# ---- inst_loader ----
**inst_loader: clock wiring as the flow saved it**

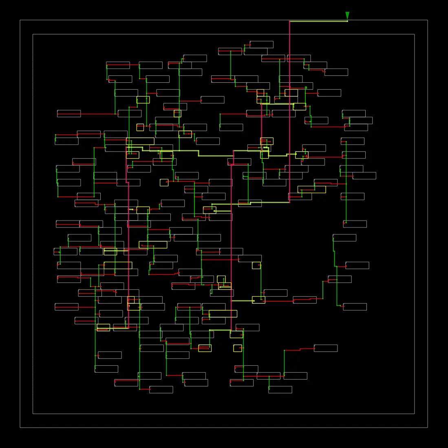

### src/rtl/inst_loader_pkg.sv
// Shared types and constants for the instruction-memory program loader.
package inst_loader_pkg;

  localparam int unsigned BYTE_W     = 8;
  localparam int unsigned WORD_W     = 32;
  localparam int unsigned WORD_BYTES = 4;
  localparam int unsigned HDR_BYTES  = 4;

  typedef enum logic [2:0] {
    IDLE,
    HDR,
    DATA,
    CSUM,
    FIN
  } state_e;

endpackage

### src/rtl/byte_assembler.sv
// Collects four stream bytes into a little-endian 32-bit word; word_valid_c_o
// is combinational so the word is available in the cycle its last byte lands.
module byte_assembler
  import inst_loader_pkg::*;
(
  input  logic              clk,
  input  logic              reset,
  input  logic              clear_i,
  input  logic              byte_valid_i,
  input  logic [BYTE_W-1:0] byte_i,
  output logic              word_valid_c_o,
  output logic [WORD_W-1:0] word_c_o
);

  localparam int unsigned SR_W = WORD_W - BYTE_W;

  logic [1:0]      cnt_q, cnt_d;
  logic [SR_W-1:0] sr_q, sr_d;

  // Next byte count / shift contents; new bytes enter at the top.
  always_comb begin
    cnt_d = cnt_q;
    sr_d  = sr_q;
    if (clear_i) begin
      cnt_d = '0;
      sr_d  = '0;
    end else if (byte_valid_i) begin
      cnt_d = cnt_q + 2'd1;
      sr_d  = {byte_i, sr_q[SR_W-1:BYTE_W]};
    end
  end

  assign word_valid_c_o = byte_valid_i && !clear_i && (cnt_q == 2'(WORD_BYTES - 1));
  assign word_c_o       = {byte_i, sr_q};

  // Byte counter and shift register state.
  always_ff @(posedge clk or posedge reset) begin
    if (reset) begin
      cnt_q <= '0;
      sr_q  <= '0;
    end else begin
      cnt_q <= cnt_d;
      sr_q  <= sr_d;
    end
  end

endmodule

### src/rtl/inst_loader.sv
// Program loader: parses a length header from a byte stream and writes the
// following little-endian words to instruction memory from BASE_ADDR upward.
// Optional trailing checksum word enabled by INST_LOADER_CHECKSUM_EN.
module inst_loader
  import inst_loader_pkg::*;
#(
  parameter int unsigned ADDR_WIDTH = 20,
  parameter int unsigned BASE_ADDR  = 0
) (
  input  logic                  clk,
  input  logic                  reset,
  input  logic                  start,
  input  logic                  in_valid,
  input  logic [BYTE_W-1:0]     in_data,
  output logic                  in_ready,
  output logic                  mem_we,
  output logic [ADDR_WIDTH-1:0] mem_addr,
  output logic [WORD_W-1:0]     mem_wdata,
  output logic                  busy,
  output logic                  done,
  output logic                  error,
  output logic [ADDR_WIDTH:0]   word_count
);

  localparam int unsigned CNT_W     = ADDR_WIDTH + 1;
  localparam logic [63:0] MAX_WORDS = (64'd1 << ADDR_WIDTH) - 64'(BASE_ADDR);
`ifdef INST_LOADER_CHECKSUM_EN
  localparam state_e      END_ST    = CSUM;
`else
  localparam state_e      END_ST    = FIN;
`endif

  state_e                state_q, state_d;
  logic [CNT_W-1:0]      len_q, len_d;
  logic [ADDR_WIDTH-1:0] addr_q, addr_d;
  logic [CNT_W-1:0]      wc_q, wc_d;
  logic                  we_q, we_d;
  logic [ADDR_WIDTH-1:0] maddr_q, maddr_d;
  logic [WORD_W-1:0]     wdata_q, wdata_d;
  logic                  busy_q, busy_d;
  logic                  done_q, done_d;
  logic                  err_q, err_d;
  logic                  rdy_q, rdy_d;
`ifdef INST_LOADER_CHECKSUM_EN
  logic [WORD_W-1:0]     sum_q, sum_d;
`endif

  logic              byte_fire;
  logic              asm_clear;
  logic              word_valid;
  logic [WORD_W-1:0] word;
  logic              last_word;

  assign byte_fire = in_valid && rdy_q;
  assign asm_clear = start && (state_q == IDLE);
  assign last_word = ((wc_q + CNT_W'(1)) == len_q);

  byte_assembler u_asm (
    .clk           (clk),
    .reset         (reset),
    .clear_i       (asm_clear),
    .byte_valid_i  (byte_fire),
    .byte_i        (in_data),
    .word_valid_c_o(word_valid),
    .word_c_o      (word)
  );

  // Next-state and registered-output logic.
  always_comb begin
    state_d = state_q;
    len_d   = len_q;
    addr_d  = addr_q;
    wc_d    = wc_q;
    we_d    = 1'b0;
    maddr_d = maddr_q;
    wdata_d = wdata_q;
    done_d  = 1'b0;
    err_d   = err_q;
`ifdef INST_LOADER_CHECKSUM_EN
    sum_d   = sum_q;
`endif
    unique case (state_q)
      IDLE: begin
        if (start) begin
          state_d = HDR;
          err_d   = 1'b0;
          wc_d    = '0;
          addr_d  = ADDR_WIDTH'(BASE_ADDR);
`ifdef INST_LOADER_CHECKSUM_EN
          sum_d   = '0;
`endif
        end
      end
      HDR: begin
        if (word_valid) begin
          if (64'(word) > MAX_WORDS) begin
            err_d   = 1'b1;
            state_d = FIN;
          end else if (word == '0) begin
            state_d = END_ST;
          end else begin
            len_d   = CNT_W'(word);
            state_d = DATA;
          end
        end
      end
      DATA: begin
        if (word_valid) begin
          we_d    = 1'b1;
          maddr_d = addr_q;
          wdata_d = word;
          addr_d  = addr_q + ADDR_WIDTH'(1);
          wc_d    = wc_q + CNT_W'(1);
`ifdef INST_LOADER_CHECKSUM_EN
          sum_d   = sum_q + word;
`endif
          if (last_word) state_d = END_ST;
        end
      end
`ifdef INST_LOADER_CHECKSUM_EN
      CSUM: begin
        // Checksum verdict and done pulse leave together on the next cycle.
        if (word_valid) begin
          if (word != sum_q) err_d = 1'b1;
          done_d  = 1'b1;
          state_d = FIN;
        end
      end
`endif
      FIN: begin
        done_d  = !done_q;
        state_d = IDLE;
      end
      default: state_d = IDLE;
    endcase
    rdy_d  = (state_d == HDR) || (state_d == DATA) || (state_d == CSUM);
    busy_d = (state_d != IDLE) || done_d;
  end

  // State and output registers.
  always_ff @(posedge clk or posedge reset) begin
    if (reset) begin
      state_q <= IDLE;
      len_q   <= '0;
      addr_q  <= '0;
      wc_q    <= '0;
      we_q    <= 1'b0;
      maddr_q <= '0;
      wdata_q <= '0;
      busy_q  <= 1'b0;
      done_q  <= 1'b0;
      err_q   <= 1'b0;
      rdy_q   <= 1'b0;
`ifdef INST_LOADER_CHECKSUM_EN
      sum_q   <= '0;
`endif
    end else begin
      state_q <= state_d;
      len_q   <= len_d;
      addr_q  <= addr_d;
      wc_q    <= wc_d;
      we_q    <= we_d;
      maddr_q <= maddr_d;
      wdata_q <= wdata_d;
      busy_q  <= busy_d;
      done_q  <= done_d;
      err_q   <= err_d;
      rdy_q   <= rdy_d;
`ifdef INST_LOADER_CHECKSUM_EN
      sum_q   <= sum_d;
`endif
    end
  end

  assign in_ready   = rdy_q;
  assign mem_we     = we_q;
  assign mem_addr   = maddr_q;
  assign mem_wdata  = wdata_q;
  assign busy       = busy_q;
  assign done       = done_q;
  assign error      = err_q;
  assign word_count = wc_q;

endmodule

### config.mk
export PLATFORM = sky130hd
export DESIGN_NAME = inst_loader
export DESIGN_NICKNAME = d
export VERILOG_FILES = /design/src/rtl/inst_loader_pkg.sv /design/src/rtl/byte_assembler.sv /design/src/rtl/inst_loader.sv
export SDC_FILE = /design/constraint.sdc
export NUM_CORES = 1
export LEC_CHECK = 0
export ABC_AREA = 1
export CORE_MARGIN = 5
export CORE_UTILIZATION = 30
export CTS_BUF_LIST = sky130_fd_sc_hd__clkbuf_8
export DETAILED_ROUTE_END_ITERATION = 6
export PLACE_DENSITY = 0.54
export SLEW_MARGIN = 20
export SYNTH_ARGS = -nofsm -noshare
export SYNTH_HDL_FRONTEND = slang
export SYNTH_SLANG_ARGS = --single-unit
### constraint.sdc
create_clock -name clk -period 8.1 [get_ports clk]
set_input_delay 0.81 -clock clk [delete_from_list [all_inputs] [get_ports clk]]
set_output_delay 0.81 -clock clk [all_outputs]
set_load 0.005 [all_outputs]
# ---- disp_bebida ----
## src/rtl/disp_bebida.sv

```systemverilog
// rtl/disp_bebida.sv - drink dispenser sequencer (water, powder, milk, sugar handoff); optional abort via DISP_BEBIDA_CANCEL_EN
module disp_bebida #(
  parameter int T_AGUA  = 4,
  parameter int T_POLVO = 2,
  parameter int T_LECHE = 3
) (
  input  logic       clk,
  input  logic       rst,
  input  logic       start,
  input  logic [1:0] bebida,
  input  logic       enable_fin,
`ifdef DISP_BEBIDA_CANCEL_EN
  input  logic       cancelar,
`endif
  output logic       led_agua,
  output logic       led_cafe,
  output logic       led_choco,
  output logic       led_leche,
  output logic       enable_azucar,
  output logic [1:0] bebida_out,
  output logic       busy,
  output logic       listo
);

  typedef enum logic [2:0] {
    IDLE   = 3'd0,
    AGUA   = 3'd1,
    POLVO  = 3'd2,
    LECHE  = 3'd3,
    AZUCAR = 3'd4
  } state_t;

  // Terminal counts: a phase of N cycles ends when the counter reads N-1.
  localparam logic [4:0] LAST_AGUA   = 5'(T_AGUA - 1);
  localparam logic [4:0] LAST_POLVO  = 5'(T_POLVO - 1);
  localparam logic [4:0] LAST_LECHE  = 5'(T_LECHE - 1);
  localparam logic [4:0] LAST_LECHE2 = 5'(2 * T_LECHE - 1);

  localparam logic [1:0] COD_NEGRO = 2'b00;
  localparam logic [1:0] COD_CAPUC = 2'b10;
  localparam logic [1:0] COD_CHOCO = 2'b11;

  state_t     state, state_n;
  logic [4:0] cnt;
  logic [4:0] last;
  logic       listo_n;

  // Next-state decision; outputs are registered from state_n below.
  always_comb begin
    state_n = state;
    listo_n = 1'b0;
    last    = 5'd0;
    case (state)
      IDLE: begin
        if (start) state_n = AGUA;
      end
      AGUA: begin
        last = LAST_AGUA;
        if (cnt == last) state_n = POLVO;
      end
      POLVO: begin
        last = LAST_POLVO;
        if (cnt == last) state_n = (bebida_out == COD_NEGRO) ? AZUCAR : LECHE;
      end
      LECHE: begin
        last = (bebida_out == COD_CAPUC) ? LAST_LECHE2 : LAST_LECHE;
        if (cnt == last) state_n = AZUCAR;
      end
      AZUCAR: begin
        if (enable_fin) begin
          state_n = IDLE;
          listo_n = 1'b1;
        end
      end
      default: state_n = IDLE;
    endcase
`ifdef DISP_BEBIDA_CANCEL_EN
    if (cancelar && state != IDLE) begin
      state_n = IDLE;
      listo_n = 1'b0;
    end
`endif
  end

  // State, phase counter and registered output decode of the upcoming state.
  always_ff @(posedge clk) begin
    if (!rst) begin
      state         <= IDLE;
      cnt           <= 5'd0;
      led_agua      <= 1'b0;
      led_cafe      <= 1'b0;
      led_choco     <= 1'b0;
      led_leche     <= 1'b0;
      enable_azucar <= 1'b0;
      bebida_out    <= 2'b00;
      busy          <= 1'b0;
      listo         <= 1'b0;
    end else begin
      state <= state_n;
      if (state_n != state || state_n == IDLE || state_n == AZUCAR)
        cnt <= 5'd0;
      else
        cnt <= cnt + 5'd1;
      // The code is latched at order acceptance; POLVO is never entered in the same edge,
      // so comparing the held bebida_out there is safe.
      if (state == IDLE && start)
        bebida_out <= bebida;
      led_agua      <= (state_n == AGUA);
      led_cafe      <= (state_n == POLVO) && (bebida_out != COD_CHOCO);
      led_choco     <= (state_n == POLVO) && (bebida_out == COD_CHOCO);
      led_leche     <= (state_n == LECHE);
      enable_azucar <= (state_n == AZUCAR);
      busy          <= (state_n != IDLE);
      listo         <= listo_n;
    end
  end

endmodule

```

## config.mk

```make
export PLATFORM = sky130hd
export DESIGN_NAME = disp_bebida
export DESIGN_NICKNAME = d
export VERILOG_FILES = /design/src/rtl/disp_bebida.sv
export SDC_FILE = /design/constraint.sdc
export NUM_CORES = 1
export LEC_CHECK = 0
export CAP_MARGIN = 20
export CELL_PAD_IN_SITES_DETAIL_PLACEMENT = 0
export CELL_PAD_IN_SITES_GLOBAL_PLACEMENT = 1
export CORE_MARGIN = 5
export CORE_UTILIZATION = 40
export CTS_BUF_LIST = sky130_fd_sc_hd__clkbuf_8
export DETAILED_ROUTE_END_ITERATION = 7
export PLACE_DENSITY = 0.78
export SYNTH_ARGS = -nofsm -noshare
export SYNTH_HDL_FRONTEND = slang
export SYNTH_SLANG_ARGS = --single-unit
```

## constraint.sdc

```tcl
create_clock -name clk -period 2.87 [get_ports clk]
set_input_delay 0.4305 -clock clk [delete_from_list [all_inputs] [get_ports clk]]
set_output_delay 0.4305 -clock clk [all_outputs]
set_load 0.02 [all_outputs]
```

**disp_bebida: metal layers overlaid**

Two of the layers only.
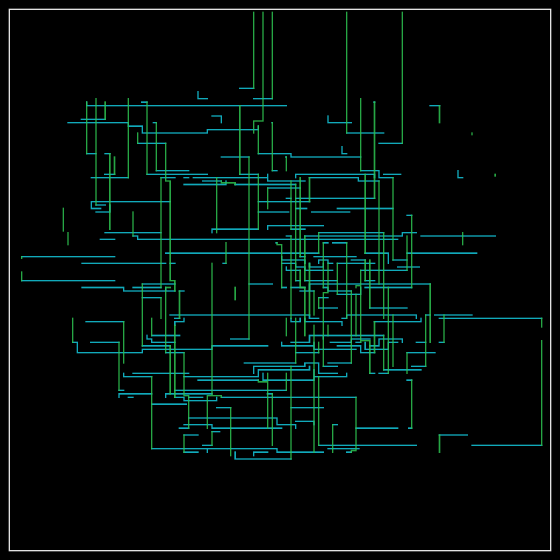
Green marks M2, wire length 561 µm. Cyan marks M1, wire length 731 µm.

==> job_summary.md, disp_bebida <==
### Metrics collected by this job

| Metric | Value |
|---|---|
| Initial Util | 42.9% |
| Die outline width | 53.5 µm |
| Total power | 469 µW |
| Synth cell count leaders | 17 x dfxtp_1, 10 x nor2_1, 4 x and2_1 |
| Hold path start | cnt[0]$_SDFF_PP0_ |
| Yosys stat chip area | 757 µm² |
| Area leader, netlist | dfxtp_1 |
| Via count | 555 |
| Top Family by Delay on Critical Path | simple AND/OR/NAND/NOR gates |
| Net Sw Frac | 22.2% |
| Most common cell in the netlist | dfxtp_1 |
| Nets | 102 |
| Final Cell Area | 963 µm² |
| Hold path depth | 1 |
| Peak supply drop | 0.000361 V |
| Total wire length | 1360 µm |
| CP Capture Point | busy$_SDFF_PN0_ |
| Iteration-0 DRC Markers | 2 |
| Status | complete, no violations |
| Top cells, area | dfxtp_1 45%, nor2_1 5.0%, and2_1 3.3% |
| Largest net degree at the start of global routing | 12 |
| Seq. pwr | 250 µW |
| Hold endpoint | cnt[0]$_SDFF_PP0_ |
| Worst-path cell chain | ha_1 -> nor4b_1 -> nor2_1 -> or4_4 -> o31a_1 |
| Total GRT Usage | 11.4% |
-- disp_bebida: registers in the layout, indices dropped and copies added, names as in the netlist --
signal         cells
bebida_out         2
busy               1
cnt                5
enable_azucar      1
led_agua           1
led_cafe           1
led_choco          1
led_leche          1
listo              1
state              3
-- disp_bebida: area by class of cell --
type | count | area [µm²]
inverters | 2 | 7.51
multi-input cells | 56 | 398
clock inverters | 1 | 5.00
fillers | 173 | 801
clock buffers | 3 | 41.3
well taps | 25 | 31.3
repair buffers | 14 | 140
flip-flops and latches | 17 | 340
-- disp_bebida: kinds of logic (layout without fill, tap and decap cells) --
group | Yosys count | count (layout) | synth area share, %
XOR/XNOR | 3 | 3 | 3.47
flip-flops | 17 | 17 | 45.0
AND-OR/OR-AND | 9 | 9 | 9.92
adder cells (fa/ha/maj) | 2 | 2 | 3.31
buffers and inverters | 4 | 20 | 2.48
multiplexers | 2 | 2 | 2.64
AND/OR/NAND/NOR | 40 | 40 | 33.2
-- disp_bebida: per-layer routing --
metal,track usage (%),part of all wire (%),vias to the layer above
li1,-,-,301
met1,15.1,54,242
met2,16.1,41,10
met3,2.54,3.9,2
met4,8.09,1.2,0
met5,0,0,-
**inst_loader: metal layers overlaid**

Two of the layers only.
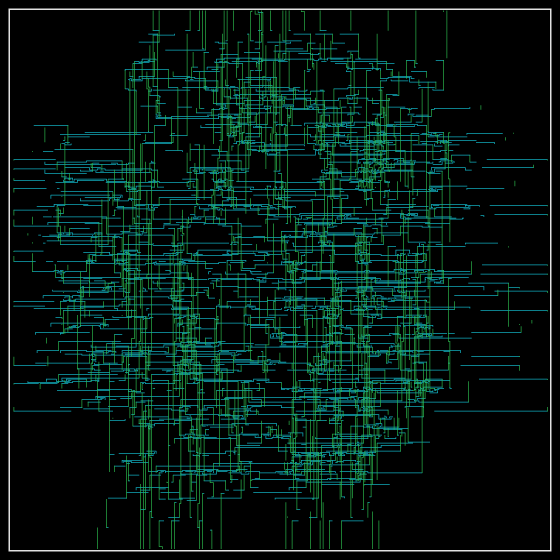
Green marks M2, wire length 7,510 µm. Cyan marks M1, wire length 9,070 µm.

Notes on 'clock wiring as the flow saved it' of inst_loader above:
clock group power: 677 µW
flop count: 148

==> job_summary.md, inst_loader <==
### Metrics collected by this job

| Metric | Value |
|---|---|
| Clock Skew | 0.0122 ns |
| Sequential cell area | 3700 µm² |
| Latency at later pin | 0.45 ns |
| # hold bufs at CTS | 0 |
| Top Family by Delay on Critical Path | simple AND/OR/NAND/NOR gates |
| Buffers, non-clock | 91 |
| Synth cell types | 37 |
| Finish-stage setup viols | 0 |
| Drt drc | 0 |
| Final Non-Filler Cells | 1,199 |
| Most frequent CP cell | nand2_4 |
| First-pass GRT wire length | 29,200 µm |
| Yosys warning count | 0 |
| Logic area | 2620 µm² |
| Cells after Synth | 815 |
| Max layer used | met4 |
| Mapped Area | 6810 µm² |
| Final min period | 3.39 ns |
| Number of vias per cell | 4.66 |
| Fraction of layout cells with a size suffix above 1 | 6.78% |
| Status | complete, no violations |
| R2R Setup Slk | 5.07 ns |
| Synth Seq Share | 54.4% |
| Hold endpoint | mem_addr[3]$_DFFE_PP0P_ |
| Async set-reset flop share out of synthesis | 100% |
| Clock buffer count | 18 |
| Most frequent cells in the layout | 227 x nand2_1, 148 x dfrtp_1, 102 x inv_1 |
| Grt total ovfl | 0 |
| Final Cell Area | 8470 µm² |
| Most used logic cell in the final layout | nand2_1 |
| Worst-path cell chain | clkdlybuf4s50_1 -> nand2_4 -> nand2_4 -> nor2_2 -> nand2_8 -> nand2_4 -> inv_1 -> nor2_1 -> inv_1 -> nor3_1 -> nand3_1 -> nand2_1 -> a21oi_1 |
| Max reg flops | 32 |
| Crit-path max FO | 112 |
| Die outline width | 161 µm |
| GRT busiest layer | met2 |
| Setup Crit Path Kind | in2reg |
| TAP cells | 285 |
| Max Cap Violations | 0 |
[inst_loader: synthesized netlist by cell type, types with 3 or more instances]
library cell,count,area share [%]
nand2_1,227,13
dfrtp_1,148,54
inv_1,103,5.7
o21ai_0,91,6.7
nand3_1,47,3.5
nor2_1,45,2.5
o22ai_1,34,3.1
clkbuf_1,16,0.88
nor3_1,15,1.1
nand4_1,12,1.1
a21oi_1,10,0.74
nand3b_1,10,1.1
buf_1,6,0.33
nand2_2,5,0.46
nor2_4,5,0.83
inv_2,4,0.22
nand2_4,4,0.66
nor4_1,4,0.37
ha_1,3,0.55
nor2_2,3,0.28
[inst_loader: cell families after synthesis]
group                      after synthesis  synth area share, %
and+or+nand+nor                        383                 25.3
buffers and inverters                  132                 7.31
xor gates and xnor gates                 3                0.588
DFF                                    148                 54.4
adders and majority gates                3                0.551
AOI/OAI and AO/OA                      146                 11.8
[inst_loader: power breakdown]
part / switching, µW / internal [µW] / leakage (µW) / total [µW]
logic: 209 / 90.7 / 0.00147 / 300
clock network: 299 / 378 / 0.000223 / 677
registers: 30.2 / 809 / 0.00203 / 839
total: 538 / 1280 / 0.00373 / 1820

# ---- oven_setpoint_timer ----
**oven_setpoint_timer: logic cells by family**

Scale bar: 50 µm.
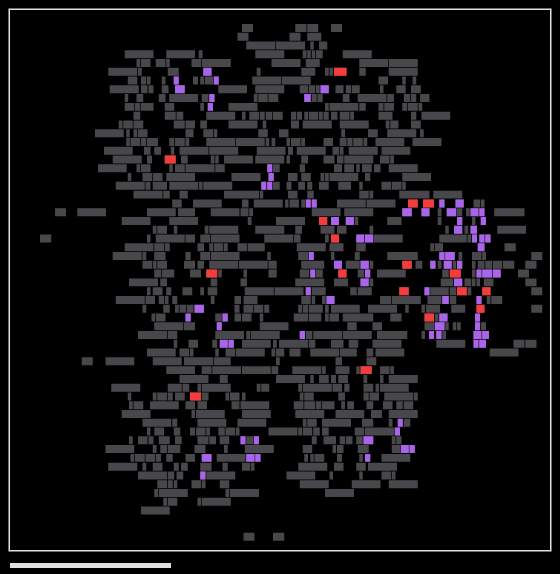

## config.mk

```make
export PLATFORM = sky130hd
export DESIGN_NAME = oven_setpoint_timer
export DESIGN_NICKNAME = d
export VERILOG_FILES = /design/src/rtl/oven_pkg.sv /design/src/rtl/oven_debounce.sv /design/src/rtl/oven_setpoint_timer.sv
export SDC_FILE = /design/constraint.sdc
export NUM_CORES = 1
export LEC_CHECK = 0
export CAP_MARGIN = 25
export CORE_MARGIN = 2
export CORE_UTILIZATION = 28
export DETAILED_ROUTE_END_ITERATION = 6
export PLACE_DENSITY = 0.53
export SLEW_MARGIN = 0
export SYNTH_ARGS = -nofsm -noshare
export SYNTH_HDL_FRONTEND = slang
export SYNTH_HIERARCHICAL = 1
export SYNTH_SLANG_ARGS = --single-unit
```

## constraint.sdc

```tcl
create_clock -name clk -period 2.7 [get_ports clk]
set_input_delay 0.81 -clock clk [delete_from_list [all_inputs] [get_ports clk]]
set_output_delay 0.81 -clock clk [all_outputs]
set_load 0.02 [all_outputs]
```

## src/rtl/oven_pkg.sv

```systemverilog
// Shared definitions for the oven front-panel stage:
// FSM state encodings, hysteresis interval and setpoint defaults.
package oven_pkg;

  typedef enum logic [1:0] {
    ST_IDLE = 2'd0,
    ST_RUN  = 2'd1,
    ST_DONE = 2'd2
  } state_e;

  localparam logic [7:0] HYST          = 8'd10;
  localparam logic [7:0] TEMP_MIN_DEF  = 8'd10;
  localparam logic [7:0] TEMP_MAX_DEF  = 8'd245;
  localparam logic [7:0] TEMP_INIT_DEF = 8'd100;
  localparam logic [3:0] TIME_INIT_DEF = 4'd5;

endpackage

```

## src/rtl/oven_debounce.sv

```systemverilog
// Button conditioner: 2-FF synchronizer, stability counter, rising-edge pulse.
// Ports: clk, rst (async high), raw button in; level (debounced), press (1-cycle).
module oven_debounce #(
  parameter int DEBOUNCE = 500_000
) (
  input  logic clk,
  input  logic rst,
  input  logic raw,
  output logic level,
  output logic press
);

  localparam int CW = $clog2(DEBOUNCE + 1);

  logic          s1_q, s2_q;
  logic          lvl_q, lvl_d;
  logic          prev_q;
  logic [CW-1:0] cnt_q, cnt_d;

  // Level flips on the DEBOUNCE-th consecutive sample that differs from it;
  // any sample equal to the current level restarts the count.
  always_comb begin
    lvl_d = lvl_q;
    cnt_d = '0;
    if (s2_q != lvl_q) begin
      if (cnt_q == CW'(DEBOUNCE - 1)) lvl_d = s2_q;
      else                            cnt_d = cnt_q + 1'b1;
    end
  end

  always_ff @(posedge clk or posedge rst) begin
    if (rst) begin
      s1_q   <= 1'b0;
      s2_q   <= 1'b0;
      lvl_q  <= 1'b0;
      prev_q <= 1'b0;
      cnt_q  <= '0;
    end else begin
      s1_q   <= raw;
      s2_q   <= s1_q;
      lvl_q  <= lvl_d;
      prev_q <= lvl_q;
      cnt_q  <= cnt_d;
    end
  end

  assign level = lvl_q;
  assign press = lvl_q & ~prev_q;

endmodule

```

## src/rtl/oven_setpoint_timer.sv

```systemverilog
// Front-panel stage: debounced setpoint buttons and an IDLE/RUN/DONE cook timer.
// Ports: clk, rst, start, stop, 4 buttons in; set_temp, set_timer, timer, running, done out.
module oven_setpoint_timer
  import oven_pkg::*;
#(
  parameter int         TICK_DIV  = 50_000_000,
  parameter int         DEBOUNCE  = 500_000,
  parameter logic [7:0] TEMP_STEP = 8'd5,
  parameter logic [7:0] TEMP_MIN  = TEMP_MIN_DEF,
  parameter logic [7:0] TEMP_MAX  = TEMP_MAX_DEF,
  parameter logic [7:0] TEMP_INIT = TEMP_INIT_DEF,
  parameter logic [3:0] TIME_INIT = TIME_INIT_DEF
) (
  input  logic       clk,
  input  logic       rst,
  input  logic       start,
  input  logic       stop,
  input  logic       btn_temp_up,
  input  logic       btn_temp_down,
  input  logic       btn_time_up,
  input  logic       btn_time_down,
  output logic [7:0] set_temp,
  output logic [3:0] set_timer,
  output logic [3:0] timer,
  output logic       running,
  output logic       done
);

  localparam int PW = $clog2(TICK_DIV);
  localparam logic [PW-1:0] P_LAST = PW'(TICK_DIV - 1);

  logic [3:0] raw_btn, lvl, prs;
  logic       tu_p, td_p, mu_p, md_p;

  assign raw_btn = {btn_time_down, btn_time_up, btn_temp_down, btn_temp_up};

  for (genvar i = 0; i < 4; i++) begin : g_btn
    oven_debounce #(.DEBOUNCE(DEBOUNCE)) u_db (
      .clk   (clk),
      .rst   (rst),
      .raw   (raw_btn[i]),
      .level (lvl[i]),
      .press (prs[i])
    );
  end

  // A press pulse always coincides with a high level.
  assign tu_p = prs[0] & lvl[0];
  assign td_p = prs[1] & lvl[1];
  assign mu_p = prs[2] & lvl[2];
  assign md_p = prs[3] & lvl[3];

  logic          start_s1_q, start_s2_q;
  logic          stop_s1_q, stop_s2_q;
  state_e        state_q, state_d;
  logic [PW-1:0] presc_q, presc_d;
  logic [3:0]    timer_q, timer_d;
  logic [7:0]    temp_q, temp_d;
  logic [3:0]    stime_q, stime_d;
  logic [8:0]    sum;
  logic [3:0]    tnext;

  always_comb begin
    state_d = state_q;
    presc_d = presc_q;
    timer_d = timer_q;
    tnext   = timer_q + 4'd1;
    if (stop_s2_q) begin
      state_d = ST_IDLE;
      presc_d = '0;
      timer_d = '0;
    end else begin
      case (state_q)
        ST_IDLE: begin
          presc_d = '0;
          timer_d = '0;
          if (start_s2_q) state_d = ST_RUN;
        end
        ST_RUN: begin
          if (presc_q == P_LAST) begin
            presc_d = '0;
            timer_d = tnext;
            if (tnext >= stime_q) state_d = ST_DONE;
          end else begin
            presc_d = presc_q + 1'b1;
          end
        end
        ST_DONE: begin
          presc_d = '0;
          timer_d = stime_q;
          if (start_s2_q) begin
            state_d = ST_RUN;
            timer_d = '0;
          end
        end
        default: begin
          state_d = ST_IDLE;
          presc_d = '0;
          timer_d = '0;
        end
      endcase
    end
  end

  // Sum in 9 bits and compare before subtracting so neither direction wraps.
  always_comb begin
    temp_d = temp_q;
    sum    = {1'b0, temp_q} + {1'b0, TEMP_STEP};
    if (tu_p && !td_p) begin
      temp_d = (sum > {1'b0, TEMP_MAX}) ? TEMP_MAX : sum[7:0];
    end else if (td_p && !tu_p) begin
      if ({1'b0, temp_q} < ({1'b0, TEMP_MIN} + {1'b0, TEMP_STEP}))
        temp_d = TEMP_MIN;
      else
        temp_d = temp_q - TEMP_STEP;
    end
  end

  always_comb begin
    stime_d = stime_q;
    if (state_q != ST_RUN) begin
      if (mu_p && !md_p && stime_q != 4'd15) stime_d = stime_q + 4'd1;
      if (md_p && !mu_p && stime_q > 4'd1)   stime_d = stime_q - 4'd1;
    end
  end

  always_ff @(posedge clk or posedge rst) begin
    if (rst) begin
      start_s1_q <= 1'b0;
      start_s2_q <= 1'b0;
      stop_s1_q  <= 1'b0;
      stop_s2_q  <= 1'b0;
      state_q    <= ST_IDLE;
      presc_q    <= '0;
      timer_q    <= '0;
      temp_q     <= TEMP_INIT;
      stime_q    <= TIME_INIT;
    end else begin
      start_s1_q <= start;
      start_s2_q <= start_s1_q;
      stop_s1_q  <= stop;
      stop_s2_q  <= stop_s1_q;
      state_q    <= state_d;
      presc_q    <= presc_d;
      timer_q    <= timer_d;
      temp_q     <= temp_d;
      stime_q    <= stime_d;
    end
  end

  assign set_temp  = temp_q;
  assign set_timer = stime_q;
  assign timer     = timer_q;
  assign running   = (state_q == ST_RUN);
  assign done      = (state_q == ST_DONE);

endmodule

```

# ---- pll_phase_ctrl ----
--- src/rtl/pll_phase_pkg.sv ---
// Shared types and default timing for the ECP5 EHXPLLL dynamic phase-shift sequencer.
package pll_phase_pkg;

   typedef enum logic [2:0] {
      ST_IDLE,
      ST_SETUP,
      ST_PULSE,
      ST_GAP,
      ST_LOCKWAIT,
      ST_FINISH
   } state_e;

   // PHASESEL encodings of the EHXPLLL outputs
   localparam logic [1:0] SEL_CLKOS  = 2'd0;
   localparam logic [1:0] SEL_CLKOS2 = 2'd1;
   localparam logic [1:0] SEL_CLKOS3 = 2'd2;
   localparam logic [1:0] SEL_CLKOP  = 2'd3;

   localparam int DEF_STEP_W       = 6;
   localparam int DEF_POS_W        = 6;
   localparam int DEF_PHASE_MOD    = 48;
   localparam int DEF_SETUP_CYC    = 4;
   localparam int DEF_PULSE_CYC    = 4;
   localparam int DEF_GAP_CYC      = 8;
   localparam int DEF_LOCK_TIMEOUT = 4096;

   function automatic int max4(input int a, input int b, input int c, input int d);
      int m;
      m = a;
      if (b > m) m = b;
      if (c > m) m = c;
      if (d > m) m = d;
      return m;
   endfunction

endpackage

--- src/rtl/pll_phase_timer.sv ---
// Loadable down-counter with a zero flag; one instance times every sequencer interval.
module pll_phase_timer #(
   parameter int W = 13
) (
   input  logic         clock,
   input  logic         reset,
   input  logic         load_i,
   input  logic [W-1:0] load_val_i,
   output logic         zero_o
);

   logic [W-1:0] cnt_q;

   // NOTE: sequential state uses non-blocking assignments so every flop samples pre-edge values.
   always_ff @(posedge clock) begin
      if (reset) begin
         cnt_q <= '0;
      end else if (load_i) begin
         cnt_q <= load_val_i;
      end else if (cnt_q != '0) begin
         cnt_q <= cnt_q - W'(1);
      end
   end

   assign zero_o = (cnt_q == '0);

endmodule

--- src/rtl/pll_phase_ctrl.sv ---
// Sequencer that turns "shift output X by N steps" requests into timed PHASESTEP pulses
// and tracks the phase position of each PLL output.
module pll_phase_ctrl
   import pll_phase_pkg::*;
#(
   parameter int STEP_W       = DEF_STEP_W,
   parameter int POS_W        = DEF_POS_W,
   parameter int PHASE_MOD    = DEF_PHASE_MOD,
   parameter int SETUP_CYC    = DEF_SETUP_CYC,
   parameter int PULSE_CYC    = DEF_PULSE_CYC,
   parameter int GAP_CYC      = DEF_GAP_CYC,
   parameter int LOCK_TIMEOUT = DEF_LOCK_TIMEOUT
) (
   input  logic               clock,
   input  logic               reset,
   input  logic               pll_locked,
   input  logic               req_valid,
   output logic               req_ready,
   input  logic [1:0]         req_sel,
   input  logic               req_dir,
   input  logic [STEP_W-1:0]  req_steps,
   output logic [1:0]         phasesel,
   output logic               phasedir,
   output logic               phasestep,
   output logic               phaseloadreg,
   output logic               busy,
   output logic               done,
   output logic               err,
   output logic [4*POS_W-1:0] phase_pos
);

   localparam int TMR_W = $clog2(max4(LOCK_TIMEOUT, SETUP_CYC, PULSE_CYC, GAP_CYC)) + 1;

   state_e            state_q, state_d;
   logic [1:0]        phasesel_q;
   logic              phasedir_q;
   logic              phasestep_q;
   logic [STEP_W-1:0] rem_q;
   logic              err_q;
   logic [POS_W-1:0]  pos_q [4];

   logic              accept;
   logic              step_evt;
   logic              timeout;
   logic              tmr_load;
   logic [TMR_W-1:0]  tmr_val;
   logic              tmr_zero;

   function automatic logic [POS_W-1:0] pos_step(input logic [POS_W-1:0] pos, input logic dir);
      if (!dir) return (pos == POS_W'(PHASE_MOD - 1)) ? '0 : pos + POS_W'(1);
      else      return (pos == '0) ? POS_W'(PHASE_MOD - 1) : pos - POS_W'(1);
   endfunction

   pll_phase_timer #(.W(TMR_W)) u_timer (
      .clock      (clock),
      .reset      (reset),
      .load_i     (tmr_load),
      .load_val_i (tmr_val),
      .zero_o     (tmr_zero)
   );

   assign req_ready = (state_q == ST_IDLE) & pll_locked & ~reset;
   assign accept    = req_valid & req_ready;

   // NOTE: every always_comb output gets a default first so no path leaves it unassigned (no latch).
   always_comb begin
      state_d  = state_q;
      tmr_load = 1'b0;
      tmr_val  = '0;
      step_evt = 1'b0;
      timeout  = 1'b0;
      unique case (state_q)
         ST_IDLE: begin
            if (accept) begin
               if (req_steps != '0) begin
                  state_d  = ST_SETUP;
                  tmr_load = 1'b1;
                  tmr_val  = TMR_W'(SETUP_CYC - 1);
               end else begin
                  state_d = ST_FINISH;
               end
            end
         end
         ST_SETUP: begin
            if (tmr_zero) begin
               state_d  = ST_PULSE;
               tmr_load = 1'b1;
               tmr_val  = TMR_W'(PULSE_CYC - 1);
            end
         end
         ST_PULSE: begin
            if (tmr_zero) begin
               state_d  = ST_GAP;
               tmr_load = 1'b1;
               tmr_val  = TMR_W'(GAP_CYC - 1);
               step_evt = 1'b1;
            end
         end
         ST_GAP, ST_LOCKWAIT: begin
            if (pll_locked && (tmr_zero || state_q == ST_LOCKWAIT)) begin
               if (rem_q != '0) begin
                  state_d  = ST_SETUP;
                  tmr_load = 1'b1;
                  tmr_val  = TMR_W'(SETUP_CYC - 1);
               end else begin
                  state_d = ST_FINISH;
               end
            end else if (tmr_zero && state_q == ST_GAP) begin
               state_d  = ST_LOCKWAIT;
               tmr_load = 1'b1;
               tmr_val  = TMR_W'(LOCK_TIMEOUT - 1);
            end else if (tmr_zero) begin
               // lock never came back: abandon the rest of the request
               state_d = ST_FINISH;
               timeout = 1'b1;
            end
         end
         ST_FINISH: state_d = ST_IDLE;
         default:   state_d = ST_IDLE;
      endcase
   end

   // NOTE: position registers are part of the observable state, so they are reset with everything else.
   always_ff @(posedge clock) begin
      if (reset) begin
         state_q     <= ST_IDLE;
         phasesel_q  <= '0;
         phasedir_q  <= 1'b1;
         phasestep_q <= 1'b1;
         rem_q       <= '0;
         err_q       <= 1'b0;
         for (int k = 0; k < 4; k++) pos_q[k] <= '0;
      end else begin
         state_q     <= state_d;
         phasestep_q <= (state_d != ST_PULSE);
         if (accept) begin
            rem_q <= req_steps;
            err_q <= 1'b0;
            if (req_steps != '0) begin
               phasesel_q <= req_sel;
               phasedir_q <= req_dir;
            end
         end
         if (step_evt) begin
            rem_q             <= rem_q - STEP_W'(1);
            pos_q[phasesel_q] <= pos_step(pos_q[phasesel_q], phasedir_q);
         end
         if (timeout) begin
            rem_q <= '0;
            err_q <= 1'b1;
         end
      end
   end

   for (genvar k = 0; k < 4; k++) begin : g_pos
      assign phase_pos[k*POS_W +: POS_W] = pos_q[k];
   end

   assign phasesel     = phasesel_q;
   assign phasedir     = phasedir_q;
   assign phasestep    = phasestep_q;
   assign phaseloadreg = 1'b1;
   assign busy         = (state_q != ST_IDLE);
   assign done         = (state_q == ST_FINISH);
   assign err          = err_q;

endmodule

--- config.mk ---
export PLATFORM = sky130hd
export DESIGN_NAME = pll_phase_ctrl
export DESIGN_NICKNAME = d
export VERILOG_FILES = /design/src/rtl/pll_phase_pkg.sv /design/src/rtl/pll_phase_timer.sv /design/src/rtl/pll_phase_ctrl.sv
export SDC_FILE = /design/constraint.sdc
export NUM_CORES = 1
export LEC_CHECK = 0
export CAP_MARGIN = 15
export CELL_PAD_IN_SITES_DETAIL_PLACEMENT = 1
export CELL_PAD_IN_SITES_GLOBAL_PLACEMENT = 1
export CORE_AREA = 10 10 96 98
export DETAILED_ROUTE_END_ITERATION = 7
export DIE_AREA = 0 0 106 108
export GPL_TIMING_DRIVEN = 0
export PLACE_DENSITY_LB_ADDON = 0.25
export RECOVER_POWER = 100
export SYNTH_ARGS = -nofsm -noshare
export SYNTH_HDL_FRONTEND = slang
export SYNTH_SLANG_ARGS = --single-unit
--- constraint.sdc ---
create_clock -name clock -period 2.59 [get_ports clock]
set_input_delay 0.777 -clock clock [delete_from_list [all_inputs] [get_ports clock]]
set_output_delay 0.777 -clock clock [all_outputs]
set_load 0.02 [all_outputs]
# ---- ce_pulse_gen ----
**src/rtl/ce_gen_pkg.sv**
```systemverilog
// ce_gen_pkg
// Shared definitions for the clock-enable pulse generator:
//   - state_e     : FSM state encoding (IDLE=0, RUN=1, BURST=2, STEP=3)
//   - DIV_W_DEF   : default prescaler / period width
//   - BURST_W_DEF : default burst length / remaining-pulse counter width
package ce_gen_pkg;

  localparam int DIV_W_DEF   = 8;
  localparam int BURST_W_DEF = 8;

  typedef enum logic [1:0] {
    ST_IDLE  = 2'd0,
    ST_RUN   = 2'd1,
    ST_BURST = 2'd2,
    ST_STEP  = 2'd3
  } state_e;

endpackage

```
**src/rtl/ce_pulse_gen_rise_detect.sv**
```systemverilog
// rise_detect
// Registered rising-edge detector for a level request input.
// Ports:
//   clk    in  : clock
//   rst    in  : asynchronous active-low reset
//   in_sig in  : request level
//   pulse  out : one-cycle pulse, registered, one clock after the rise is seen
// An input that is already high when reset releases is not reported: the
// armed flag holds off detection for the first clock so in_q can catch up.
module rise_detect (
  input  logic clk,
  input  logic rst,
  input  logic in_sig,
  output logic pulse
);

  logic armed_q, armed_d;
  logic in_q,    in_d;
  logic pulse_q, pulse_d;

  always_comb begin
    armed_d = 1'b1;
    in_d    = in_sig;
    pulse_d = armed_q & in_sig & ~in_q;
  end

  always_ff @(posedge clk or negedge rst) begin
    if (!rst) begin
      armed_q <= 1'b0;
      in_q    <= 1'b0;
      pulse_q <= 1'b0;
    end else begin
      armed_q <= armed_d;
      in_q    <= in_d;
      pulse_q <= pulse_d;
    end
  end

  assign pulse = pulse_q;

endmodule

```
**src/rtl/ce_pulse_gen.sv**
```systemverilog
// ce_pulse_gen
// Programmable clock-enable generator feeding a downstream counter's ce.
// Modes: continuous run, counted burst, single step.
// Ports:
//   clk        in          : clock
//   rst        in          : asynchronous active-low reset
//   run        in          : continuous mode while high
//   period     in  DIV_W   : pulse spacing minus one
//   burst_req  in          : burst request (rising edge)
//   burst_len  in  BURST_W : pulses per burst, sampled with the accepted request
//   step_req   in          : single-step request (rising edge)
//   ce_out     out         : enable pulse
//   step_ack   out         : high in the cycle the step pulse is issued
//   burst_done out         : high with the last pulse of a burst (or alone for len 0)
//   busy       out         : state is not IDLE
//   dbg_state  out 2       : current FSM state
// Handshake: requests are edge events only; an edge is accepted only in IDLE
// and dropped otherwise. There is no back-pressure; outputs are decoded from
// registers so no input reaches an output combinationally.
module ce_pulse_gen
  import ce_gen_pkg::*;
#(
  parameter int DIV_W   = DIV_W_DEF,
  parameter int BURST_W = BURST_W_DEF
) (
  input  logic               clk,
  input  logic               rst,
  input  logic               run,
  input  logic [DIV_W-1:0]   period,
  input  logic               burst_req,
  input  logic [BURST_W-1:0] burst_len,
  input  logic               step_req,
  output logic               ce_out,
  output logic               step_ack,
  output logic               burst_done,
  output logic               busy,
  output logic [1:0]         dbg_state
);

  state_e             state_q, state_d;
  logic [DIV_W-1:0]   cnt_q,   cnt_d;
  logic [BURST_W-1:0] rem_q,   rem_d;
  logic               zero_done_q, zero_done_d;
  logic               burst_pulse, step_pulse;
  logic               cnt_zero;

  rise_detect u_burst_rd (
    .clk    (clk),
    .rst    (rst),
    .in_sig (burst_req),
    .pulse  (burst_pulse)
  );

  rise_detect u_step_rd (
    .clk    (clk),
    .rst    (rst),
    .in_sig (step_req),
    .pulse  (step_pulse)
  );

  assign cnt_zero = (cnt_q == '0);

  always_comb begin
    state_d     = state_q;
    cnt_d       = cnt_q;
    rem_d       = rem_q;
    zero_done_d = 1'b0;
    unique case (state_q)
      ST_IDLE: begin
        if (run) begin
          state_d = ST_RUN;
          cnt_d   = period;
        end else if (burst_pulse) begin
          if (burst_len == '0) begin
            // Empty burst completes immediately without any enable pulse.
            zero_done_d = 1'b1;
          end else begin
            state_d = ST_BURST;
            cnt_d   = period;
            rem_d   = burst_len;
          end
        end else if (step_pulse) begin
          state_d = ST_STEP;
          cnt_d   = '0;
        end
      end
      ST_RUN: begin
        if (!run) begin
          state_d = ST_IDLE;
          cnt_d   = '0;
        end else if (cnt_zero) begin
          // New period only takes effect at reload.
          cnt_d = period;
        end else begin
          cnt_d = cnt_q - DIV_W'(1);
        end
      end
      ST_BURST: begin
        if (cnt_zero) begin
          rem_d = rem_q - BURST_W'(1);
          if (rem_q == BURST_W'(1)) begin
            state_d = ST_IDLE;
            cnt_d   = '0;
          end else begin
            cnt_d = period;
          end
        end else begin
          cnt_d = cnt_q - DIV_W'(1);
        end
      end
      ST_STEP: begin
        state_d = ST_IDLE;
        cnt_d   = '0;
      end
      default: begin
        state_d = ST_IDLE;
        cnt_d   = '0;
      end
    endcase
  end

  always_ff @(posedge clk or negedge rst) begin
    if (!rst) begin
      state_q     <= ST_IDLE;
      cnt_q       <= '0;
      rem_q       <= '0;
      zero_done_q <= 1'b0;
    end else begin
      state_q     <= state_d;
      cnt_q       <= cnt_d;
      rem_q       <= rem_d;
      zero_done_q <= zero_done_d;
    end
  end

  assign ce_out     = (state_q != ST_IDLE) && cnt_zero;
  assign step_ack   = (state_q == ST_STEP);
  assign burst_done = zero_done_q ||
                      ((state_q == ST_BURST) && cnt_zero && (rem_q == BURST_W'(1)));
  assign busy       = (state_q != ST_IDLE);
  assign dbg_state  = state_q;

endmodule

```
**config.mk**
```make
export PLATFORM = sky130hd
export DESIGN_NAME = ce_pulse_gen
export DESIGN_NICKNAME = d
export VERILOG_FILES = /design/src/rtl/ce_gen_pkg.sv /design/src/rtl/ce_pulse_gen_rise_detect.sv /design/src/rtl/ce_pulse_gen.sv
export SDC_FILE = /design/constraint.sdc
export NUM_CORES = 1
export LEC_CHECK = 0
export ABC_AREA = 1
export ABC_CLOCK_PERIOD_IN_PS = 1300
export CAP_MARGIN = 30
export CORE_MARGIN = 2
export CORE_UTILIZATION = 45
export CTS_CLUSTER_SIZE = 20
export DETAILED_ROUTE_END_ITERATION = 12
export PLACE_DENSITY = 0.72
export REMOVE_ABC_BUFFERS = 1
export SETUP_SLACK_MARGIN = 0.4
export SYNTH_ARGS = -nofsm -noshare
export SYNTH_HDL_FRONTEND = slang
export SYNTH_HIERARCHICAL = 1
export SYNTH_SLANG_ARGS = --single-unit
```
**constraint.sdc**
```tcl
create_clock -name clk -period 1.3 [get_ports clk]
set_input_delay 0.26 -clock clk [delete_from_list [all_inputs] [get_ports clk]]
set_output_delay 0.26 -clock clk [all_outputs]
set_load 0.05 [all_outputs]
```
# ---- user_proj_example_ctr_flat ----
==> src/rtl/user_proj_example_ctr_if.sv <==
// Wishbone slave bus bundle between the management SoC and the counter user project.
interface user_proj_example_ctr_if;
    logic        wbs_cyc_i;
    logic        wbs_stb_i;
    logic        wbs_we_i;
    logic [3:0]  wbs_sel_i;
    logic [31:0] wbs_adr_i;
    logic [31:0] wbs_dat_i;
    logic        wbs_ack_o;
    logic [31:0] wbs_dat_o;

    modport master (
        output wbs_cyc_i, wbs_stb_i, wbs_we_i, wbs_sel_i, wbs_adr_i, wbs_dat_i,
        input  wbs_ack_o, wbs_dat_o
    );

    modport slave (
        input  wbs_cyc_i, wbs_stb_i, wbs_we_i, wbs_sel_i, wbs_adr_i, wbs_dat_i,
        output wbs_ack_o, wbs_dat_o
    );
endinterface

==> src/rtl/user_proj_example_ctr.sv <==
// Free-running up-counter readable/writable over Wishbone, observable and loadable via the
// logic analyzer, and mirrored onto the GPIO outputs.
module user_proj_example_ctr #(
    parameter int unsigned BITS    = 32,
    parameter int unsigned IO_PADS = 38
) (
`ifdef USE_POWER_PINS
    inout  wire                  vccd1,
    inout  wire                  vssd1,
`endif
    input  logic                 wb_clk_i,
    input  logic                 wb_rst_i,
    user_proj_example_ctr_if.slave wb,
    input  logic [127:0]         la_data_in,
    output logic [127:0]         la_data_out,
    input  logic [127:0]         la_oenb,
    input  logic [IO_PADS-1:0]   io_in,
    output logic [IO_PADS-1:0]   io_out,
    output logic [IO_PADS-1:0]   io_oeb,
    output logic [2:0]           irq
);

    logic [BITS-1:0] count_q, count_d;
    logic [31:0]     count_ext;
    logic [31:0]     wr_val;
    logic [BITS-1:0] la_mask;
    logic [31:0]     rdata_q;
    logic            ack_q;
    logic            valid;
    logic            wr_en;
    logic            la_en;

    assign valid   = wb.wbs_cyc_i & wb.wbs_stb_i;
    assign wr_en   = ack_q & valid & wb.wbs_we_i;
    assign la_mask = ~la_oenb[32 +: BITS];
    assign la_en   = (la_mask != '0) & ~valid;

    always_comb begin
        count_ext = '0;
        count_ext[BITS-1:0] = count_q;
    end

    // Byte-lane merge: lanes without a select keep the current count byte.
    always_comb begin
        wr_val = count_ext;
        for (int i = 0; i < 4; i++) begin
            if (wb.wbs_sel_i[i]) wr_val[8*i +: 8] = wb.wbs_dat_i[8*i +: 8];
        end
    end

    always_comb begin
        count_d = count_q + BITS'(1);
        if (wr_en) begin
            count_d = wr_val[BITS-1:0];
        end else if (la_en) begin
            count_d = (count_q & ~la_mask) | (la_data_in[32 +: BITS] & la_mask);
        end
    end

    always_ff @(posedge wb_clk_i or negedge wb_rst_i) begin
        if (!wb_rst_i) begin
            count_q <= '0;
            ack_q   <= 1'b0;
            rdata_q <= '0;
        end else begin
            count_q <= count_d;
            ack_q   <= valid & ~ack_q;
            if (valid & ~ack_q) rdata_q <= count_ext;
        end
    end

    assign wb.wbs_ack_o = ack_q;
    assign wb.wbs_dat_o = rdata_q;

    assign la_data_out = {count_ext, 96'b0};

    always_comb begin
        io_out = '0;
        io_out[BITS-1:0] = count_q;
    end

    // Pads are driven only once the design is out of reset.
    assign io_oeb = {IO_PADS{~wb_rst_i}};
    assign irq    = 3'b000;

    logic unused_inputs;
    assign unused_inputs = ^{io_in, wb.wbs_adr_i, la_data_in, la_oenb};

`ifdef USE_POWER_PINS
    logic unused_pwr;
    assign unused_pwr = vccd1 ^ vssd1;
`endif

endmodule

==> src/flat_wrapper.sv <==
// flat-port wrapper written by rule: the top's interface ports become plain ports
module user_proj_example_ctr_flat 
#(
    parameter int unsigned BITS    = 32,
    parameter int unsigned IO_PADS = 38
)
  (wb_clk_i, wb_rst_i, la_data_in, la_data_out, la_oenb, io_in, io_out, io_oeb, irq, wb_wbs_cyc_i, wb_wbs_stb_i, wb_wbs_we_i, wb_wbs_sel_i, wb_wbs_adr_i, wb_wbs_dat_i, wb_wbs_ack_o, wb_wbs_dat_o);
  user_proj_example_ctr_if wb_i ();
  input  logic wb_clk_i;
  input  logic wb_rst_i;
  input  logic [127:0] la_data_in;
  output logic [127:0] la_data_out;
  input  logic [127:0] la_oenb;
  input  logic [IO_PADS-1:0] io_in;
  output logic [IO_PADS-1:0] io_out;
  output logic [IO_PADS-1:0] io_oeb;
  output logic [2:0] irq;
  input wire logic [$bits(wb_i.wbs_cyc_i)-1:0] wb_wbs_cyc_i;
  input wire logic [$bits(wb_i.wbs_stb_i)-1:0] wb_wbs_stb_i;
  input wire logic [$bits(wb_i.wbs_we_i)-1:0] wb_wbs_we_i;
  input wire logic [$bits(wb_i.wbs_sel_i)-1:0] wb_wbs_sel_i;
  input wire logic [$bits(wb_i.wbs_adr_i)-1:0] wb_wbs_adr_i;
  input wire logic [$bits(wb_i.wbs_dat_i)-1:0] wb_wbs_dat_i;
  output wire logic [$bits(wb_i.wbs_ack_o)-1:0] wb_wbs_ack_o;
  output wire logic [$bits(wb_i.wbs_dat_o)-1:0] wb_wbs_dat_o;
  assign wb_i.wbs_cyc_i = wb_wbs_cyc_i;
  assign wb_i.wbs_stb_i = wb_wbs_stb_i;
  assign wb_i.wbs_we_i = wb_wbs_we_i;
  assign wb_i.wbs_sel_i = wb_wbs_sel_i;
  assign wb_i.wbs_adr_i = wb_wbs_adr_i;
  assign wb_i.wbs_dat_i = wb_wbs_dat_i;
  assign wb_wbs_ack_o = wb_i.wbs_ack_o;
  assign wb_wbs_dat_o = wb_i.wbs_dat_o;
  user_proj_example_ctr #(.BITS(BITS), .IO_PADS(IO_PADS)) u_core (.wb_clk_i(wb_clk_i), .wb_rst_i(wb_rst_i), .wb(wb_i), .la_data_in(la_data_in), .la_data_out(la_data_out), .la_oenb(la_oenb), .io_in(io_in), .io_out(io_out), .io_oeb(io_oeb), .irq(irq));
endmodule
==> config.mk <==
export PLATFORM = sky130hd
export DESIGN_NAME = user_proj_example_ctr_flat
export DESIGN_NICKNAME = d
export VERILOG_FILES = /design/src/rtl/user_proj_example_ctr_if.sv /design/src/rtl/user_proj_example_ctr.sv /design/src/flat_wrapper.sv
export SDC_FILE = /design/constraint.sdc
export NUM_CORES = 1
export LEC_CHECK = 0
export CAP_MARGIN = 20
export CELL_PAD_IN_SITES_DETAIL_PLACEMENT = 1
export CELL_PAD_IN_SITES_GLOBAL_PLACEMENT = 1
export CORE_AREA = 5 5 230 232
export CTS_CLUSTER_SIZE = 24
export DETAILED_ROUTE_END_ITERATION = 8
export DIE_AREA = 0 0 235 237
export GPL_TIMING_DRIVEN = 0
export PLACE_DENSITY = 0.64
export SLEW_MARGIN = 10
export SYNTH_ARGS = -nofsm -noshare
export SYNTH_HDL_FRONTEND = slang
export SYNTH_SLANG_ARGS = --single-unit
==> constraint.sdc <==
create_clock -name wb_clk_i -period 1.92 [get_ports wb_clk_i]
set_input_delay 0.576 -clock wb_clk_i [delete_from_list [all_inputs] [get_ports wb_clk_i]]
set_output_delay 0.576 -clock wb_clk_i [all_outputs]
set_load 0.01 [all_outputs]

==> screenshots <==
Where the registers sit.
(a)
Scale bar: 20 µm.
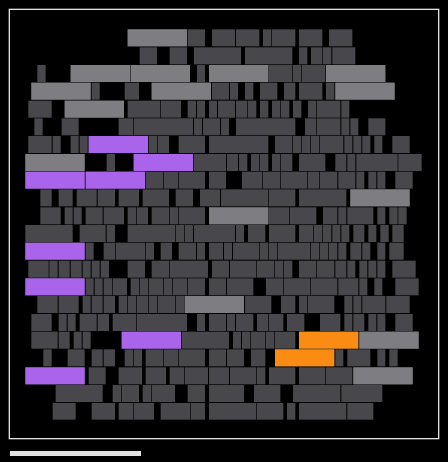
(b)
Scale bar: 20 µm.
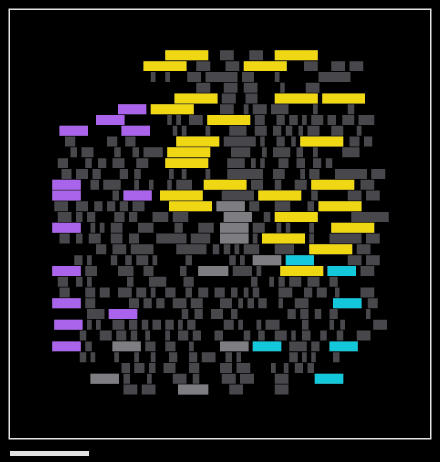
(c)
Scale bar: 50 µm.
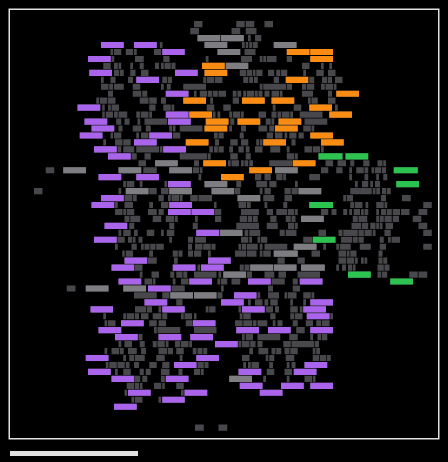
ce_pulse_gen is (a).
oven_setpoint_timer is (c).
pll_phase_ctrl is (b).

**ce_pulse_gen: I/O pins on the die edge**

Pins as bars across the die edge, other pins in gray.
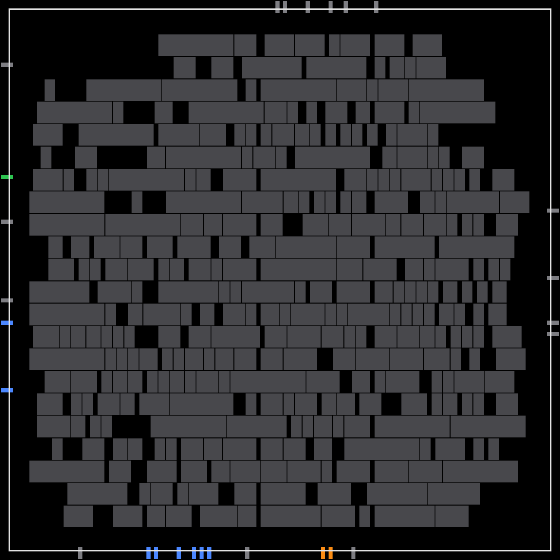
Orange marks `dbg_state`, pins 2, direction output, edge bottom. Blue marks `burst_len`, pins 8, direction input, edge 6 bottom, 2 left. Green marks `step_req`, pins 1, direction input, edge left.

==> job_summary.md, ce_pulse_gen <==
### Metrics collected by this job

| Metric | Value |
|---|---|
| Clk root buf | clkbuf_8 |
| Number of vias per cell | 5.25 |
| CP Launch Type | flip-flop |
| M1 wire length | 2250 µm |
| Area leader, netlist | dfrtp_1 |
| Post-DP HPWL | 3300 µm |
| Finish-stage setup viols | 23 |
| Cts bufs inserted | 3 |
| CP Capture Point | burst_done |
| Yosys stat chip area | 1700 µm² |
| Top cells, area | dfrtp_1 37%, nand2_1 15%, nor2_1 8.4% |
| WL per Instance | 15.8 µm |
| Placed inst area | 2410 µm² |
| Reg2reg start | dbg_state[0]$_DFFE_PN0P_ |
| Ys flops | 25 |
| Failing checks | negative setup slack |
| Met3 WL | 283 µm |
| ANT cells | 0 |
| Io pins | 27 |
| Final setup slack of the worst path | -0.555 ns |
| TNS Setup | -6.74 ns |
| Total wire length | 6060 µm |
| Sequential cell area share | 21.3% |
| Nets | 362 |
| Area leader share | 36.8% |
| Max stage delay cell, worst path | dfrtp_1 |
| Most common cell in the netlist | nand2_1 |
| Flop count | 25 |
| Placed Instances | 367 |
| Post-Synth AOI/OAI Area | 9.12% |
| Synth cell types | 28 |
| Post-layout util | 80.7% |
| Clock Skew | 0.00346 ns |
| CP required | 1.04 ns |
| H-tree depth | 1 |
| Cells after Synth | 250 |
| Status | complete, but fails checks |
| Clock Network Area Fraction | 1.71% |
| Top FF cell, synth | dfrtp_1 |
==> ce_pulse_gen: power by group <==
part           switching, µW  total [µW]  internal [µW]
logic                    974        1860            886
clock network            297         523            226
registers                119        1060            943
==> ce_pulse_gen: metal layers <==
metal / GRT usage [%] / vias up
li1: - / 955
met1: 30.4 / 941
met2: 49.0 / 91
met3: 4.97 / 29
met4: 10.4 / 0
met5: 0 / -
==> ce_pulse_gen: cell families (layout without fill, tap and decap cells) <==
kind of cell | count (synthesis) | in the layout
AND/OR/NAND/NOR | 149 | 151
buffers and inverters | 39 | 123
AND-OR/OR-AND | 29 | 29
flip-flops | 25 | 25
adder cells (fa/ha/maj) | 4 | 4
other | 2 | 2
XOR/XNOR | 2 | 2
==> ce_pulse_gen: what timing repair did <==
action                                  4_1_cts  5_1_grt
pin swaps                                    27       17
gates cloned                                  2        0
setup buffers                                 5        6
gates resized                                64       36
hold endpoints to repair                      0        0
endpoints found under the setup margin       25       25
==> ce_pulse_gen: critical path: cells and delay by family, from the launching register on <==
kind                   cells  cell delay [ns]
and+or+nand+nor            4             0.46
AOI/OAI and AO/OA          1             0.15
buffers and inverters      2             0.29
DFF                        1             0.41
**pll_phase_ctrl: I/O pins on the die edge**

Pins as bars across the die edge, other pins in gray.
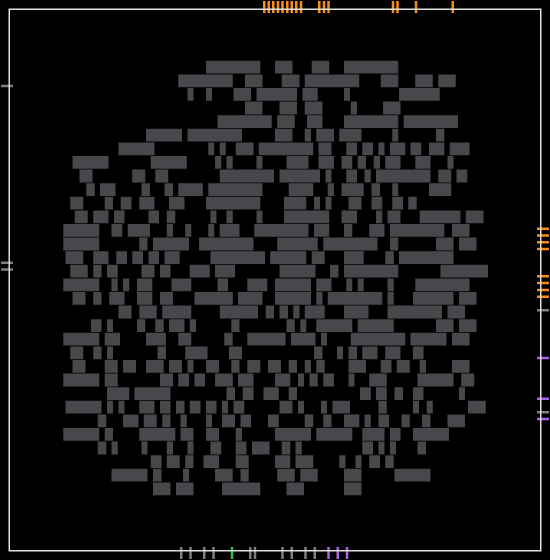
Green marks `busy`, pins 1, direction output, edge bottom. Orange marks `phase_pos`, pins 24, direction output, edge 16 top, 8 right. Purple marks `req_steps`, pins 6, direction input, edge 3 bottom, 3 right.
All pins by edge: 16 top, 14 bottom, 13 right, 3 left.

**pll_phase_ctrl: metal layers overlaid**

Two of the layers only.
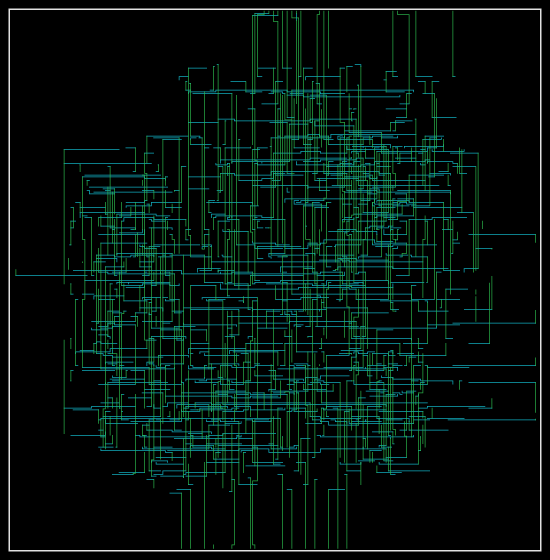
Green marks M2, wire length 4,500 µm. Cyan marks M1, wire length 3,790 µm.

==> job_summary.md, pll_phase_ctrl <==
### Metrics collected by this job

| Metric | Value |
|---|---|
| Status | complete, no violations |
| IO Port Bufs | 44 |
| TNS Setup | 0 ns |
| Cts bufs inserted | 5 |
| Avg Cell Area, Syn | 9.76 µm² |
| Clock Network Area Fraction | 2.86% |
| Die outline width | 106 µm |
| Clock Skew | 0.0140 ns |
| Initial antenna violation count | 0 |
| Top cells, area | edfxtp_1 24%, dfxtp_1 20%, mux4_2 4.5% |
| Hold path depth | 2 |
| Floorplan row count | 32 |
| Max Cap Violations | 0 |
| # hold bufs at CTS | 0 |
| Final period utilization | 97.4% |
| Dpl ws | -1.01 ns |
| Worst-path cell chain | clkbuf_4 -> mux4_2 -> ha_1 -> and3_1 -> mux2_2 -> a22oi_2 -> nor2_1 |
| CP Launch Type | flip-flop |
| Worst Tran Pin Value | 0.846 ns |
| Nets | 376 |
| Io pins | 46 |
-- pll_phase_ctrl: placed cells by master (no fill, tap or decap), types with 3 or more instances in the layout --
| cell | netlist | layout |
|---|---|---|
| nor3_1 | 16 | 16 |
| ha_1 | 5 | 5 |
| dlygate4sd3_1 | 0 | 29 |
| buf_4 | 3 | 6 |
| clkbuf_8 | 0 | 5 |
| clkbuf_1 | 6 | 5 |
| a211oi_1 | 4 | 4 |
| nand3_1 | 7 | 7 |
| xor2_1 | 4 | 4 |
| dfxtp_1 | 29 | 27 |
| a21oi_1 | 14 | 14 |
| o21a_1 | 10 | 10 |
| nand2b_1 | 3 | 3 |
| o21ai_0 | 8 | 7 |
| clkdlybuf4s50_1 | 0 | 12 |
| mux4_2 | 6 | 6 |
| or2_2 | 3 | 3 |
| nor2_1 | 32 | 31 |
| edfxtp_1 | 24 | 24 |
| or3_1 | 9 | 8 |
| nand2_1 | 25 | 22 |
| and3_1 | 5 | 5 |
| nor4_1 | 7 | 6 |
| clkbuf_2 | 0 | 3 |
| or4_1 | 4 | 4 |
| o311ai_0 | 3 | 3 |
| nor2b_1 | 3 | 3 |
| xnor2_1 | 10 | 10 |
| a31oi_1 | 5 | 5 |
| inv_1 | 9 | 9 |
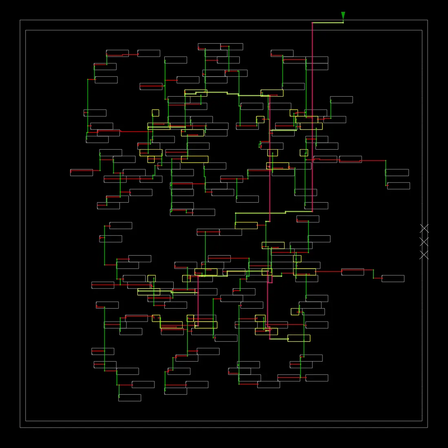
**Above:** oven_setpoint_timer (clock wiring as the flow saved it).
flop count: 140
clock sinks: 140
Latency at later pin: 0.42 ns
Clock Skew: 0.00576 ns
clock buffer count: 17

## Picture notes: 'logic cells by family' of oven_setpoint_timer
Purple marks aoi and oai cells, cells 82, most used a21oi_1. Red marks non-inverting ao/oa cells, cells 17.

==> job_summary.md, oven_setpoint_timer <==
### Metrics collected by this job

| Metric | Value |
|---|---|
| Iteration-0 DRC Markers | 440 |
| IO Port Bufs | 25 |
| Synth cell count leaders | 135 x dfrtp_1, 97 x nor2_1, 53 x nand2_1 |
| Hold path start | start_s1_q$_DFF_PP0_ |
| Cts bufs inserted | 17 |
| CP max stage delay | 0.62 ns |
| Drt drc | 3 |
| Nets | 800 |
| Status | complete, but fails checks |
| Final setup slack of the worst path | 0.127 ns |
| Number of vias per cell | 4.89 |
| Top cells, area | dfrtp_1 45%, xor2_1 6.0%, nor2_1 4.9% |
| Dpl ws | 0.351 ns |
| Final period utilization | 95.3% |
| Failing checks | design-rule violations |
| Area leader share | 45.2% |
-- oven_setpoint_timer: power breakdown --
group	switching, µW	total (µW)	internal [µW]	leakage, µW
clock network	976	2280	1300	0.000277
logic	191	292	101	0.00137
registers	38.7	2170	2140	0.00190
total	1210	4740	3540	0.00354
-- oven_setpoint_timer: cells by family after synthesis --
kind of cell | after synthesis | synth area share, %
compound gates | 99 | 8.82
flops | 140 | 47.0
xor+xnor | 88 | 10.3
mux | 5 | 0.954
buf+inv | 52 | 4.17
simple gates | 343 | 25.3
fa+ha+maj | 21 | 3.50
-- oven_setpoint_timer: state kept, by name (all words and copies together) (netlist names) --
register           cells
g_btn.u_db/prev_q      4
start_s1_q             1
g_btn.u_db/level       4
g_btn.u_db/s1_q        4
set_temp               8
start_s2_q             1
set_timer              4
presc_q               26
state_q                2
stop_s2_q              1
g_btn.u_db/cnt_q      76
stop_s1_q              1
g_btn.u_db/s2_q        4
timer                  4
-- oven_setpoint_timer: critical path: cells and delay by family (launching register included) --
family / cells / cell delay (ns)
buf+inv: 2 / 0.73
flops: 1 / 0.43
fa+ha+maj: 1 / 0.19
**user_proj_example_ctr_flat: I/O pins on the die edge**

Pins as bars across the die edge, other pins in gray.
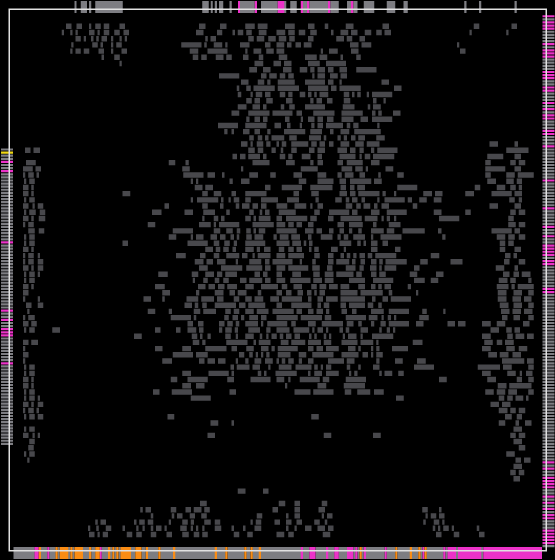
Magenta marks `la_oenb`, pins 128, direction input, edge 62 bottom, 48 right, 9 left, 9 top. Orange marks `io_in`, pins 38, direction input, edge bottom. Yellow marks `wb_wbs_stb_i`, pins 1, direction input, edge left.

==> job_summary.md, user_proj_example_ctr_flat <==
### Metrics collected by this job

| Metric | Value |
|---|---|
| Comb area leader | buffers and inverters |
| Arrival @ worst endpoint | 2.40 ns |
| Avg Cell Area, Syn | 8.31 µm² |
| Failing checks | negative setup slack |
| ANT cells | 7 |
| CTS tree | built |
| Pleak | 0.00560 µW |
| Clock sinks | 65 |
| Clock Skew | 0.0187 ns |
| Logic area | 3530 µm² |
| Sequential Power Share | 26.7% |
| Iteration-0 DRC Markers | 454 |
| CORE AREA | 50,800 µm² |
| Yosys warning count | 0 |
| Crit end category | flip-flop |
| Clock buffer count | 9 |
| Power Dens Cells | 590 nW/µm² |
| Final setup slack of the worst path | -0.245 ns |
| Most common cell in the netlist | buf_4 |
| Latency at later pin | 0.36 ns |
| Floorplan row count | 83 |
| Post-DP HPWL | 29,000 µm |
| Most used logic cell in the final layout | buf_4 |
| Filler cells | 5,880 |
| Area leader share | 28.9% |
| Via count | 7,205 |
| Dpl ws | -1.52 ns |
| Number of vias per cell | 3.87 |
| Final Non-Filler Cells | 1,860 |
| Status | complete, but fails checks |
| Peak supply drop | 0.000365 V |
| TNS Setup | -4.50 ns |
| Finish-stage setup viols | 54 |
| Tool warnings | 291 |
| Initial Util | 11.1% |
-- user_proj_example_ctr_flat: worst max-delay path, cell delays in order, from the launching register on --
cell	delay (ns)
dfrtp_2	0.38
nand4_1	0.23
buf_4	0.21
or4_4	0.51
buf_4	0.18
nor4_4	0.22
a311o_1	0.25
a221oi_2	0.07
-- user_proj_example_ctr_flat: layer usage --
layer,part of all wire [%],vias up,wire length (µm)
li1,-,3142,-
met1,39,3529,15400
met2,46,399,18200
met3,12,95,4850
met4,2.7,40,1070
met5,0.59,-,234
-- user_proj_example_ctr_flat: metrics by stage --
step	hold slack (ns)	area, µm²	utilization [%]
finish	0.147	12000	23.6
global route	0.149	12000	23.6
CTS	0.146	11100	21.9
detailed placement	0.474	9360	18.4
global placement	0.470	9340	18.4
floorplan	0.280	6110	-
-- user_proj_example_ctr_flat: power by group through the flow --
stage	Combinational (µW)	Clock [µW]	Sequential, µW
final	3370	1820	1890
after global routing	3600	1880	1930
after CTS	3100	1850	1900
after detailed placement	2660	0	2000
after global placement	2610	0	1990
after floorplan	1120	0	1990


==> notes/layouts.md <==
Pictures saved along the way, in no particular order.

Clock wiring as the flow saved it.
panel A
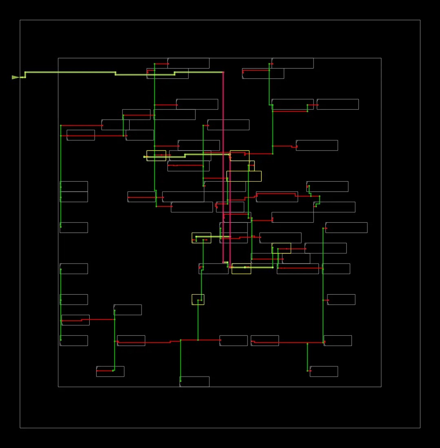
panel B
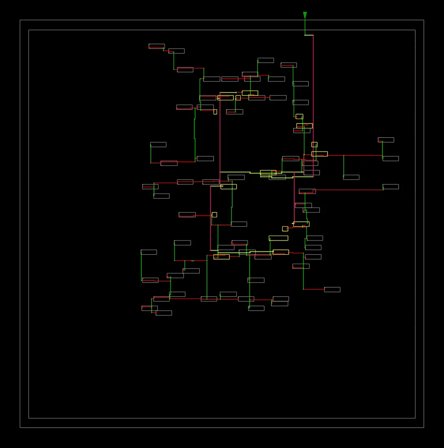
panel C
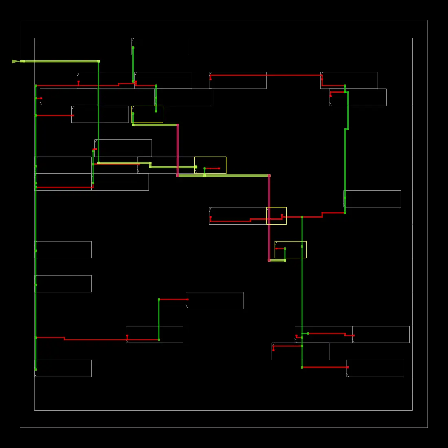
panel C -> ce_pulse_gen
panel B -> user_proj_example_ctr_flat
panel A -> pll_phase_ctrl
- fewest sequential cells: panel C
- fewest clock buffers: panel C


## Gallery

Metal layers overlaid.
Two of the layers only.
picture 1
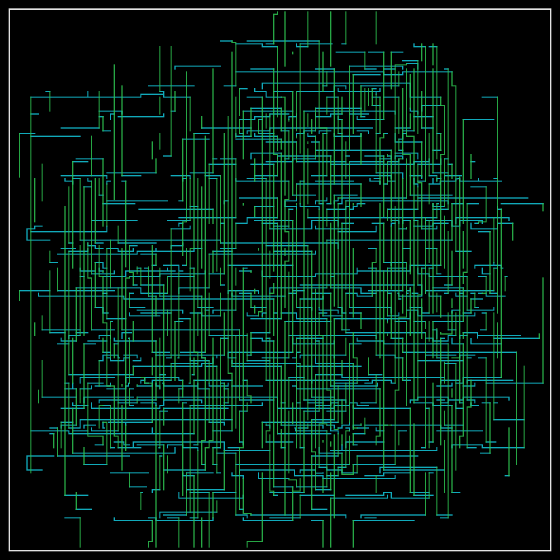
picture 2
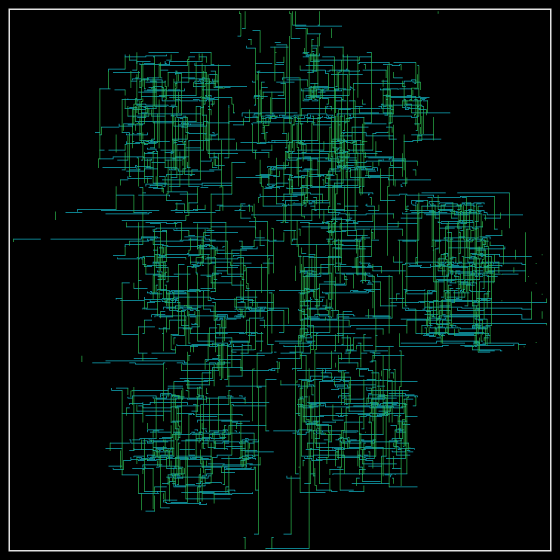
picture 3
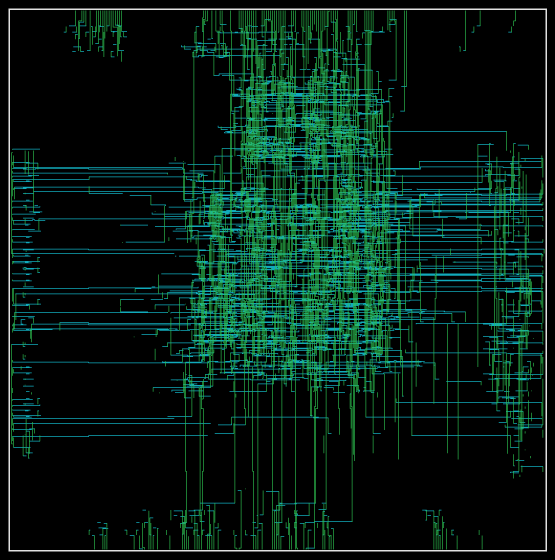
oven_setpoint_timer: picture 2
user_proj_example_ctr_flat: picture 3
ce_pulse_gen: picture 1
Of these, least wire: picture 1
Of these, most wire: picture 3

Key to picture 1:
Green marks M2, wire length 3,260 µm. Cyan marks M1, wire length 2,250 µm.

Power and IR drop assume default switching activity.
